######## bf_io_bridge_flat ########
==> src/rtl/bf_io_pkg.sv <==
// Shared types and constants for the buffered BFCPU console I/O bridge.
package bf_io_pkg;

    localparam int unsigned STAT_W  = 32;
    localparam logic        EOF_BIT = 1'b1;

    typedef enum logic [1:0] {
        RD_NONE,
        RD_DATA,
        RD_EOF,
        RD_WAIT
    } rd_act_e;

    function automatic int unsigned lvl_w(input int unsigned depth);
        return $clog2(depth) + 1;
    endfunction

endpackage

==> src/rtl/bf_io_bridge_if.sv <==
// CPU toggle pins and byte-stream handshakes of the console I/O bridge.
interface bf_io_bridge_if #(
    parameter int unsigned CPU_W  = 16,
    parameter int unsigned DATA_W = 8
);
    logic              cpu_ir;
    logic              cpu_ow;
    logic [CPU_W-1:0]  cpu_outpd;
    logic [CPU_W-1:0]  cpu_inpd;
    logic              cpu_stall;
    logic [DATA_W-1:0] in_data;
    logic              in_valid;
    logic              in_ready;
    logic              in_eof;
    logic [DATA_W-1:0] out_data;
    logic              out_valid;
    logic              out_ready;

    modport slave (
        input  cpu_ir, cpu_ow, cpu_outpd, in_data, in_valid, in_eof, out_ready,
        output cpu_inpd, cpu_stall, in_ready, out_data, out_valid
    );

    modport master (
        output cpu_ir, cpu_ow, cpu_outpd, in_data, in_valid, in_eof, out_ready,
        input  cpu_inpd, cpu_stall, in_ready, out_data, out_valid
    );
endinterface

==> src/rtl/bf_sync_fifo.sv <==
// Synchronous FIFO; full/empty derive from an occupancy count so all entries are usable.
module bf_sync_fifo #(
    parameter int unsigned WIDTH = 8,
    parameter int unsigned DEPTH = 16,
    localparam int unsigned AW = $clog2(DEPTH),
    localparam int unsigned LW = AW + 1
) (
    input  logic             clk,
    input  logic             reset,
    input  logic             push,
    input  logic [WIDTH-1:0] din,
    input  logic             pop,
    output logic [WIDTH-1:0] dout,
    output logic             full,
    output logic             empty,
    output logic [LW-1:0]    level
);
    logic [WIDTH-1:0] mem [DEPTH];
    logic [AW-1:0]    wp, rp;
    logic [LW-1:0]    cnt;
    logic             do_push, do_pop;

    assign full    = (cnt == LW'(DEPTH));
    assign empty   = (cnt == '0);
    assign level   = cnt;
    assign dout    = mem[rp];
    // A full FIFO refuses a push even when a pop frees a slot in the same cycle.
    assign do_push = push && !full;
    assign do_pop  = pop && !empty;

    always_ff @(posedge clk) begin
        if (do_push) mem[wp] <= din;
    end

    always_ff @(posedge clk) begin
        if (reset) begin
            wp  <= '0;
            rp  <= '0;
            cnt <= '0;
        end else begin
            if (do_push) wp <= wp + 1'b1;
            if (do_pop)  rp <= rp + 1'b1;
            case ({do_push, do_pop})
                2'b10:   cnt <= cnt + 1'b1;
                2'b01:   cnt <= cnt - 1'b1;
                default: cnt <= cnt;
            endcase
        end
    end
endmodule

==> src/rtl/bf_io_bridge.sv <==
// Buffered BFCPU console bridge: toggle-style IR/OW pins to byte streams with FIFOs.
// Optional BF_IO_STATS_EN adds saturating read/write/stall counters.
module bf_io_bridge
    import bf_io_pkg::*;
#(
    parameter int unsigned      CPU_W     = 16,
    parameter int unsigned      DATA_W    = 8,
    parameter int unsigned      IN_DEPTH  = 16,
    parameter int unsigned      OUT_DEPTH = 16,
    parameter logic [CPU_W-1:0] EOF_VALUE = {CPU_W{EOF_BIT}}
) (
    input  logic                          clk,
    input  logic                          reset,
    bf_io_bridge_if.slave                 io,
    output logic [lvl_w(IN_DEPTH)-1:0]    in_level,
    output logic [lvl_w(OUT_DEPTH)-1:0]   out_level
`ifdef BF_IO_STATS_EN
    ,
    output logic [STAT_W-1:0]             stat_rd,
    output logic [STAT_W-1:0]             stat_wr,
    output logic [STAT_W-1:0]             stat_stall
`endif
);
    logic              ir_q, ow_q;
    logic              rd_pend, wr_pend;
    logic              in_full, in_empty, out_full, out_empty;
    logic              in_push, in_pop, out_push, out_pop;
    logic [DATA_W-1:0] in_head;
    logic [CPU_W-1:0]  inpd_q;
    rd_act_e           rd_act;

    assign rd_pend      = (io.cpu_ir != ir_q);
    assign wr_pend      = (io.cpu_ow != ow_q);
    assign io.in_ready  = !in_full;
    assign io.out_valid = !out_empty;
    assign in_push      = io.in_valid && !in_full;
    assign out_pop      = !out_empty && io.out_ready;
    assign in_pop       = (rd_act == RD_DATA);
    assign out_push     = wr_pend && !out_full;
    assign io.cpu_stall = (rd_act == RD_WAIT) || (wr_pend && out_full);
    assign io.cpu_inpd  = inpd_q;

    bf_sync_fifo #(.WIDTH(DATA_W), .DEPTH(IN_DEPTH)) u_in_fifo (
        .clk   (clk),
        .reset (reset),
        .push  (in_push),
        .din   (io.in_data),
        .pop   (in_pop),
        .dout  (in_head),
        .full  (in_full),
        .empty (in_empty),
        .level (in_level)
    );

    bf_sync_fifo #(.WIDTH(DATA_W), .DEPTH(OUT_DEPTH)) u_out_fifo (
        .clk   (clk),
        .reset (reset),
        .push  (out_push),
        .din   (io.cpu_outpd[DATA_W-1:0]),
        .pop   (out_pop),
        .dout  (io.out_data),
        .full  (out_full),
        .empty (out_empty),
        .level (out_level)
    );

    always_comb begin
        rd_act = RD_NONE;
        if (rd_pend) begin
            if (!in_empty)      rd_act = RD_DATA;
            else if (io.in_eof) rd_act = RD_EOF;
            else                rd_act = RD_WAIT;
        end
    end

    // Reset captures the current pin levels so no request is seen afterwards.
    always_ff @(posedge clk) begin
        if (reset) begin
            ir_q   <= io.cpu_ir;
            ow_q   <= io.cpu_ow;
            inpd_q <= '0;
        end else begin
            case (rd_act)
                RD_DATA: begin
                    inpd_q <= CPU_W'(in_head);
                    ir_q   <= io.cpu_ir;
                end
                RD_EOF: begin
                    inpd_q <= EOF_VALUE;
                    ir_q   <= io.cpu_ir;
                end
                default: ;
            endcase
            if (out_push) ow_q <= io.cpu_ow;
        end
    end

`ifdef BF_IO_STATS_EN
    always_ff @(posedge clk) begin
        if (reset) begin
            stat_rd    <= '0;
            stat_wr    <= '0;
            stat_stall <= '0;
        end else begin
            if ((rd_act == RD_DATA || rd_act == RD_EOF) && stat_rd != '1) stat_rd <= stat_rd + 1'b1;
            if (out_push && stat_wr != '1)                                 stat_wr <= stat_wr + 1'b1;
            if (io.cpu_stall && stat_stall != '1)                          stat_stall <= stat_stall + 1'b1;
        end
    end
`endif
endmodule

==> src/flat_wrapper.sv <==
// flat-port wrapper written by rule: the top's interface ports become plain ports
module bf_io_bridge_flat import bf_io_pkg::*;
#(
    parameter int unsigned      CPU_W     = 16,
    parameter int unsigned      DATA_W    = 8,
    parameter int unsigned      IN_DEPTH  = 16,
    parameter int unsigned      OUT_DEPTH = 16,
    parameter logic [CPU_W-1:0] EOF_VALUE = {CPU_W{EOF_BIT}}
)
  (clk, reset, in_level, out_level, io_cpu_ir, io_cpu_ow, io_cpu_outpd, io_in_data, io_in_valid, io_in_eof, io_out_ready, io_cpu_inpd, io_cpu_stall, io_in_ready, io_out_data, io_out_valid);
  bf_io_bridge_if #(.CPU_W(CPU_W), .DATA_W(DATA_W)) io_i ();
  input  logic clk;
  input  logic reset;
  output logic [lvl_w(IN_DEPTH)-1:0] in_level;
  output logic [lvl_w(OUT_DEPTH)-1:0] out_level;
  input wire logic [$bits(io_i.cpu_ir)-1:0] io_cpu_ir;
  input wire logic [$bits(io_i.cpu_ow)-1:0] io_cpu_ow;
  input wire logic [$bits(io_i.cpu_outpd)-1:0] io_cpu_outpd;
  input wire logic [$bits(io_i.in_data)-1:0] io_in_data;
  input wire logic [$bits(io_i.in_valid)-1:0] io_in_valid;
  input wire logic [$bits(io_i.in_eof)-1:0] io_in_eof;
  input wire logic [$bits(io_i.out_ready)-1:0] io_out_ready;
  output wire logic [$bits(io_i.cpu_inpd)-1:0] io_cpu_inpd;
  output wire logic [$bits(io_i.cpu_stall)-1:0] io_cpu_stall;
  output wire logic [$bits(io_i.in_ready)-1:0] io_in_ready;
  output wire logic [$bits(io_i.out_data)-1:0] io_out_data;
  output wire logic [$bits(io_i.out_valid)-1:0] io_out_valid;
  assign io_i.cpu_ir = io_cpu_ir;
  assign io_i.cpu_ow = io_cpu_ow;
  assign io_i.cpu_outpd = io_cpu_outpd;
  assign io_i.in_data = io_in_data;
  assign io_i.in_valid = io_in_valid;
  assign io_i.in_eof = io_in_eof;
  assign io_i.out_ready = io_out_ready;
  assign io_cpu_inpd = io_i.cpu_inpd;
  assign io_cpu_stall = io_i.cpu_stall;
  assign io_in_ready = io_i.in_ready;
  assign io_out_data = io_i.out_data;
  assign io_out_valid = io_i.out_valid;
  bf_io_bridge #(.CPU_W(CPU_W), .DATA_W(DATA_W), .IN_DEPTH(IN_DEPTH), .OUT_DEPTH(OUT_DEPTH), .EOF_VALUE(EOF_VALUE)) u_core (.clk(clk), .reset(reset), .io(io_i), .in_level(in_level), .out_level(out_level));
endmodule
==> config.mk <==
export PLATFORM = sky130hd
export DESIGN_NAME = bf_io_bridge_flat
export DESIGN_NICKNAME = d
export VERILOG_FILES = /design/src/rtl/bf_io_pkg.sv /design/src/rtl/bf_io_bridge_if.sv /design/src/rtl/bf_sync_fifo.sv /design/src/rtl/bf_io_bridge.sv /design/src/flat_wrapper.sv
export SDC_FILE = /design/constraint.sdc
export NUM_CORES = 1
export LEC_CHECK = 0
export CAP_MARGIN = 20
export CORE_AREA = 10 10 132 194
export CTS_CLUSTER_DIAMETER = 80
export CTS_CLUSTER_SIZE = 8
export DETAILED_ROUTE_END_ITERATION = 7
export DIE_AREA = 0 0 142 204
export GPL_ROUTABILITY_DRIVEN = 0
export PLACE_DENSITY = 0.75
export RECOVER_POWER = 100
export SLEW_MARGIN = 20
export SYNTH_ARGS = -nofsm -noshare
export SYNTH_HDL_FRONTEND = slang
export SYNTH_SLANG_ARGS = --single-unit
==> constraint.sdc <==
create_clock -name clk -period 4.5 [get_ports clk]
set_input_delay 0.675 -clock clk [delete_from_list [all_inputs] [get_ports clk]]
set_output_delay 0.675 -clock clk [all_outputs]
set_load 0.05 [all_outputs]
######## sample_decimator ########
`config.mk`:
```
export PLATFORM = sky130hd
export DESIGN_NAME = sample_decimator
export DESIGN_NICKNAME = d
export VERILOG_FILES = /design/src/rtl/audio_pkg.sv /design/src/rtl/sync_fifo.sv /design/src/rtl/sample_decimator.sv
export SDC_FILE = /design/constraint.sdc
export NUM_CORES = 1
export LEC_CHECK = 0
export ABC_CLOCK_PERIOD_IN_PS = 3700
export CAP_MARGIN = 10
export CELL_PAD_IN_SITES_DETAIL_PLACEMENT = 2
export CELL_PAD_IN_SITES_GLOBAL_PLACEMENT = 2
export CORE_MARGIN = 5
export CORE_UTILIZATION = 42
export CTS_BUF_LIST = sky130_fd_sc_hd__clkbuf_4 sky130_fd_sc_hd__clkbuf_8 sky130_fd_sc_hd__clkbuf_16
export DETAILED_ROUTE_END_ITERATION = 16
export GPL_ROUTABILITY_DRIVEN = 0
export PLACE_DENSITY = 0.85
export SLEW_MARGIN = 20
export SYNTH_ARGS = -nofsm -noshare
export SYNTH_HDL_FRONTEND = slang
export SYNTH_HIERARCHICAL = 1
export SYNTH_SLANG_ARGS = --single-unit
```
`constraint.sdc`:
```
create_clock -name clk -period 3.7 [get_ports clk]
set_input_delay 0.74 -clock clk [delete_from_list [all_inputs] [get_ports clk]]
set_output_delay 0.74 -clock clk [all_outputs]
set_load 0.005 [all_outputs]
```
`src/rtl/audio_pkg.sv`:
```
// audio_pkg: shared constants, widths and FIFO entry type for the audio
// sample path.
package audio_pkg;

  localparam int DEFAULT_DATA_SIZE = 24;
  localparam int DEFAULT_CW        = 1;

  typedef struct packed {
    logic [DEFAULT_CW-1:0]        chan;
    logic [DEFAULT_DATA_SIZE-1:0] data;
  } fifo_entry_t;

  function automatic int acc_width(input int data_size,
                                   input int log2_factor);
    return data_size + log2_factor;
  endfunction

endpackage

```
`src/rtl/sync_fifo.sv`:
```
// sync_fifo: single-clock show-ahead FIFO, power-of-two depth.
// The head entry is visible on rdata whenever empty is low.
module sync_fifo
  import audio_pkg::*;
#(
  parameter int WIDTH = 8,
  parameter int DEPTH = 4
) (
  input  logic             clk,
  input  logic             rst_n,
  input  logic             flush,
  input  logic             push,
  input  logic [WIDTH-1:0] wdata,
  input  logic             pop,
  output logic [WIDTH-1:0] rdata,
  output logic             full,
  output logic             empty
);

  localparam int AW = $clog2(DEPTH);

  logic [AW:0]      wr_ptr;
  logic [AW:0]      rd_ptr;
  logic [WIDTH-1:0] mem [DEPTH];
  logic             do_pop;
  logic             do_push;

  assign empty = (wr_ptr == rd_ptr);
  assign full  = (wr_ptr[AW] != rd_ptr[AW]) &&
                 (wr_ptr[AW-1:0] == rd_ptr[AW-1:0]);

  // A full FIFO still takes a write when the head leaves on the same edge.
  assign do_pop  = pop & ~empty;
  assign do_push = push & (~full | do_pop);
  assign rdata   = mem[rd_ptr[AW-1:0]];

  always_ff @(posedge clk or negedge rst_n) begin
    if (!rst_n) begin
      wr_ptr <= '0;
      rd_ptr <= '0;
    end else if (flush) begin
      wr_ptr <= '0;
      rd_ptr <= '0;
    end else begin
      if (do_push) wr_ptr <= wr_ptr + 1'b1;
      if (do_pop)  rd_ptr <= rd_ptr + 1'b1;
    end
  end

  always_ff @(posedge clk) begin
    if (do_push && !flush) mem[wr_ptr[AW-1:0]] <= wdata;
  end

endmodule

```
`src/rtl/sample_decimator.sv`:
```
// sample_decimator: per-channel decimate-by-2**LOG2_FACTOR with output FIFO.
// Define SAMPLE_DECIMATOR_AVERAGE_EN for floored group mean instead of pick.
module sample_decimator
  import audio_pkg::*;
#(
  parameter int DATA_SIZE   = DEFAULT_DATA_SIZE,
  parameter int CHANNELS    = 2,
  parameter int LOG2_FACTOR = 2,
  parameter int OUT_DEPTH   = 4,
  localparam int CW = (CHANNELS > 1) ? $clog2(CHANNELS) : 1
) (
  input  logic                 clk,
  input  logic                 rst_n,
  input  logic                 flush,
  input  logic                 in_valid,
  input  logic [CW-1:0]        in_chan,
  input  logic [DATA_SIZE-1:0] in_data,
  output logic                 out_valid,
  input  logic                 out_ready,
  output logic [CW-1:0]        out_chan,
  output logic [DATA_SIZE-1:0] out_data,
  output logic                 overrun
);

  localparam int FACTOR = 1 << LOG2_FACTOR;
  localparam int CNTW   = (LOG2_FACTOR > 0) ? LOG2_FACTOR : 1;
  localparam int AW     = acc_width(DATA_SIZE, LOG2_FACTOR);

  typedef struct packed {
    logic [CW-1:0]        chan;
    logic [DATA_SIZE-1:0] data;
  } entry_t;

  logic [CNTW-1:0]      cnt [CHANNELS];
  logic                 chan_ok;
  logic [CW-1:0]        idx;
  logic                 accept;
  logic                 last;
  logic                 push;
  logic                 pop;
  logic                 full;
  logic                 empty;
  logic [DATA_SIZE-1:0] result;
  entry_t               wr_entry;
  entry_t               head;

  assign chan_ok = {1'b0, in_chan} < (CW+1)'(CHANNELS);
  assign idx     = chan_ok ? in_chan : '0;
  assign accept  = in_valid & chan_ok & ~flush;
  assign last    = (cnt[idx] == CNTW'(FACTOR - 1));
  assign push    = accept & last;
  assign pop     = out_valid & out_ready;

  always_ff @(posedge clk or negedge rst_n) begin
    if (!rst_n) begin
      for (int i = 0; i < CHANNELS; i++) cnt[i] <= '0;
    end else if (flush) begin
      for (int i = 0; i < CHANNELS; i++) cnt[i] <= '0;
    end else if (accept) begin
      cnt[idx] <= last ? '0 : cnt[idx] + 1'b1;
    end
  end

`ifdef SAMPLE_DECIMATOR_AVERAGE_EN
  logic signed [AW-1:0] acc [CHANNELS];
  logic signed [AW-1:0] sum;

  assign sum    = acc[idx] + AW'($signed(in_data));
  assign result = DATA_SIZE'(sum >>> LOG2_FACTOR);

  always_ff @(posedge clk or negedge rst_n) begin
    if (!rst_n) begin
      for (int i = 0; i < CHANNELS; i++) acc[i] <= '0;
    end else if (flush) begin
      for (int i = 0; i < CHANNELS; i++) acc[i] <= '0;
    end else if (accept) begin
      acc[idx] <= last ? '0 : sum;
    end
  end
`else
  assign result = in_data;
`endif

  // Dropped results still clear channel state above; only the flag records it.
  always_ff @(posedge clk or negedge rst_n) begin
    if (!rst_n) begin
      overrun <= 1'b0;
    end else if (flush) begin
      overrun <= 1'b0;
    end else if (push && full && !pop) begin
      overrun <= 1'b1;
    end
  end

  assign wr_entry = '{chan: idx, data: result};

  sync_fifo #(
    .WIDTH($bits(entry_t)),
    .DEPTH(OUT_DEPTH)
  ) u_fifo (
    .clk  (clk),
    .rst_n(rst_n),
    .flush(flush),
    .push (push),
    .wdata(wr_entry),
    .pop  (pop),
    .rdata(head),
    .full (full),
    .empty(empty)
  );

  assign out_valid = ~empty;
  assign out_chan  = empty ? '0 : head.chan;
  assign out_data  = empty ? '0 : head.data;

endmodule
```
######## spu_write_arbiter ########
### src/rtl/spu_pkg.sv
// Shared types and default widths for the SPU write-back path.
// Latency: n/a (declarations only).
// Backpressure: n/a.
package spu_pkg;

    localparam int DEF_DATA_W = 17;
    localparam int DEF_ADDR_W = 8;

    typedef enum logic [1:0] {
        ST_IDLE  = 2'd0,
        ST_RUN   = 2'd1,
        ST_DRAIN = 2'd2,
        ST_DONE  = 2'd3
    } spu_state_e;

endpackage

### src/rtl/spu_write_arbiter_rr_arbiter.sv
// Round-robin arbiter: picks the first asserted req at or above ptr (modulo N).
// Latency: winner is combinational; the pointer moves on the clock after an accepted grant.
// Backpressure: the pointer holds while advance is low or no req is pending.
module rr_arbiter #(
    parameter int N     = 4,
    parameter int IDX_W = (N > 1) ? $clog2(N) : 1
) (
    input  logic             clk,
    input  logic             rst_n,
    input  logic [N-1:0]     req,
    input  logic             advance,
    output logic [N-1:0]     win_oh,
    output logic [IDX_W-1:0] win_idx,
    output logic             win_vld
);

    logic [IDX_W-1:0] ptr_q;
    logic [IDX_W-1:0] ptr_d;

    // Rotating priority search starting at ptr_q
    always_comb begin
        win_oh  = '0;
        win_idx = '0;
        win_vld = 1'b0;
        for (int i = 0; i < N; i++) begin
            if (!win_vld && req[(int'(ptr_q) + i) % N]) begin
                win_vld                          = 1'b1;
                win_oh[(int'(ptr_q) + i) % N]    = 1'b1;
                win_idx                          = IDX_W'((int'(ptr_q) + i) % N);
            end
        end
    end

    // Next pointer is one past the winner, wrapping the top requester back to 0
    always_comb begin
        ptr_d = ptr_q;
        if (advance && win_vld) begin
            ptr_d = (win_idx == IDX_W'(N - 1)) ? '0 : win_idx + IDX_W'(1);
        end
    end

    // Pointer register
    always_ff @(posedge clk or negedge rst_n) begin
        if (!rst_n) begin
            ptr_q <= '0;
        end else begin
            ptr_q <= ptr_d;
        end
    end

endmodule

### src/rtl/spu_write_arbiter.sv
// Shares the i_next write port among N_SPU SPUs round-robin and sequences each timestep.
// Latency: req -> grant/mem_we one cycle (both registered together); step_done one cycle after DRAIN empties.
// Backpressure: output register holds while mem_we & ~mem_ready; no grants are issued until it frees.
module spu_write_arbiter
    import spu_pkg::*;
#(
    parameter int N_SPU     = 4,
    parameter int DATA_W    = DEF_DATA_W,
    parameter int ADDR_W    = DEF_ADDR_W,
    parameter int QUIET_CYC = 2
) (
    input  logic                      clk,
    input  logic                      asyn_reset_n,
    input  logic                      step_start,
    input  logic                      fifo_empty,
    input  logic [N_SPU-1:0]          spu_busy,
    input  logic [N_SPU-1:0]          req,
    input  logic [N_SPU*ADDR_W-1:0]   req_addr,
    input  logic [N_SPU*DATA_W-1:0]   req_data,
    output logic [N_SPU-1:0]          grant,
    output logic                      mem_we,
    output logic [ADDR_W-1:0]         mem_addr,
    output logic [DATA_W-1:0]         mem_wdata,
    input  logic                      mem_ready,
    output logic                      step_done,
    output logic [1:0]                state
);

    localparam int IDX_W = (N_SPU > 1) ? $clog2(N_SPU) : 1;
    localparam int QW    = $clog2(QUIET_CYC + 1);

    spu_state_e          state_q, state_d;
    logic [QW-1:0]       quiet_q, quiet_d;
    logic [N_SPU-1:0]    grant_q, grant_d;
    logic                mem_we_q, mem_we_d;
    logic [ADDR_W-1:0]   mem_addr_q, mem_addr_d;
    logic [DATA_W-1:0]   mem_wdata_q, mem_wdata_d;

    logic [N_SPU-1:0]    req_eff;
    logic [N_SPU-1:0]    win_oh;
    logic [IDX_W-1:0]    win_idx;
    logic                win_vld;
    logic                arb_on;
    logic                out_free;
    logic                capture;
    logic                quiet_cyc;
    logic [ADDR_W-1:0]   sel_addr;
    logic [DATA_W-1:0]   sel_data;

    // A requester still sees its grant this cycle and may not have dropped req yet;
    // masking it prevents capturing the same write twice.
    assign req_eff   = req & ~grant_q;
    assign arb_on    = (state_q == ST_RUN) || (state_q == ST_DRAIN);
    assign out_free  = ~mem_we_q | mem_ready;
    assign capture   = arb_on & out_free & win_vld;
    assign quiet_cyc = fifo_empty & ~|spu_busy & ~|req;

    rr_arbiter #(
        .N     (N_SPU),
        .IDX_W (IDX_W)
    ) u_rr (
        .clk     (clk),
        .rst_n   (asyn_reset_n),
        .req     (req_eff),
        .advance (capture),
        .win_oh  (win_oh),
        .win_idx (win_idx),
        .win_vld (win_vld)
    );

    // Select the winning SPU's address and data
    always_comb begin
        sel_addr = '0;
        sel_data = '0;
        for (int i = 0; i < N_SPU; i++) begin
            if (win_oh[i]) begin
                sel_addr = req_addr[i*ADDR_W +: ADDR_W];
                sel_data = req_data[i*DATA_W +: DATA_W];
            end
        end
    end

    // One-entry output register: load on capture, hold while stalled, clear valid once accepted
    always_comb begin
        grant_d     = '0;
        mem_we_d    = mem_we_q;
        mem_addr_d  = mem_addr_q;
        mem_wdata_d = mem_wdata_q;
        if (capture) begin
            grant_d     = win_oh;
            mem_we_d    = 1'b1;
            mem_addr_d  = sel_addr;
            mem_wdata_d = sel_data;
        end else if (out_free) begin
            mem_we_d    = 1'b0;
        end
    end

    // Timestep sequencing: RUN until enough quiet cycles, DRAIN the write port, pulse DONE
    always_comb begin
        state_d = state_q;
        quiet_d = quiet_q;
        case (state_q)
            ST_IDLE: begin
                if (step_start) begin
                    state_d = ST_RUN;
                    quiet_d = '0;
                end
            end
            ST_RUN: begin
                if (quiet_cyc) begin
                    quiet_d = quiet_q + QW'(1);
                    if (quiet_q == QW'(QUIET_CYC - 1)) begin
                        state_d = ST_DRAIN;
                    end
                end else begin
                    quiet_d = '0;
                end
            end
            ST_DRAIN: begin
                if (|req) begin
                    state_d = ST_RUN;
                    quiet_d = '0;
                end else if (out_free) begin
                    state_d = ST_DONE;
                end
            end
            ST_DONE: begin
                state_d = ST_IDLE;
            end
            default: begin
                state_d = ST_IDLE;
            end
        endcase
    end

    // State, counter and output registers; reset discards any in-flight write
    always_ff @(posedge clk or negedge asyn_reset_n) begin
        if (!asyn_reset_n) begin
            state_q     <= ST_IDLE;
            quiet_q     <= '0;
            grant_q     <= '0;
            mem_we_q    <= 1'b0;
            mem_addr_q  <= '0;
            mem_wdata_q <= '0;
        end else begin
            state_q     <= state_d;
            quiet_q     <= quiet_d;
            grant_q     <= grant_d;
            mem_we_q    <= mem_we_d;
            mem_addr_q  <= mem_addr_d;
            mem_wdata_q <= mem_wdata_d;
        end
    end

    assign grant     = grant_q;
    assign mem_we    = mem_we_q;
    assign mem_addr  = mem_addr_q;
    assign mem_wdata = mem_wdata_q;
    assign step_done = (state_q == ST_DONE);
    assign state     = state_q;

endmodule

### config.mk
export PLATFORM = sky130hd
export DESIGN_NAME = spu_write_arbiter
export DESIGN_NICKNAME = d
export VERILOG_FILES = /design/src/rtl/spu_pkg.sv /design/src/rtl/spu_write_arbiter_rr_arbiter.sv /design/src/rtl/spu_write_arbiter.sv
export SDC_FILE = /design/constraint.sdc
export NUM_CORES = 1
export LEC_CHECK = 0
export CORE_AREA = 2 2 88 90
export DETAILED_ROUTE_END_ITERATION = 7
export DIE_AREA = 0 0 90 92
export HOLD_SLACK_MARGIN = 0.06
export PLACE_DENSITY = 0.88
export SYNTH_ARGS = -nofsm -noshare
export SYNTH_HDL_FRONTEND = slang
export SYNTH_SLANG_ARGS = --single-unit
### constraint.sdc
create_clock -name clk -period 3.35 [get_ports clk]
set_clock_uncertainty 0.2 [all_clocks]
set_input_delay 0.335 -clock clk [delete_from_list [all_inputs] [get_ports clk]]
set_output_delay 0.335 -clock clk [all_outputs]
set_load 0.02 [all_outputs]
sample_decimator, signal wires on met3:
Scale bar: 20 um.
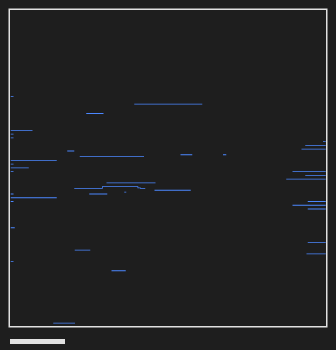
share of all routed wire = 2.6%
longest straight run = 24.4 um
main direction = horizontal
nets with wire on the layer = 31
Routed Wire Length: 10770 um
Vias: 2378

sample_decimator, routed metal per tile:
Scale bar: 20 um. The die is cut into 23 by 23 equal tiles; dark purple is low, yellow is high, scaled to the fullest tile. Values are wire area over tile area, all layers added.
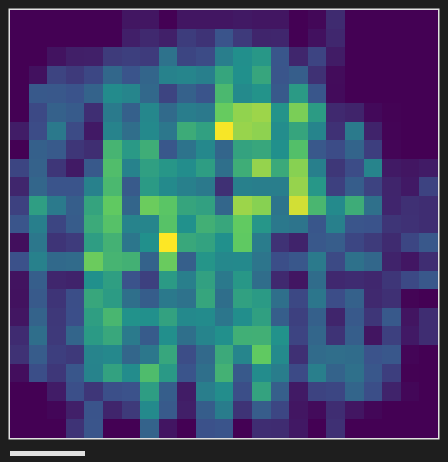
tiles over half the peak = 18%
densest ninth of the die = centre
emptiest ninth of the die = north-east
WL per Instance: 23.82 um
GRT Overall Usage: 17.52%

==> out/results.tsv, sample_decimator <==
metric	value	unit
Buf/Inv on CP	2	
capturing point of the worst reg2reg path	u_fifo/mem[3][4]$_DFFE_PP_	
yosys aoi share	1.492	%
Ys Warns	6	
Max Cap Viol	0	
Setup Crit Path Kind	register to output port	
Crit path depth	6	
worst min-delay path startpoint	cnt[2]$_DFFE_PN0P_	
delay-heaviest family, CP	buffers and inverters	
Core Footprint	0.01079	mm2
placement-stage worst setup slack	451.7	ps
tapcell count	140	
EDFF count, synth	100	
Crit. End Element	output port	
Syn Area/Cell	19.38	um2
post-cts repair resize count	0	
Detail Route Antenna Nets	0	
CTS sink count	111	
Rows	38	
Critical Path AT	2760	ps
worst r2r src	u_fifo/rd_ptr[0]$_DFFE_PN0P_	
ClkCell Share	3.336	%
worst setup margin	201.2	ps
outcome	complete, no violations	
ant diodes	0	
Highest Signal Layer	met4	
Final Hold Slack	564.7	ps
pwr dens	383.0	mW/mm2
yosys cell count	238	
invs w/o clock	7	
logic area	0.001252	mm2
Cell area leaders	edfxtp_1 65%, mux4_2 10%, dfrtp_1 6.0%	
-- sample_decimator: state kept, by name, indices dropped and copies added, names as in the netlist --
signal and count:
cnt 4, overrun 1, u_fifo/mem 100, u_fifo/rd_ptr 3
u_fifo/wr_ptr 3
-- sample_decimator: cells in the final DEF, fill, tap and decap left out, types with 3 or more instances in the layout --
master,synthesis,layout
mux4_2,21,21
nor2_1,10,9
mux2i_1,3,3
mux4_1,4,4
mux2_2,3,3
clkbuf_8,0,9
nor2b_1,27,27
inv_1,7,7
and2_1,4,4
clkdlybuf4s50_1,0,56
dfrtp_1,11,10
nand2_1,4,4
buf_4,3,9
ha_1,6,6
inv_8,0,3
edfxtp_1,100,100
nand2b_1,5,5
-- sample_decimator: power by group --
| group | switching [W] | internal, W | total [W] |
|---|---|---|---|
| Combinational | 0.0000300 | 0.0000369 | 0.0000669 |
| Clock | 0.000442 | 0.000263 | 0.000704 |
| Sequential | 0.00000219 | 0.00137 | 0.00137 |
| Total | 0.000474 | 0.00167 | 0.00214 |
-- sample_decimator: per-layer routing --
layer	vias to the layer above	global-route usage, %
li1	1058	-
met1	1264	21.24
met2	47	32.67
met3	9	2.368
met4	0	4.930
met5	-	0
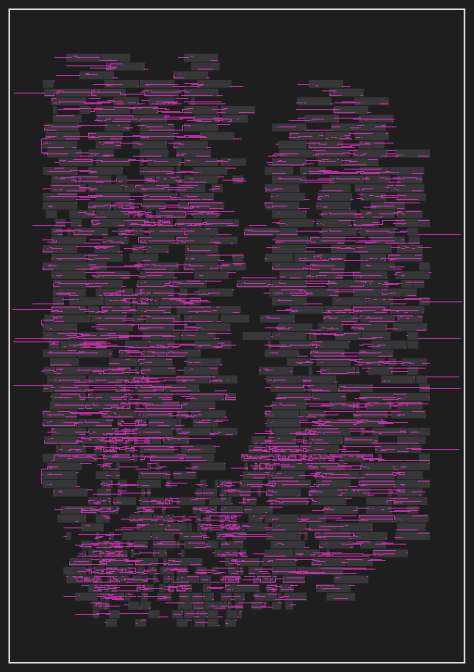
bf_io_bridge_flat: the metal 1 layer
wire length on this layer = 7970 um
longest straight run = 32.2 um
main direction = horizontal
share of all routed wire = 34%
nets with wire on the layer = 741
met1 Use GR: 17.05%
Routed Wire Length: 23720 um

==> out/results.tsv, bf_io_bridge_flat <==
metric	value	unit
Die W	142	um
pwr dens	594.2	mW/mm2
ant diodes	0	
worst setup margin	503.5	ps
NetSw	0.002515	W
FP Util	54.21	%
yosys xor share	1.314	%
reg2reg setup slack	650	ps
Core Footprint	0.02213	mm2
Synthesized Nets	706	
synthesis-stage register bit count	301	
FMAX	250.2	MHz
initial antenna violation count	2	
EDFF count, synth	258	
Power Internal	0.005829	W
share of layout cells above drive strength 1	16.69	%
first-pass GRT wire length	37850	um
P_leak	4.590	nW
cycle use final	88.81	%
Inserted Clock Buffers	43	
Leading power group	sequential cells	
Top Ports	68	
Final setup violation count	0	
hold path depth	2	
routed vias/inst	5.767	
post-layout util	63.46	%
yosys cell count	655	
yosys adder share	2.148	%
Hold/Removal Path Class	register to register	
gr ovfl total	0	
outcome	complete, no violations	
Ys Warns	0	
Residual DRC	0	
Post-synth mux share	15.53	%
largest net degree at the start of global routing	33	
Final Hold Slack	520.0	ps
critical path launch point type	register	
non-filler cells, final	1043	
worst min-delay path startpoint	u_core.u_in_fifo.rp[3]$_SDFFE_PP0P_	
WL per Instance	22.74	um
hpwl dp	15950	um
Sw Ratio	30.14	%
port buffer count	59	
drt initial violations	502	
Detail Route Antenna Nets	0	
worst r2r src	u_core.u_in_fifo.level[1]$_SDFFE_PP0P_	
Vias	6015	
P_seq	0.00338	W
crit path time final	3996	ps
CTS tree	built	
Late-Pin Clk Latency	520	ps
chip area	0.02897	mm2
simple share	4.682	%
Area Overhead vs Synth	17.05	%
combinational power	0.00209	W
Worst-path clk slew	50	ps
capturing point of the worst reg2reg path	u_core.u_in_fifo.level[4]$_SDFFE_PP0P_	
RSZ-0062 raised after global routing	false	
DIE HEIGHT	204	um
-- bf_io_bridge_flat: worst max-delay path: stages, from the launching register on --
cell,delay [ps]
dfxtp_2,650
buf_4,320
mux4_2,550
mux4_2,490
dlygate4sd3_1,780
-- bf_io_bridge_flat: state kept, by name (all words and copies together), names as in the netlist, named ones only --
signal,cells
u_core.u_in_fifo.level,5
u_core.ir_q,1
u_core.u_in_fifo.rp,4
u_core.u_out_fifo.rp,4
u_core.u_out_fifo.level,5
u_core.u_in_fifo.wp,4
u_core.u_in_fifo.mem,128
u_core.ow_q,1
u_core.u_out_fifo.wp,4
u_core.u_out_fifo.mem,128
u_core.io.cpu_inpd,9
-- bf_io_bridge_flat: area by class of cell --
| type | count | area (um2) |
|---|---|---|
| flip-flops and latches | 301 | 8611 |
| fillers | 1564 | 8088 |
| multi-input cells | 292 | 3092 |
| clock buffers | 70 | 1199 |
| repair buffers | 77 | 676.9 |
| well taps | 276 | 345.3 |
| inverters | 24 | 90.09 |
| clock inverters | 3 | 30.03 |
-- bf_io_bridge_flat: metal layers --
metal  part of all wire, %  vias to the layer above
li1                      -                     2734
met1                    34                     3050
met2                    60                      190
met3                   5.0                       41
met4                   1.8                        0
met5                     0                        -
spu_write_arbiter, signal wires on met3:
Scale bar: 20 um.
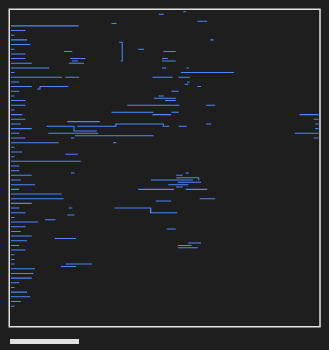
main direction = horizontal
longest straight run = 22.5 um
wire length on this layer = 632 um
nets with wire on the layer = 111
share of all routed wire = 6.0%
GR Util met3: 4.684%
Routed Wire Length: 10500 um
Vias: 3472

spu_write_arbiter, met2 routing:
Scale bar: 20 um.
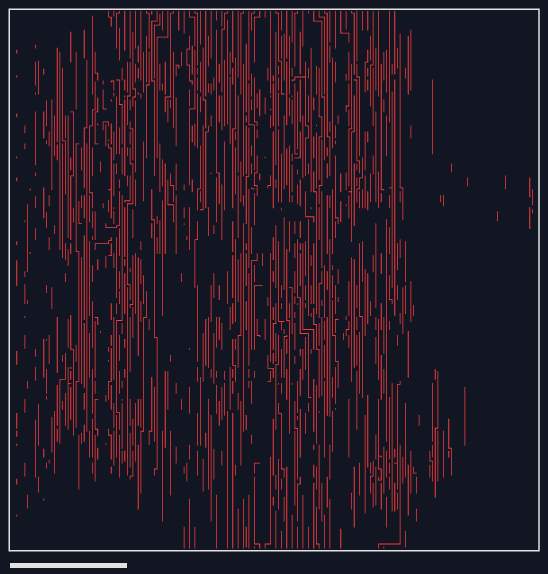
nets with wire on the layer = 546
share of all routed wire = 51%
main direction = vertical
M2 GR Usage: 45.24%

==> out/results.tsv, spu_write_arbiter <==
metric	value	unit
area leader, netlist	dfrtp_1	
share of layout cells above drive strength 1	11.13	%
Worst-path clk slew	80	ps
Final setup violation count	0	
Late-Pin Clk Latency	300	ps
outcome	complete, no violations	
port buffer count	145	
Area after DPL	0.004587	mm2
Area Overhead vs Synth	62.12	%
Cell area leaders	dfrtp_1 31%, a311oi_1 6.9%, o211ai_1 6.7%	
nets@finish	627	
ant diodes	0	
grt peak-use layer	met2	
P_leak	1.834	nW
Setup Crit Path Kind	primary input to register	
most numerous logic cell after layout	clkdlybuf4s50_1	
Rows	32	
Top cell area share	31.06	%
non-filler cells, final	605	
reg2reg setup slack	310	ps
Power Internal	0.002452	W
Max Cap Viol	0	
Core Footprint	0.007447	mm2
Crit. End Element	register	
CP max stage cell	a221o_2	
Highest Signal Layer	met4	
top cells by count	51 x nand2_1, 36 x dfrtp_1, 28 x nand3_1, 26 x o211ai_1, 26 x o21ai_0	
count of tool warnings	35	
critical path cell sequence	clkdlybuf4s50_1 -> nor2b_1 -> buf_4 -> nand2_1 -> mux4_2 -> nor2b_1 -> a221o_2 -> a311oi_1 -> o211ai_1	
FILL cells	633	
Sw Ratio	50.99	%
spu_write_arbiter: worst max-delay path: cells and delay by family:
| family | cells | cell delay, ps |
|---|---|---|
| and+or+nand+nor | 3 | 610 |
| AOI/OAI and AO/OA | 3 | 900 |
| buffers and inverters | 2 | 700 |
| muxes | 1 | 510 |
spu_write_arbiter: cell type report:
class | instances | area, um2 | area share (%)
Clock buffer | 7 | 86.33 | 1.836
Clock inverter | 1 | 7.507 | 0.1597
Inverter | 6 | 22.52 | 0.4790
Multi-Input combinational cell | 273 | 1846 | 39.25
Sequential cell | 36 | 900.9 | 19.16
Tap cell | 102 | 127.6 | 2.714
Timing Repair Buffer | 180 | 1712 | 36.40
spu_write_arbiter: kinds of logic (layout without fill, tap and decap cells):
| group | count (synthesis) | count (layout) | synth area share, % |
|---|---|---|---|
| buf+inv | 33 | 194 | 6.039 |
| mux | 4 | 4 | 2.243 |
| compound gates | 130 | 130 | 34.81 |
| simple gates | 126 | 126 | 20.36 |
| flops | 36 | 36 | 31.06 |
| fa+ha+maj | 12 | 12 | 5.177 |
| xor+xnor | 1 | 1 | 0.3020 |

######## nrdiv_fsm_flat ########
## config.mk

```make
export PLATFORM = sky130hd
export DESIGN_NAME = nrdiv_fsm_flat
export DESIGN_NICKNAME = d
export VERILOG_FILES = /design/src/rtl/nrdiv_fsm_pkg.sv /design/src/rtl/nrdiv_fsm_if.sv /design/src/rtl/nrdiv_fsm_twos_abs.sv /design/src/rtl/nrdiv_fsm.sv /design/src/flat_wrapper.sv
export SDC_FILE = /design/constraint.sdc
export NUM_CORES = 1
export LEC_CHECK = 0
export CAP_MARGIN = 10
export CORE_MARGIN = 10
export CORE_UTILIZATION = 30
export DETAILED_ROUTE_END_ITERATION = 7
export PLACE_DENSITY = 0.5
export SLEW_MARGIN = 15
export SYNTH_ARGS = -nofsm -noshare
export SYNTH_HDL_FRONTEND = slang
export SYNTH_SLANG_ARGS = --single-unit
```

## constraint.sdc

```tcl
create_clock -name clk -period 3.1 [get_ports clk]
set_input_delay 0.93 -clock clk [delete_from_list [all_inputs] [get_ports clk]]
set_output_delay 0.93 -clock clk [all_outputs]
set_load 0.03 [all_outputs]
```

## src/rtl/nrdiv_fsm_pkg.sv

```systemverilog
// Shared arithmetic package for the small sequential arithmetic blocks (divider and Booth
// multiplier FSMs).
// Contents:
//   state_e   - common three-state control encoding (idle / iterate / finalise)
//   cnt_width - width of an iteration counter able to hold 0..dw
package nrdiv_fsm_pkg;

  typedef enum logic [1:0] {
    StIdle = 2'd0,
    StCalc = 2'd1,
    StFix  = 2'd2
  } state_e;

  function automatic int unsigned cnt_width(input int unsigned dw);
    return $clog2(dw + 1);
  endfunction

endpackage

```

## src/rtl/nrdiv_fsm_if.sv

```systemverilog
// Handshake/operand bundle shared by the divider and its driver.
// Signals:
//   en        - start request (driver -> divider)
//   dividend  - signed dividend (driver -> divider)
//   divisor   - signed divisor (driver -> divider)
//   done      - result valid (divider -> driver)
//   quotient  - signed quotient (divider -> driver)
//   remainder - signed remainder (divider -> driver)
//   div_zero  - last operation had a zero divisor (divider -> driver)
interface nrdiv_fsm_if #(
  parameter int unsigned DATAWIDTH = 8
);

  logic                 en;
  logic [DATAWIDTH-1:0] dividend;
  logic [DATAWIDTH-1:0] divisor;
  logic                 done;
  logic [DATAWIDTH-1:0] quotient;
  logic [DATAWIDTH-1:0] remainder;
  logic                 div_zero;

  modport master (
    output en, dividend, divisor,
    input  done, quotient, remainder, div_zero
  );

  modport slave (
    input  en, dividend, divisor,
    output done, quotient, remainder, div_zero
  );

endinterface

```

## src/rtl/nrdiv_fsm_twos_abs.sv

```systemverilog
// Conditional two's-complement negate: y_o = neg_i ? -a_i : a_i.
// Used with neg_i = sign bit to form a magnitude, and with neg_i = a sign flag to re-apply
// a sign to an unsigned magnitude.
// Ports:
//   a_i   - input value
//   neg_i - negate when high
//   y_o   - result, same width as a_i
module nrdiv_fsm_twos_abs #(
  parameter int unsigned Width = 8
) (
  input  logic [Width-1:0] a_i,
  input  logic             neg_i,
  output logic [Width-1:0] y_o
);

  always_comb begin
    y_o = neg_i ? (~a_i + Width'(1)) : a_i;
  end

endmodule

```

## src/rtl/nrdiv_fsm.sv

```systemverilog
// Sequential signed non-restoring divider, one quotient bit per clock.
// Quotient truncates toward zero, remainder takes the sign of the dividend. Start is accepted
// only in idle; done rises DATAWIDTH+1 edges after the start edge and results hold until the
// next FIX. A zero divisor still runs full latency and yields quotient=-1, remainder=dividend.
// Ports:
//   clk - clock, rising edge
//   rst - asynchronous reset, active high
//   bus - nrdiv_fsm_if slave modport (en/dividend/divisor in, done/quotient/remainder/div_zero out)
module nrdiv_fsm
  import nrdiv_fsm_pkg::*;
#(
  parameter int unsigned DATAWIDTH = 8
) (
  input logic         clk,
  input logic         rst,
  nrdiv_fsm_if.slave  bus
);

  localparam int unsigned DW   = DATAWIDTH;
  localparam int unsigned CntW = cnt_width(DATAWIDTH);

  state_e          state_q, state_d;
  logic [CntW-1:0] cnt_q, cnt_d;
  logic [DW:0]     p_q, p_d;      // signed partial remainder, bit DW is the sign
  logic [DW-1:0]   q_q, q_d;      // dividend magnitude shifting out, quotient bits shifting in
  logic [DW-1:0]   d_q, d_d;      // divisor magnitude
  logic            neg_a_q, neg_a_d;
  logic            neg_b_q, neg_b_d;
  logic            dz_q, dz_d;
  logic            done_q, done_d;
  logic [DW-1:0]   quo_q, quo_d;
  logic [DW-1:0]   rem_q, rem_d;
  logic            dzo_q, dzo_d;

  // Two conditional negators shared between operand capture (idle) and sign fix-up (FIX).
  logic [DW-1:0] abs0_in, abs0_out, abs1_in, abs1_out;
  logic          abs0_neg, abs1_neg;
  logic [DW:0]   p_fix;

  always_comb begin
    p_fix = p_q[DW] ? (p_q + {1'b0, d_q}) : p_q;
  end

  always_comb begin
    if (state_q == StFix) begin
      abs0_in  = q_q;
      abs0_neg = neg_a_q ^ neg_b_q;
      abs1_in  = p_fix[DW-1:0];
      abs1_neg = neg_a_q;
    end else begin
      abs0_in  = bus.dividend;
      abs0_neg = bus.dividend[DW-1];
      abs1_in  = bus.divisor;
      abs1_neg = bus.divisor[DW-1];
    end
  end

  nrdiv_fsm_twos_abs #(
    .Width (DW)
  ) u_abs0 (
    .a_i   (abs0_in),
    .neg_i (abs0_neg),
    .y_o   (abs0_out)
  );

  nrdiv_fsm_twos_abs #(
    .Width (DW)
  ) u_abs1 (
    .a_i   (abs1_in),
    .neg_i (abs1_neg),
    .y_o   (abs1_out)
  );

  // One non-restoring step. |divisor| <= 2^(DW-1) keeps every intermediate within DW+1 bits.
  logic [DW:0]   p_sh, p_step;
  logic [DW-1:0] q_sh;

  always_comb begin
    p_sh   = {p_q[DW-1:0], q_q[DW-1]};
    p_step = p_q[DW] ? (p_sh + {1'b0, d_q}) : (p_sh - {1'b0, d_q});
    q_sh   = {q_q[DW-2:0], ~p_step[DW]};
  end

  always_comb begin
    state_d = state_q;
    cnt_d   = cnt_q;
    p_d     = p_q;
    q_d     = q_q;
    d_d     = d_q;
    neg_a_d = neg_a_q;
    neg_b_d = neg_b_q;
    dz_d    = dz_q;
    done_d  = done_q;
    quo_d   = quo_q;
    rem_d   = rem_q;
    dzo_d   = dzo_q;

    unique case (state_q)
      StIdle: begin
        if (bus.en) begin
          q_d     = abs0_out;
          d_d     = abs1_out;
          neg_a_d = bus.dividend[DW-1];
          neg_b_d = bus.divisor[DW-1];
          dz_d    = (bus.divisor == '0);
          cnt_d   = '0;
          p_d     = '0;
          done_d  = 1'b0;
          state_d = StCalc;
        end
      end
      StCalc: begin
        p_d   = p_step;
        q_d   = q_sh;
        cnt_d = cnt_q + CntW'(1);
        if (cnt_q == CntW'(DW - 1)) begin
          state_d = StFix;
        end
      end
      StFix: begin
        // With a zero divisor P accumulates |dividend| untouched, so the signed remainder
        // path already yields the dividend; only the quotient needs forcing.
        p_d     = p_fix;
        quo_d   = dz_q ? '1 : abs0_out;
        rem_d   = abs1_out;
        dzo_d   = dz_q;
        done_d  = 1'b1;
        state_d = StIdle;
      end
      default: begin
        state_d = StIdle;
      end
    endcase
  end

  always_ff @(posedge clk or posedge rst) begin
    if (rst) begin
      state_q <= StIdle;
      cnt_q   <= '0;
      p_q     <= '0;
      q_q     <= '0;
      d_q     <= '0;
      neg_a_q <= 1'b0;
      neg_b_q <= 1'b0;
      dz_q    <= 1'b0;
      done_q  <= 1'b0;
      quo_q   <= '0;
      rem_q   <= '0;
      dzo_q   <= 1'b0;
    end else begin
      state_q <= state_d;
      cnt_q   <= cnt_d;
      p_q     <= p_d;
      q_q     <= q_d;
      d_q     <= d_d;
      neg_a_q <= neg_a_d;
      neg_b_q <= neg_b_d;
      dz_q    <= dz_d;
      done_q  <= done_d;
      quo_q   <= quo_d;
      rem_q   <= rem_d;
      dzo_q   <= dzo_d;
    end
  end

  assign bus.done      = done_q;
  assign bus.quotient  = quo_q;
  assign bus.remainder = rem_q;
  assign bus.div_zero  = dzo_q;

endmodule

```

## src/flat_wrapper.sv

```systemverilog
// flat-port wrapper written by rule: the top's interface ports become plain ports
module nrdiv_fsm_flat import nrdiv_fsm_pkg::*;
#(
  parameter int unsigned DATAWIDTH = 8
)
  (clk, rst, bus_en, bus_dividend, bus_divisor, bus_done, bus_quotient, bus_remainder, bus_div_zero);
  nrdiv_fsm_if #(.DATAWIDTH(DATAWIDTH)) bus_i ();
  input logic clk;
  input logic rst;
  input wire logic [$bits(bus_i.en)-1:0] bus_en;
  input wire logic [$bits(bus_i.dividend)-1:0] bus_dividend;
  input wire logic [$bits(bus_i.divisor)-1:0] bus_divisor;
  output wire logic [$bits(bus_i.done)-1:0] bus_done;
  output wire logic [$bits(bus_i.quotient)-1:0] bus_quotient;
  output wire logic [$bits(bus_i.remainder)-1:0] bus_remainder;
  output wire logic [$bits(bus_i.div_zero)-1:0] bus_div_zero;
  assign bus_i.en = bus_en;
  assign bus_i.dividend = bus_dividend;
  assign bus_i.divisor = bus_divisor;
  assign bus_done = bus_i.done;
  assign bus_quotient = bus_i.quotient;
  assign bus_remainder = bus_i.remainder;
  assign bus_div_zero = bus_i.div_zero;
  nrdiv_fsm #(.DATAWIDTH(DATAWIDTH)) u_core (.clk(clk), .rst(rst), .bus(bus_i));
endmodule
```

######## change_payout ########
==> config.mk <==
export PLATFORM = sky130hd
export DESIGN_NAME = change_payout
export DESIGN_NICKNAME = d
export VERILOG_FILES = /design/src/rtl/change_payout.sv
export SDC_FILE = /design/constraint.sdc
export NUM_CORES = 1
export LEC_CHECK = 0
export ABC_AREA = 1
export CAP_MARGIN = 20
export CORE_MARGIN = 5
export CORE_UTILIZATION = 24
export DETAILED_ROUTE_END_ITERATION = 10
export SLEW_MARGIN = 0
export SYNTH_ARGS = -nofsm -noshare
export SYNTH_HDL_FRONTEND = slang
export SYNTH_SLANG_ARGS = --single-unit
==> constraint.sdc <==
create_clock -name clk -period 2.3 [get_ports clk]
set_clock_uncertainty 0.15 [all_clocks]
set_input_delay 0.46 -clock clk [delete_from_list [all_inputs] [get_ports clk]]
set_output_delay 0.46 -clock clk [all_outputs]
set_load 0.005 [all_outputs]
==> src/rtl/change_payout.sv <==
// Coin hopper payout sequencer: one eject pulse per coin, waits for the hopper ack, faults on timeout.
// Build option: define PAYOUT_COIN2_EN to pay with 2-unit coins greedily (otherwise eject_2 stays 0).
//
//   state    | meaning
//   IDLE     | waiting for a change request edge
//   EJECT    | eject pulse for the chosen coin is high
//   WAIT_ACK | pulse finished, waiting for the hopper coin-passed edge
//   GAP      | quiet time between coins
//   DONE     | one-cycle completion pulse
//   FAULT    | hopper ack timed out; held until fault_clr
module change_payout #(
    parameter int AMT_W        = 4,
    parameter int PULSE_CYCLES = 4,
    parameter int ACK_TIMEOUT  = 255
) (
    input  logic             clk,
    input  logic             reset,
    input  logic             req,
    input  logic [AMT_W-1:0] amount,
    input  logic             hopper_ack,
    input  logic             fault_clr,
    output logic             eject_1,
    output logic             eject_2,
    output logic             busy,
    output logic [AMT_W-1:0] remaining,
    output logic             done,
    output logic             fault
);

`ifdef PAYOUT_COIN2_EN
    localparam bit COIN2_EN = 1'b1;
`else
    localparam bit COIN2_EN = 1'b0;
`endif

    localparam int CNT_MAX = (PULSE_CYCLES > ACK_TIMEOUT) ? PULSE_CYCLES : ACK_TIMEOUT;
    localparam int CNT_W   = $clog2(CNT_MAX + 1);
    localparam logic [CNT_W-1:0] PULSE_LOAD   = CNT_W'(PULSE_CYCLES - 1);
    localparam logic [CNT_W-1:0] TIMEOUT_LOAD = CNT_W'(ACK_TIMEOUT - 1);

    typedef enum logic [2:0] {
        S_IDLE,
        S_EJECT,
        S_WAIT_ACK,
        S_GAP,
        S_DONE,
        S_FAULT
    } state_t;

    state_t           state;
    logic             req_q;
    logic             ack_q;
    logic             coin2;
    logic [CNT_W-1:0] cnt;
    logic             req_edge;
    logic             ack_edge;
    logic [AMT_W-1:0] rem_after_ack;

    // A 2-unit coin is only picked with at least 2 owed, so the subtraction below cannot wrap.
    function automatic logic use_coin2(input logic [AMT_W-1:0] owed);
        return COIN2_EN && (owed >= AMT_W'(2));
    endfunction

    always_comb begin
        req_edge      = req & ~req_q;
        ack_edge      = hopper_ack & ~ack_q;
        rem_after_ack = remaining - (coin2 ? AMT_W'(2) : AMT_W'(1));
    end

    always_ff @(posedge clk or negedge reset) begin
        if (!reset) begin
            state     <= S_IDLE;
            req_q     <= 1'b0;
            ack_q     <= 1'b0;
            coin2     <= 1'b0;
            cnt       <= '0;
            eject_1   <= 1'b0;
            eject_2   <= 1'b0;
            busy      <= 1'b0;
            remaining <= '0;
            done      <= 1'b0;
            fault     <= 1'b0;
        end else begin
            req_q <= req;
            ack_q <= hopper_ack;
            done  <= 1'b0;

            case (state)
                S_IDLE: begin
                    if (req_edge) begin
                        if (amount != '0) begin
                            remaining <= amount;
                            busy      <= 1'b1;
                            coin2     <= use_coin2(amount);
                            eject_2   <= use_coin2(amount);
                            eject_1   <= ~use_coin2(amount);
                            cnt       <= PULSE_LOAD;
                            state     <= S_EJECT;
                        end else begin
                            done  <= 1'b1;
                            state <= S_DONE;
                        end
                    end
                end

                // An ack that arrives while the pulse is still high is taken immediately.
                S_EJECT, S_WAIT_ACK: begin
                    if (ack_edge) begin
                        eject_1   <= 1'b0;
                        eject_2   <= 1'b0;
                        remaining <= rem_after_ack;
                        if (rem_after_ack == '0) begin
                            done  <= 1'b1;
                            state <= S_DONE;
                        end else begin
                            cnt   <= PULSE_LOAD;
                            state <= S_GAP;
                        end
                    end else if (cnt != '0) begin
                        cnt <= cnt - CNT_W'(1);
                    end else if (state == S_EJECT) begin
                        eject_1 <= 1'b0;
                        eject_2 <= 1'b0;
                        cnt     <= TIMEOUT_LOAD;
                        state   <= S_WAIT_ACK;
                    end else begin
                        fault <= 1'b1;
                        state <= S_FAULT;
                    end
                end

                S_GAP: begin
                    if (cnt != '0) begin
                        cnt <= cnt - CNT_W'(1);
                    end else begin
                        coin2   <= use_coin2(remaining);
                        eject_2 <= use_coin2(remaining);
                        eject_1 <= ~use_coin2(remaining);
                        cnt     <= PULSE_LOAD;
                        state   <= S_EJECT;
                    end
                end

                S_DONE: begin
                    busy      <= 1'b0;
                    remaining <= '0;
                    state     <= S_IDLE;
                end

                S_FAULT: begin
                    if (fault_clr) begin
                        fault     <= 1'b0;
                        busy      <= 1'b0;
                        remaining <= '0;
                        state     <= S_IDLE;
                    end
                end

                default: state <= S_IDLE;
            endcase
        end
    end

endmodule

######## shift_sub_divider_flat ########
<file path="src/rtl/shift_sub_divider_pkg.sv">
// Shared types and defaults for the restoring shift-subtract divider.
package shift_sub_divider_pkg;

   typedef enum logic [1:0] {
      ST_IDLE = 2'b00,
      ST_CALC = 2'b01,
      ST_DONE = 2'b10
   } div_state_t;

   localparam int DVD_W_DEF = 8;
   localparam int DVS_W_DEF = 4;
   localparam int CNT_W_DEF = 4;

   // The divide-by-zero quotient is this bit replicated across the quotient width (all ones).
   localparam logic DBZ_QUO_BIT = 1'b1;

endpackage

</file>
<file path="src/rtl/shift_sub_divider_if.sv">
// Start/busy/done handshake and operand/result bus of the divider.
interface shift_sub_divider_if
   import shift_sub_divider_pkg::*;
#(
   parameter int DVD_W = DVD_W_DEF,
   parameter int DVS_W = DVS_W_DEF
);
   logic             start;
   logic [DVD_W-1:0] dividend;
   logic [DVS_W-1:0] divisor;
   logic [DVD_W-1:0] quotient;
   logic [DVS_W-1:0] remainder;
   logic             busy;
   logic             done;
   logic             div_by_zero;

   modport master (
      output start, dividend, divisor,
      input  quotient, remainder, busy, done, div_by_zero
   );

   modport slave (
      input  start, dividend, divisor,
      output quotient, remainder, busy, done, div_by_zero
   );
endinterface

</file>
<file path="src/rtl/shift_sub_divider_div_step.sv">
// One restoring iteration: shift in a dividend bit, trial-subtract the divisor.
module div_step #(
   parameter int DVS_W = 4
) (
   input  logic [DVS_W-1:0] rem_i,
   input  logic             bit_i,
   input  logic [DVS_W-1:0] dvs_i,
   output logic [DVS_W-1:0] rem_o,
   output logic             q_o
);
   // The extra MSB only exists so the shifted value can be compared before subtraction.
   logic [DVS_W:0] trial;
   logic [DVS_W:0] dvs_ext;

   assign trial   = {rem_i, bit_i};
   assign dvs_ext = {1'b0, dvs_i};
   assign q_o     = (trial >= dvs_ext);
   assign rem_o   = q_o ? DVS_W'(trial - dvs_ext) : trial[DVS_W-1:0];
endmodule

</file>
<file path="src/rtl/shift_sub_divider.sv">
// Sequential restoring divider: unsigned DVD_W / DVS_W, one quotient bit per clock.
//
// state   | meaning
// IDLE    | waiting for start; results held
// CALC    | one restoring step per cycle, DVD_W cycles
// DONE    | results valid, done pulse; start here is accepted back-to-back
module shift_sub_divider
   import shift_sub_divider_pkg::*;
#(
   parameter int DVD_W = DVD_W_DEF,
   parameter int DVS_W = DVS_W_DEF,
   parameter int CNT_W = CNT_W_DEF
) (
   input  logic                 clk,
   input  logic                 reset,
   shift_sub_divider_if.slave   bus
);
   div_state_t       state_q, state_d;
   logic [CNT_W-1:0] cnt_q, cnt_d;
   logic [DVD_W-1:0] dvd_q, dvd_d;
   logic [DVS_W-1:0] dvs_q, dvs_d;
   logic [DVS_W-1:0] rem_q, rem_d;
   logic [DVD_W-1:0] quo_q, quo_d;
   logic [DVS_W-1:0] remr_q, remr_d;
   logic             busy_q, busy_d;
   logic             done_q, done_d;
   logic             dbz_q, dbz_d;

   logic [DVS_W-1:0] step_rem;
   logic             step_q;

   div_step #(.DVS_W(DVS_W)) u_step (
      .rem_i (rem_q),
      .bit_i (dvd_q[DVD_W-1]),
      .dvs_i (dvs_q),
      .rem_o (step_rem),
      .q_o   (step_q)
   );

   always_comb begin
      state_d = state_q;
      cnt_d   = cnt_q;
      dvd_d   = dvd_q;
      dvs_d   = dvs_q;
      rem_d   = rem_q;
      quo_d   = quo_q;
      remr_d  = remr_q;
      busy_d  = busy_q;
      done_d  = 1'b0;
      dbz_d   = dbz_q;
      case (state_q)
         ST_IDLE, ST_DONE: begin
            busy_d  = 1'b0;
            state_d = ST_IDLE;
            if (bus.start) begin
               dvd_d = bus.dividend;
               dvs_d = bus.divisor;
               rem_d = '0;
               cnt_d = CNT_W'(DVD_W - 1);
               dbz_d = 1'b0;
               if (bus.divisor == '0) begin
                  state_d = ST_DONE;
                  quo_d   = {DVD_W{DBZ_QUO_BIT}};
                  remr_d  = '0;
                  dbz_d   = 1'b1;
                  done_d  = 1'b1;
               end else begin
                  state_d = ST_CALC;
                  busy_d  = 1'b1;
               end
            end
         end
         ST_CALC: begin
            // The dividend register doubles as the quotient accumulator.
            dvd_d = {dvd_q[DVD_W-2:0], step_q};
            rem_d = step_rem;
            if (cnt_q == '0) begin
               state_d = ST_DONE;
               busy_d  = 1'b0;
               done_d  = 1'b1;
               quo_d   = {dvd_q[DVD_W-2:0], step_q};
               remr_d  = step_rem;
            end else begin
               cnt_d = cnt_q - 1'b1;
            end
         end
         default: begin
            state_d = ST_IDLE;
            busy_d  = 1'b0;
         end
      endcase
   end

   always_ff @(posedge clk or negedge reset) begin
      if (!reset) begin
         state_q <= ST_IDLE;
         cnt_q   <= '0;
         dvd_q   <= '0;
         dvs_q   <= '0;
         rem_q   <= '0;
         quo_q   <= '0;
         remr_q  <= '0;
         busy_q  <= 1'b0;
         done_q  <= 1'b0;
         dbz_q   <= 1'b0;
      end else begin
         state_q <= state_d;
         cnt_q   <= cnt_d;
         dvd_q   <= dvd_d;
         dvs_q   <= dvs_d;
         rem_q   <= rem_d;
         quo_q   <= quo_d;
         remr_q  <= remr_d;
         busy_q  <= busy_d;
         done_q  <= done_d;
         dbz_q   <= dbz_d;
      end
   end

   assign bus.quotient    = quo_q;
   assign bus.remainder   = remr_q;
   assign bus.busy        = busy_q;
   assign bus.done        = done_q;
   assign bus.div_by_zero = dbz_q;
endmodule

</file>
<file path="src/flat_wrapper.sv">
// flat-port wrapper written by rule: the top's interface ports become plain ports
module shift_sub_divider_flat import shift_sub_divider_pkg::*;
#(
   parameter int DVD_W = DVD_W_DEF,
   parameter int DVS_W = DVS_W_DEF,
   parameter int CNT_W = CNT_W_DEF
)
  (clk, reset, bus_start, bus_dividend, bus_divisor, bus_quotient, bus_remainder, bus_busy, bus_done, bus_div_by_zero);
  shift_sub_divider_if #(.DVD_W(DVD_W), .DVS_W(DVS_W)) bus_i ();
  input  logic clk;
  input  logic reset;
  input wire logic [$bits(bus_i.start)-1:0] bus_start;
  input wire logic [$bits(bus_i.dividend)-1:0] bus_dividend;
  input wire logic [$bits(bus_i.divisor)-1:0] bus_divisor;
  output wire logic [$bits(bus_i.quotient)-1:0] bus_quotient;
  output wire logic [$bits(bus_i.remainder)-1:0] bus_remainder;
  output wire logic [$bits(bus_i.busy)-1:0] bus_busy;
  output wire logic [$bits(bus_i.done)-1:0] bus_done;
  output wire logic [$bits(bus_i.div_by_zero)-1:0] bus_div_by_zero;
  assign bus_i.start = bus_start;
  assign bus_i.dividend = bus_dividend;
  assign bus_i.divisor = bus_divisor;
  assign bus_quotient = bus_i.quotient;
  assign bus_remainder = bus_i.remainder;
  assign bus_busy = bus_i.busy;
  assign bus_done = bus_i.done;
  assign bus_div_by_zero = bus_i.div_by_zero;
  shift_sub_divider #(.DVD_W(DVD_W), .DVS_W(DVS_W), .CNT_W(CNT_W)) u_core (.clk(clk), .reset(reset), .bus(bus_i));
endmodule
</file>
<file path="config.mk">
export PLATFORM = sky130hd
export DESIGN_NAME = shift_sub_divider_flat
export DESIGN_NICKNAME = d
export VERILOG_FILES = /design/src/rtl/shift_sub_divider_pkg.sv /design/src/rtl/shift_sub_divider_if.sv /design/src/rtl/shift_sub_divider_div_step.sv /design/src/rtl/shift_sub_divider.sv /design/src/flat_wrapper.sv
export SDC_FILE = /design/constraint.sdc
export NUM_CORES = 1
export LEC_CHECK = 0
export CAP_MARGIN = 20
export CELL_PAD_IN_SITES_DETAIL_PLACEMENT = 0
export CELL_PAD_IN_SITES_GLOBAL_PLACEMENT = 1
export CORE_ASPECT_RATIO = 0.5
export CORE_MARGIN = 10
export CORE_UTILIZATION = 30
export DETAILED_ROUTE_END_ITERATION = 8
export HOLD_SLACK_MARGIN = 0.15
export PLACE_DENSITY = 0.65
export SETUP_SLACK_MARGIN = 0.4
export SKIP_CTS_REPAIR_TIMING = 1
export SYNTH_ARGS = -nofsm -noshare
export SYNTH_HDL_FRONTEND = slang
export SYNTH_SLANG_ARGS = --single-unit
</file>
<file path="constraint.sdc">
create_clock -name clk -period 4.1 [get_ports clk]
set_clock_uncertainty 0.2 [all_clocks]
set_input_delay 1.025 -clock clk [delete_from_list [all_inputs] [get_ports clk]]
set_output_delay 1.025 -clock clk [all_outputs]
set_load 0.005 [all_outputs]
</file>
######## datapath_sequencer ########
File: src/rtl/datapath_sequencer.sv
// Control stage for the register-file/ALU datapath: buffers 9-bit micro-instructions
// in a FIFO and issues each one as a two-cycle SETUP/WRITE sequence.
module datapath_sequencer #(
    parameter int unsigned DEPTH = 4,
    parameter int unsigned CNT_W = 8
) (
    input  logic             clk,
    input  logic             rst,
    input  logic             in_valid,
    output logic             in_ready,
    input  logic [8:0]       in_instr,
    output logic [1:0]       addr1,
    output logic [1:0]       addr2,
    output logic [1:0]       addr3,
    output logic [2:0]       aluControl,
    output logic             wr,
    input  logic [31:0]      result_in,
    output logic [31:0]      last_result,
    output logic             busy,
    output logic             done,
    output logic [CNT_W-1:0] issued_count
);

    localparam int unsigned AW = $clog2(DEPTH);

    typedef enum logic [1:0] {
        IDLE  = 2'd0,
        SETUP = 2'd1,
        WRITE = 2'd2
    } state_t;

    state_t        state;
    logic [8:0]    mem [DEPTH];
    logic [AW-1:0] wptr;
    logic [AW-1:0] rptr;
    logic [AW:0]   count;
    logic          full;
    logic          empty;
    logic          push;
    logic          pop;

    assign full  = (count == (AW+1)'(DEPTH));
    assign empty = (count == '0);

    // in_ready depends only on registered occupancy (and rst), never on in_valid
    assign in_ready = !rst && !full;
    assign push     = in_valid && in_ready;
    assign pop      = !empty && ((state == IDLE) || (state == WRITE));

    assign wr   = (state == WRITE);
    assign busy = (state != IDLE) || !empty;

    always_ff @(posedge clk) begin
        if (push) begin
            mem[wptr] <= in_instr;
        end
    end

    always_ff @(posedge clk or posedge rst) begin
        if (rst) begin
            wptr  <= '0;
            rptr  <= '0;
            count <= '0;
        end else begin
            if (push) begin
                wptr <= wptr + 1'b1;
            end
            if (pop) begin
                rptr <= rptr + 1'b1;
            end
            case ({push, pop})
                2'b10:   count <= count + 1'b1;
                2'b01:   count <= count - 1'b1;
                default: count <= count;
            endcase
        end
    end

    always_ff @(posedge clk or posedge rst) begin
        if (rst) begin
            state        <= IDLE;
            addr1        <= '0;
            addr2        <= '0;
            addr3        <= '0;
            aluControl   <= '0;
            done         <= 1'b0;
            last_result  <= '0;
            issued_count <= '0;
        end else begin
            done <= (state == WRITE);
            if (pop) begin
                {aluControl, addr3, addr2, addr1} <= mem[rptr];
            end
            case (state)
                IDLE: begin
                    if (pop) begin
                        state <= SETUP;
                    end
                end
                SETUP: begin
                    state <= WRITE;
                end
                WRITE: begin
                    last_result  <= result_in;
                    issued_count <= issued_count + 1'b1;
                    state        <= pop ? SETUP : IDLE;
                end
                default: begin
                    state <= IDLE;
                end
            endcase
        end
    end

endmodule

File: config.mk
export PLATFORM = sky130hd
export DESIGN_NAME = datapath_sequencer
export DESIGN_NICKNAME = d
export VERILOG_FILES = /design/src/rtl/datapath_sequencer.sv
export SDC_FILE = /design/constraint.sdc
export NUM_CORES = 1
export LEC_CHECK = 0
export ABC_CLOCK_PERIOD_IN_PS = 2950
export CAP_MARGIN = 10
export CORE_ASPECT_RATIO = 1.75
export CORE_MARGIN = 10
export CORE_UTILIZATION = 25
export DETAILED_ROUTE_END_ITERATION = 12
export GPL_TIMING_DRIVEN = 0
export RECOVER_POWER = 100
export SLEW_MARGIN = 25
export SYNTH_ARGS = -nofsm -noshare
export SYNTH_HDL_FRONTEND = slang
export SYNTH_SLANG_ARGS = --single-unit
export TNS_END_PERCENT = 50
File: constraint.sdc
create_clock -name clk -period 2.95 [get_ports clk]
set_clock_uncertainty 0.1 [all_clocks]
set_input_delay 0.59 -clock clk [delete_from_list [all_inputs] [get_ports clk]]
set_output_delay 0.59 -clock clk [all_outputs]
set_load 0.05 [all_outputs]

==> gallery <==
Met2 routing.
shot_01.png
Scale bar: 50 um.
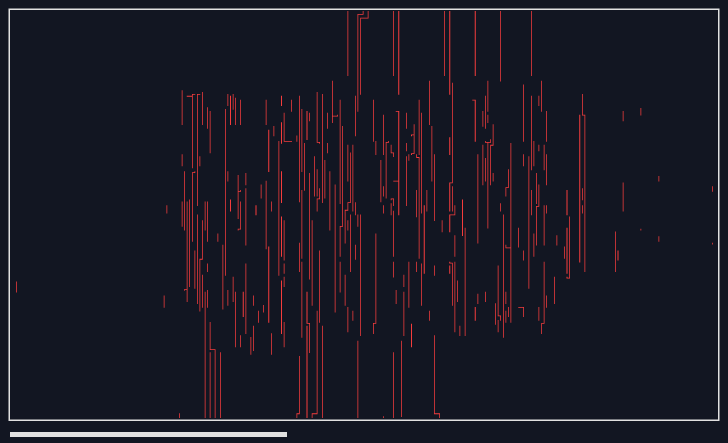
shot_02.png
Scale bar: 50 um.
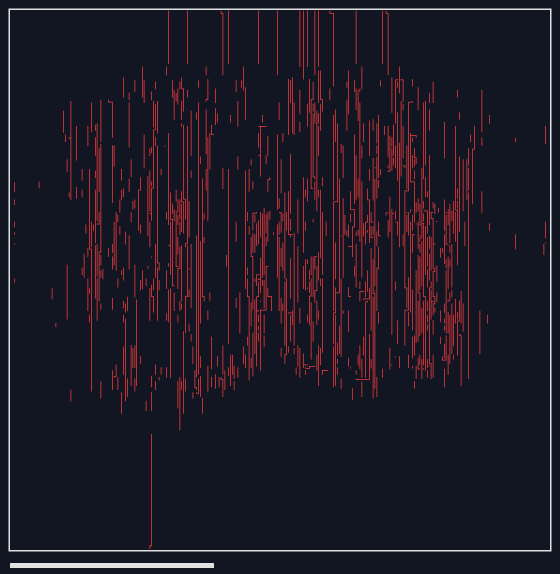
shot_03.png
Scale bar: 20 um.
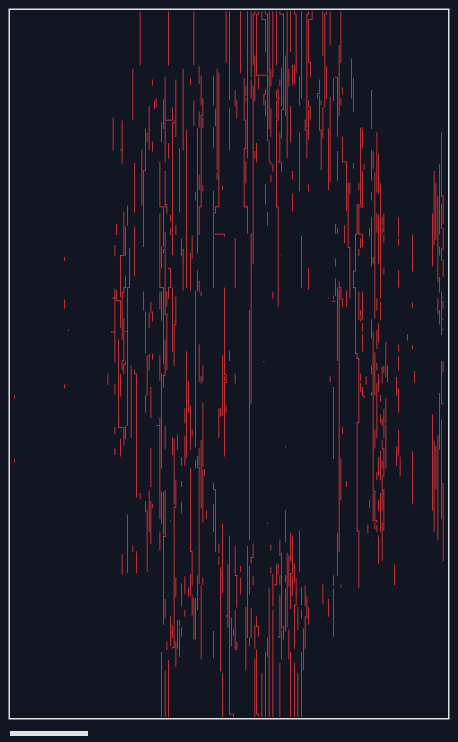
shot_04.png
Scale bar: 20 um.
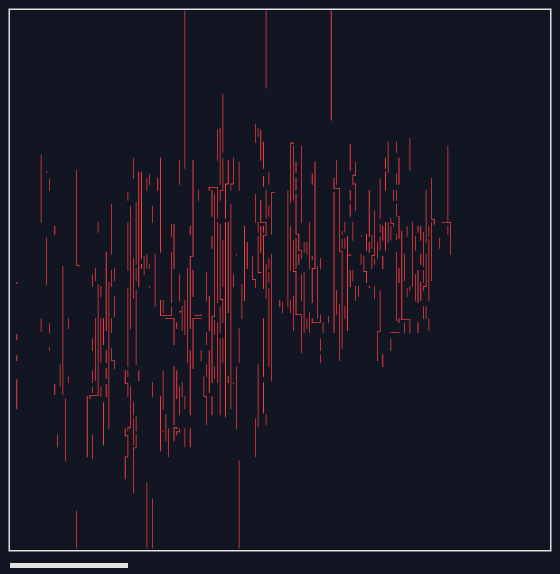
shot_03.png comes from datapath_sequencer.
shot_04.png comes from change_payout.
shot_02.png comes from nrdiv_fsm_flat.
shot_01.png comes from shift_sub_divider_flat.

Key to shot_01.png:
longest straight run = 32.3 um
wire length on this layer = 1920 um
share of all routed wire = 50%
main direction = vertical
nets with wire on the layer = 184

datapath_sequencer, clock routing:
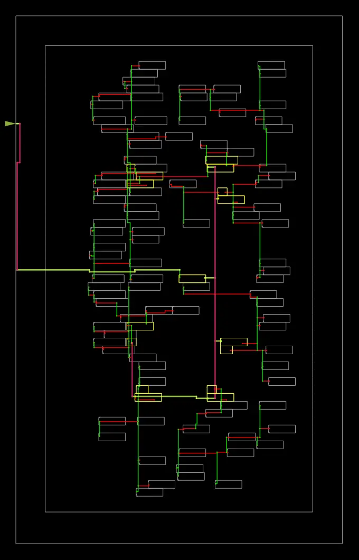
Late-Pin Clk Latency: 340 ps
CTS sink count: 95
Inserted Clock Buffers: 9
clk pwr: 0.00118 W
Flop Count: 95

==> out/results.tsv, datapath_sequencer <==
metric	value	unit
outcome	complete, no violations	
setup TNS	0	ps
worst hold endpoint	state[1]$_DFFE_PP0P_	
worst setup margin	107.5	ps
Synthesized Nets	327	
FMAX	351.8	MHz
Seq/Total Area, Yosys	68.57	%
Core Footprint	0.01476	mm2
chip area	0.02040	mm2
gpl congestion	0.7757	
Syn Area/Cell	13.51	um2
GRT Overall Usage	8.816	%
Power Internal	0.003476	W
initial antenna violation count	0	
Rows	59	
Die W	112.3	um
drt initial violations	70	
final hold vios	0	
-- datapath_sequencer: kinds of logic (layout without fill, tap and decap cells) --
logic type	after synthesis	after routing	share of synthesized area, %
and+or+nand+nor	123	123	13.42
buffers and inverters	16	129	2.080
AOI/OAI and AO/OA	2	2	0.6708
DFF	95	95	68.57
adders and majority gates	7	7	2.549
xor gates and xnor gates	13	13	3.053
muxes	20	20	9.661
-- datapath_sequencer: state kept, by name, summed over array words and instances, names as in the netlist --
register	cells
addr2	2
issued_count	8
addr3	2
mem	36
rptr	2
addr1	2
last_result	32
state	2
aluControl	3
wptr	2
count	3
done	1
-- datapath_sequencer: timing repair --
action                                  CTS  global route
setup buffers                             0             0
endpoints found under the hold margin     0             0
endpoints found under the setup margin    1             0
hold buffers                              0             0
resized                                   1             0
-- datapath_sequencer: routing by layer --
metal  routed length (um)  GRT usage [%]
met1                 3272          8.749
met2                 4886          16.31
met3                  447          2.904
met4                  149          3.466
met5                    0              0
-- datapath_sequencer: final cells by class --
class	count	area, um2
plain buffers	10	50.05
repair buffers	97	964.7
multi-input cells	165	1060
clock buffers	9	225.2
fillers	1447	9568
flip-flops and latches	95	2557
clock inverters	7	86.33
well taps	183	229.0
inverters	6	23.77
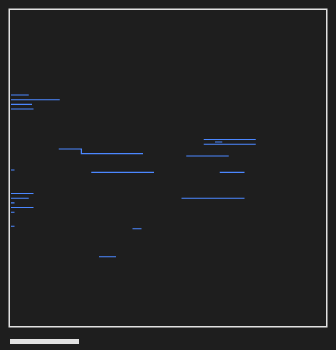
change_payout: signal wires on met3
Scale bar: 20 um.
main direction = horizontal
share of all routed wire = 4.5%
wire length on this layer = 169 um
nets with wire on the layer = 19
longest straight run = 17.9 um
Vias: 1492
GR Util met3: 1.964%

change_payout, the metal 1 layer:
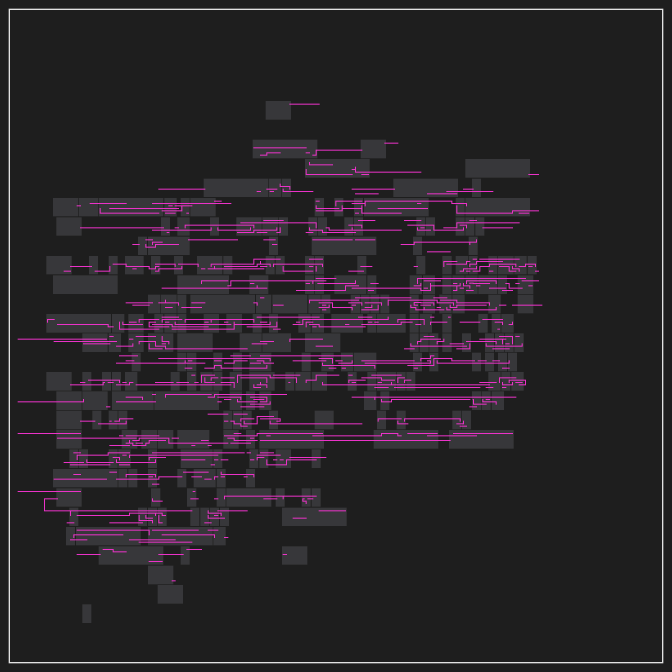
main direction = horizontal
longest straight run = 26.7 um
wire length on this layer = 1760 um
share of all routed wire = 47%
nets with wire on the layer = 237
Routed Wire Length: 3743 um
met1 Use GR: 12.17%

==> out/results.tsv, change_payout <==
metric	value	unit
Top Layout Cells	88 x nand2_1, 24 x inv_1, 21 x nor2_1, 21 x dfrtp_1, 20 x nand3_1	
Worst Reg-to-Reg Cells	7	
total power	0.002608	W
combinational power	0.00167	W
P_seq	0.000691	W
placement-stage worst setup slack	76.26	ps
clock power share	9.6	%
Cell area leaders	dfrtp_1 33%, nand2_1 21%, nand3_1 6.3%	
Combinational Gates	180	
Worst-path clk slew	80	ps
DIE HEIGHT	91.63	um
NetSw	0.001352	W
pwr dens	1381	mW/mm2
ys async rst share	100.0	%
Final Hold Slack	349.3	ps
Final setup violation count	0	
FMAX	518.9	MHz
flop share of the area	27.81	%
sequential cell area	525.5	um2
critical path launch point type	primary input	
gpl congestion	0.8577	
Area Overhead vs Synth	18.15	%
chip area	0.008395	mm2
outcome	complete, no violations	
Inst Count DP	328	
main flop type	dfrtp_1	
Crit. End Element	register	
count of tool warnings	28	
Seq/Total Area, Yosys	32.86	%
Hold/Removal Path Class	register to register	
Syn Area/Cell	6.804	um2
peak supply drop	0.7691	mV
CP endpoint	cnt[6]$_DFFE_PN0P_	
crit path time final	1927	ps
tapcell count	77	
most numerous logic cell after layout	nand2_1	
initial antenna violation count	0	
Top cell area share	32.86	%
gr ovfl total	0	
Cell Area, Synth	0.001599	mm2
Ys Warns	0	
Critical Path AT	1940	ps
worst r2r src	cnt[0]$_DFFE_PN0P_	
Residual DRC	0	
Setup Crit Path Kind	primary input to register	
drt first pass iters	4	
Top Ports	18	
CP max FO	8	
setup bufs post-CTS	0	
combinational fraction of the cell area	48.41	%
hpwl dp	2879	um
## change_payout: registers in the layout (all words and copies together) (netlist names)
name       flops
cnt            8
remaining      4
state          3
ack_q          1
busy           1
done           1
eject_1        1
fault          1
req_q          1
## change_payout: how the worst min path moves through the flow
stage / end / cells past startpoint
after floorplan: ack_q$_DFF_PN0_ / 0
after global routing: eject_1$_DFFE_PN0P_ / 2
after CTS: eject_1$_DFFE_PN0P_ / 2
after detailed placement: eject_1$_DFFE_PN0P_ / 2
after global placement: eject_1$_DFFE_PN0P_ / 2
final: eject_1$_DFFE_PN0P_ / 2
## change_payout: layer usage
layer | track usage (%) | vias up | wire length [um] | part of all wire (%)
li1 | - | 778 | - | -
met1 | 12.17 | 681 | 1763 | 47
met2 | 15.70 | 31 | 1796 | 48
met3 | 1.964 | 2 | 169 | 4.5
met4 | 1.759 | 0 | 14 | 0.37
met5 | 0 | - | 0 | 0
## change_payout: critical path, cell delays in order
cell and delay (ps):
clkdlybuf4s50_1 470, inv_1 40, nor2_1 230, nand2_1 80, nor2_1 220, nand3_4 130
inv_2 120, nor2_8 60, nand2_1 60, nand2_1 40
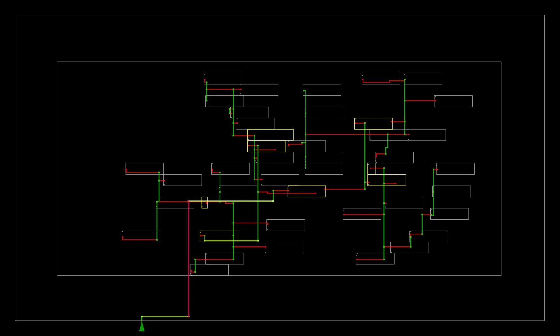
shift_sub_divider_flat: clock routing
Flop Count: 36
Inserted Clock Buffers: 5

==> out/results.tsv, shift_sub_divider_flat <==
metric	value	unit
outcome	complete, no violations	
Buffers excl. clock	31	
pwr dens	869.8	mW/mm2
post-layout util	40.77	%
Seq/Total Area, Yosys	51.72	%
yosys xor share	2.011	%
critical path cell sequence	clkdlybuf4s50_1 -> nor4_4 -> a21oi_4 -> clkinv_4 -> mux2_2	
largest class	registers	
M2 GR Usage	15.16	%
Syn Area/Cell	10.25	um2
gpl congestion	0.7378	
Ys Warns	0	
nets@finish	223	
RSZ-0062 raised after global routing	false	
final hold vios	0	
Top cell area share	51.72	%
largest net degree at the start of global routing	37	
Routed Wire Length	3859	um
clk pwr	0.000420	W
final slew viol count	0	
yosys aoi share	14.73	%
Crit. End Element	register	
Leading power group	combinational logic	
Longest Clk Path Bufs	2	
yosys cell count	170	
Root Driver	clkbuf_16	
ant diodes	0	
Worst-path clk slew	60	ps
yosys stat area	0.001742	mm2
FILL cells	559	
area leader, netlist	dfrtp_1	
clock power share	21.4	%
cycle use final	62.66	%
cell with the most instances after synthesis	dfrtp_1	
total power	0.001964	W
ys async rst share	100.0	%
flop share of the area	39.89	%
GR Util met3	3.302	%
sequential power share	31.4	%
most numerous logic cell after layout	dfrtp_1	
NetSw	0.0007098	W
CTS tree	built	
Rel. slew slack	38.09	%
[shift_sub_divider_flat: final timing paths]
path	from	end	slack, ps	depth (start not counted)
min reg2reg	u_core.bus.div_by_zero$_DFFE_PN0P_	u_core.bus.div_by_zero$_DFFE_PN0P_	280	2
min in group asynchronous	reset	u_core.dvs_q[3]$_DFFE_PN0P_	970	2
max	bus_divisor[1]	u_core.bus.remainder[3]$_DFFE_PN0P_	1530	5
min	u_core.bus.div_by_zero$_DFFE_PN0P_	u_core.bus.div_by_zero$_DFFE_PN0P_	280	2
max reg2reg	u_core.rem_q[1]$_DFFE_PN0P_	u_core.rem_q[0]$_DFFE_PN0P_	1920	6
max in group asynchronous	reset	u_core.dvd_q[5]$_DFFE_PN0P_	2400	2
[shift_sub_divider_flat: registers in the layout, summed over array words and instances (netlist names)]
name / flops
u_core.dvs_q: 4
u_core.bus.done: 1
u_core.dvd_q: 8
u_core.cnt_q: 4
u_core.bus.quotient: 8
u_core.bus.div_by_zero: 1
u_core.bus.busy: 1
u_core.rem_q: 4
u_core.state_q: 1
u_core.bus.remainder: 4
nrdiv_fsm_flat, signal wires on met3:
Scale bar: 50 um.
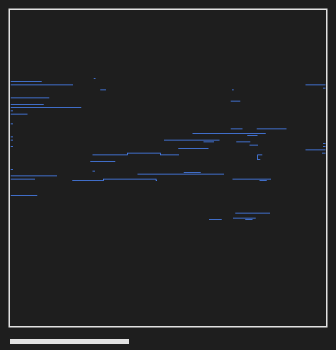
nets with wire on the layer = 40
longest straight run = 35.9 um
main direction = horizontal
share of all routed wire = 4.4%
Vias: 3225
GR Util met3: 2.401%
Routed Wire Length: 10450 um

==> out/results.tsv, nrdiv_fsm_flat <==
metric	value	unit
outcome	complete, no violations	
Crit path depth	11	
P_leak	1.923	nW
FILL cells	1293	
Area Overhead vs Synth	19.97	%
hpwl dp	7950	um
chip area	0.01753	mm2
gr ovfl total	0	
post-cts repair resize count	0	
Setup Crit Path Kind	register to register	
Rel. slew slack	45.21	%
largest net degree at the start of global routing	32	
Late-Pin Clk Latency	300	ps
routed vias/inst	5.063	
Inserted Clock Buffers	5	
Flop Count	52	
DIE HEIGHT	132.4	um
NetSw	0.002457	W
Synthesized Nets	478	
Fin Clk Skew	5.411	ps
EDFF count, synth	0	
Cell Area, Synth	0.003790	mm2
clk pwr	0.000655	W
cell with the most instances after synthesis	dfrtp_1	
Cell area leaders	dfrtp_1 34%, ha_1 7.9%, a21oi_1 6.1%	
flop share of the area	28.62	%
Buffers excl. clock	50	
FP Util	31.03	%
drt first pass iters	4	
Crit. End Element	register	
RSZ-0062 raised after global routing	false	
main flop type	dfrtp_1	
ys async rst share	100.0	%
P_seq	0.00125	W
combinational fraction of the cell area	51.49	%
FMAX	346.4	MHz
hold_buf cts	0	
Non-clock buffer share	10.51	%
total power	0.005185	W
port buffer count	36	
Logic pwr share	63.3	%
share of layout cells above drive strength 1	10.02	%
Dominant comb cell	AND-OR/OR-AND gates	
delay-heaviest family, CP	AND-OR/OR-AND gates	
nrdiv_fsm_flat: per-stage QoR:
stage / instance area (um2) / hold WS [ps] / setup WS (ps) / util, %
2_1_floorplan: 3790 / 476.4 / 195.0 / -
3_3_place_gp: 4368 / 466.7 / 169.3 / 35.77
3_5_place_dp: 4368 / 492.2 / 152.5 / 35.77
4_1_cts: 4539 / 508.4 / 141.0 / 37.17
5_1_grt: 4547 / 524.9 / 47.94 / 37.23
6_report: 4547 / 504.0 / 213.3 / 37.23
nrdiv_fsm_flat: registers in the layout, summed over array words and instances (netlist names), 2 cells and up:
name / flops
u_core.d_q: 8
u_core.q_q: 8
u_core.bus.remainder: 8
u_core.cnt_q: 4
u_core.state_q: 2
u_core.bus.quotient: 8
u_core.p_q: 9
nrdiv_fsm_flat: layer usage:
| metal | global-route usage (%) | part of all wire (%) |
|---|---|---|
| met5 | 0 | 0 |
| met1 | 16.25 | 48 |
| met2 | 18.38 | 46 |
| met3 | 2.401 | 4.3 |
| met4 | 3.912 | 1.7 |


==> layout pictures side by side <==
The metal 1 layer.
picture 1
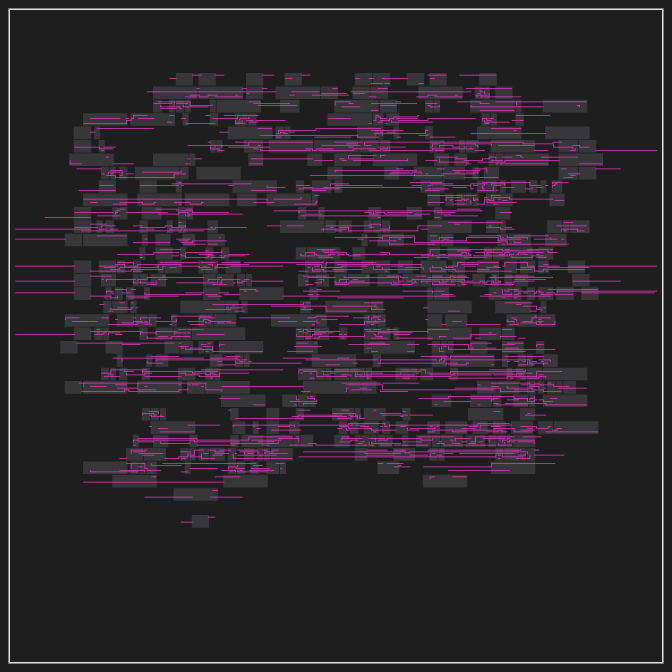
picture 2
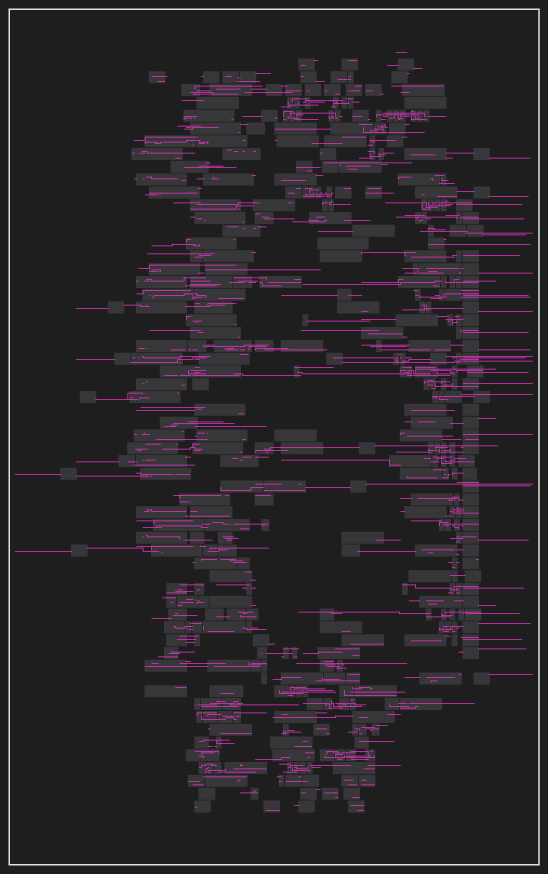
picture 3
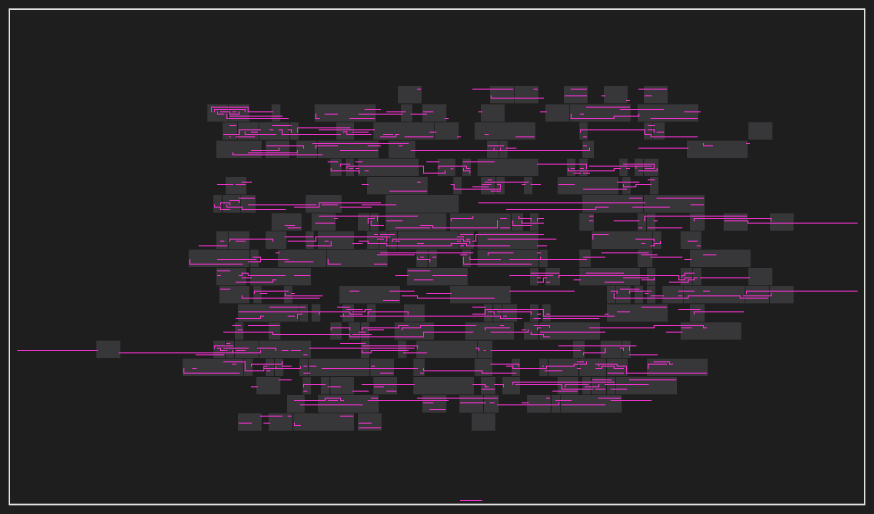
picture 4
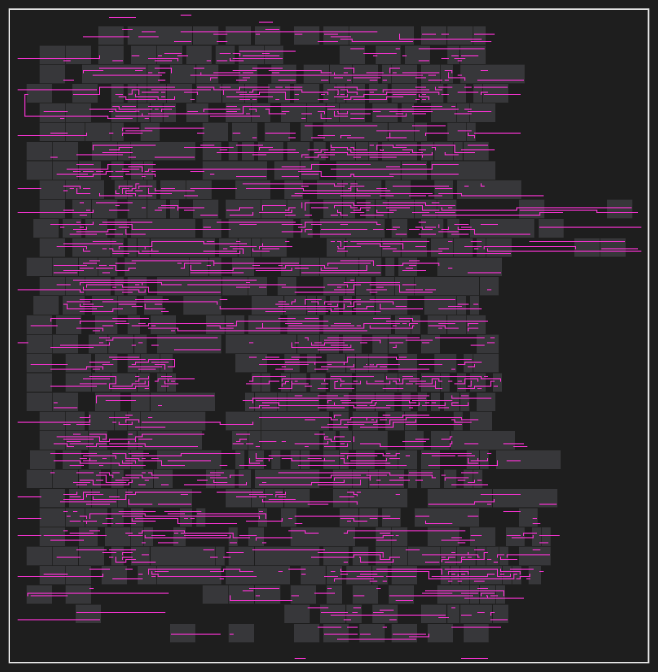
picture 5
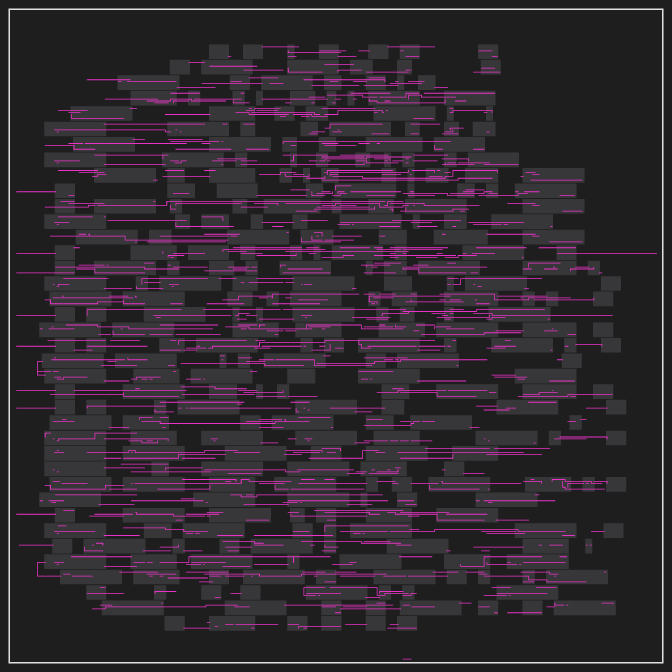
picture 5 -> sample_decimator
picture 3 -> shift_sub_divider_flat
picture 4 -> spu_write_arbiter
picture 2 -> datapath_sequencer
picture 1 -> nrdiv_fsm_flat

Key to picture 2:
main direction = horizontal
share of all routed wire = 37%
wire length on this layer = 3270 um
longest straight run = 35.4 um


==> gallery <==
Met4 routing.
panel A
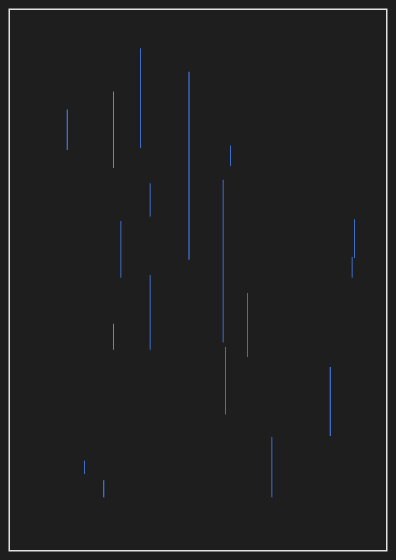
panel B
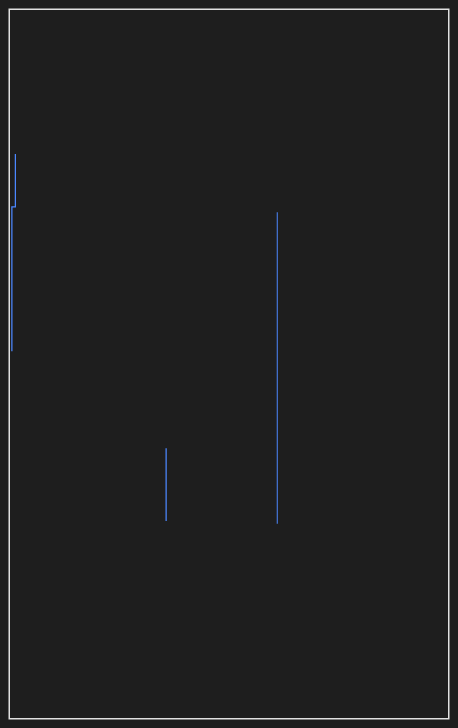
panel C
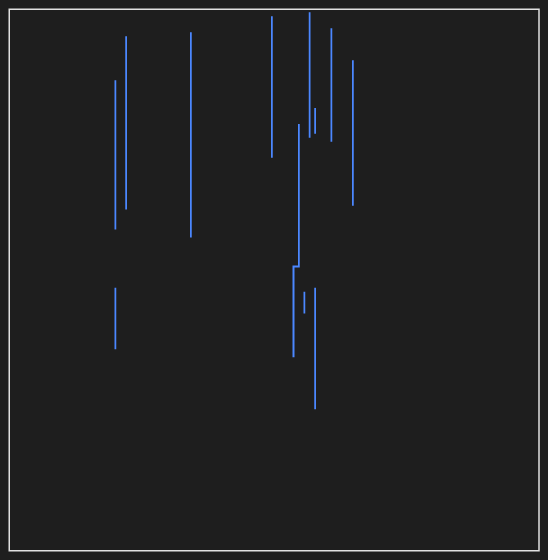
Panel A comes from bf_io_bridge_flat.
Panel B comes from datapath_sequencer.
Panel C comes from spu_write_arbiter.

Power and IR drop assume default switching activity.
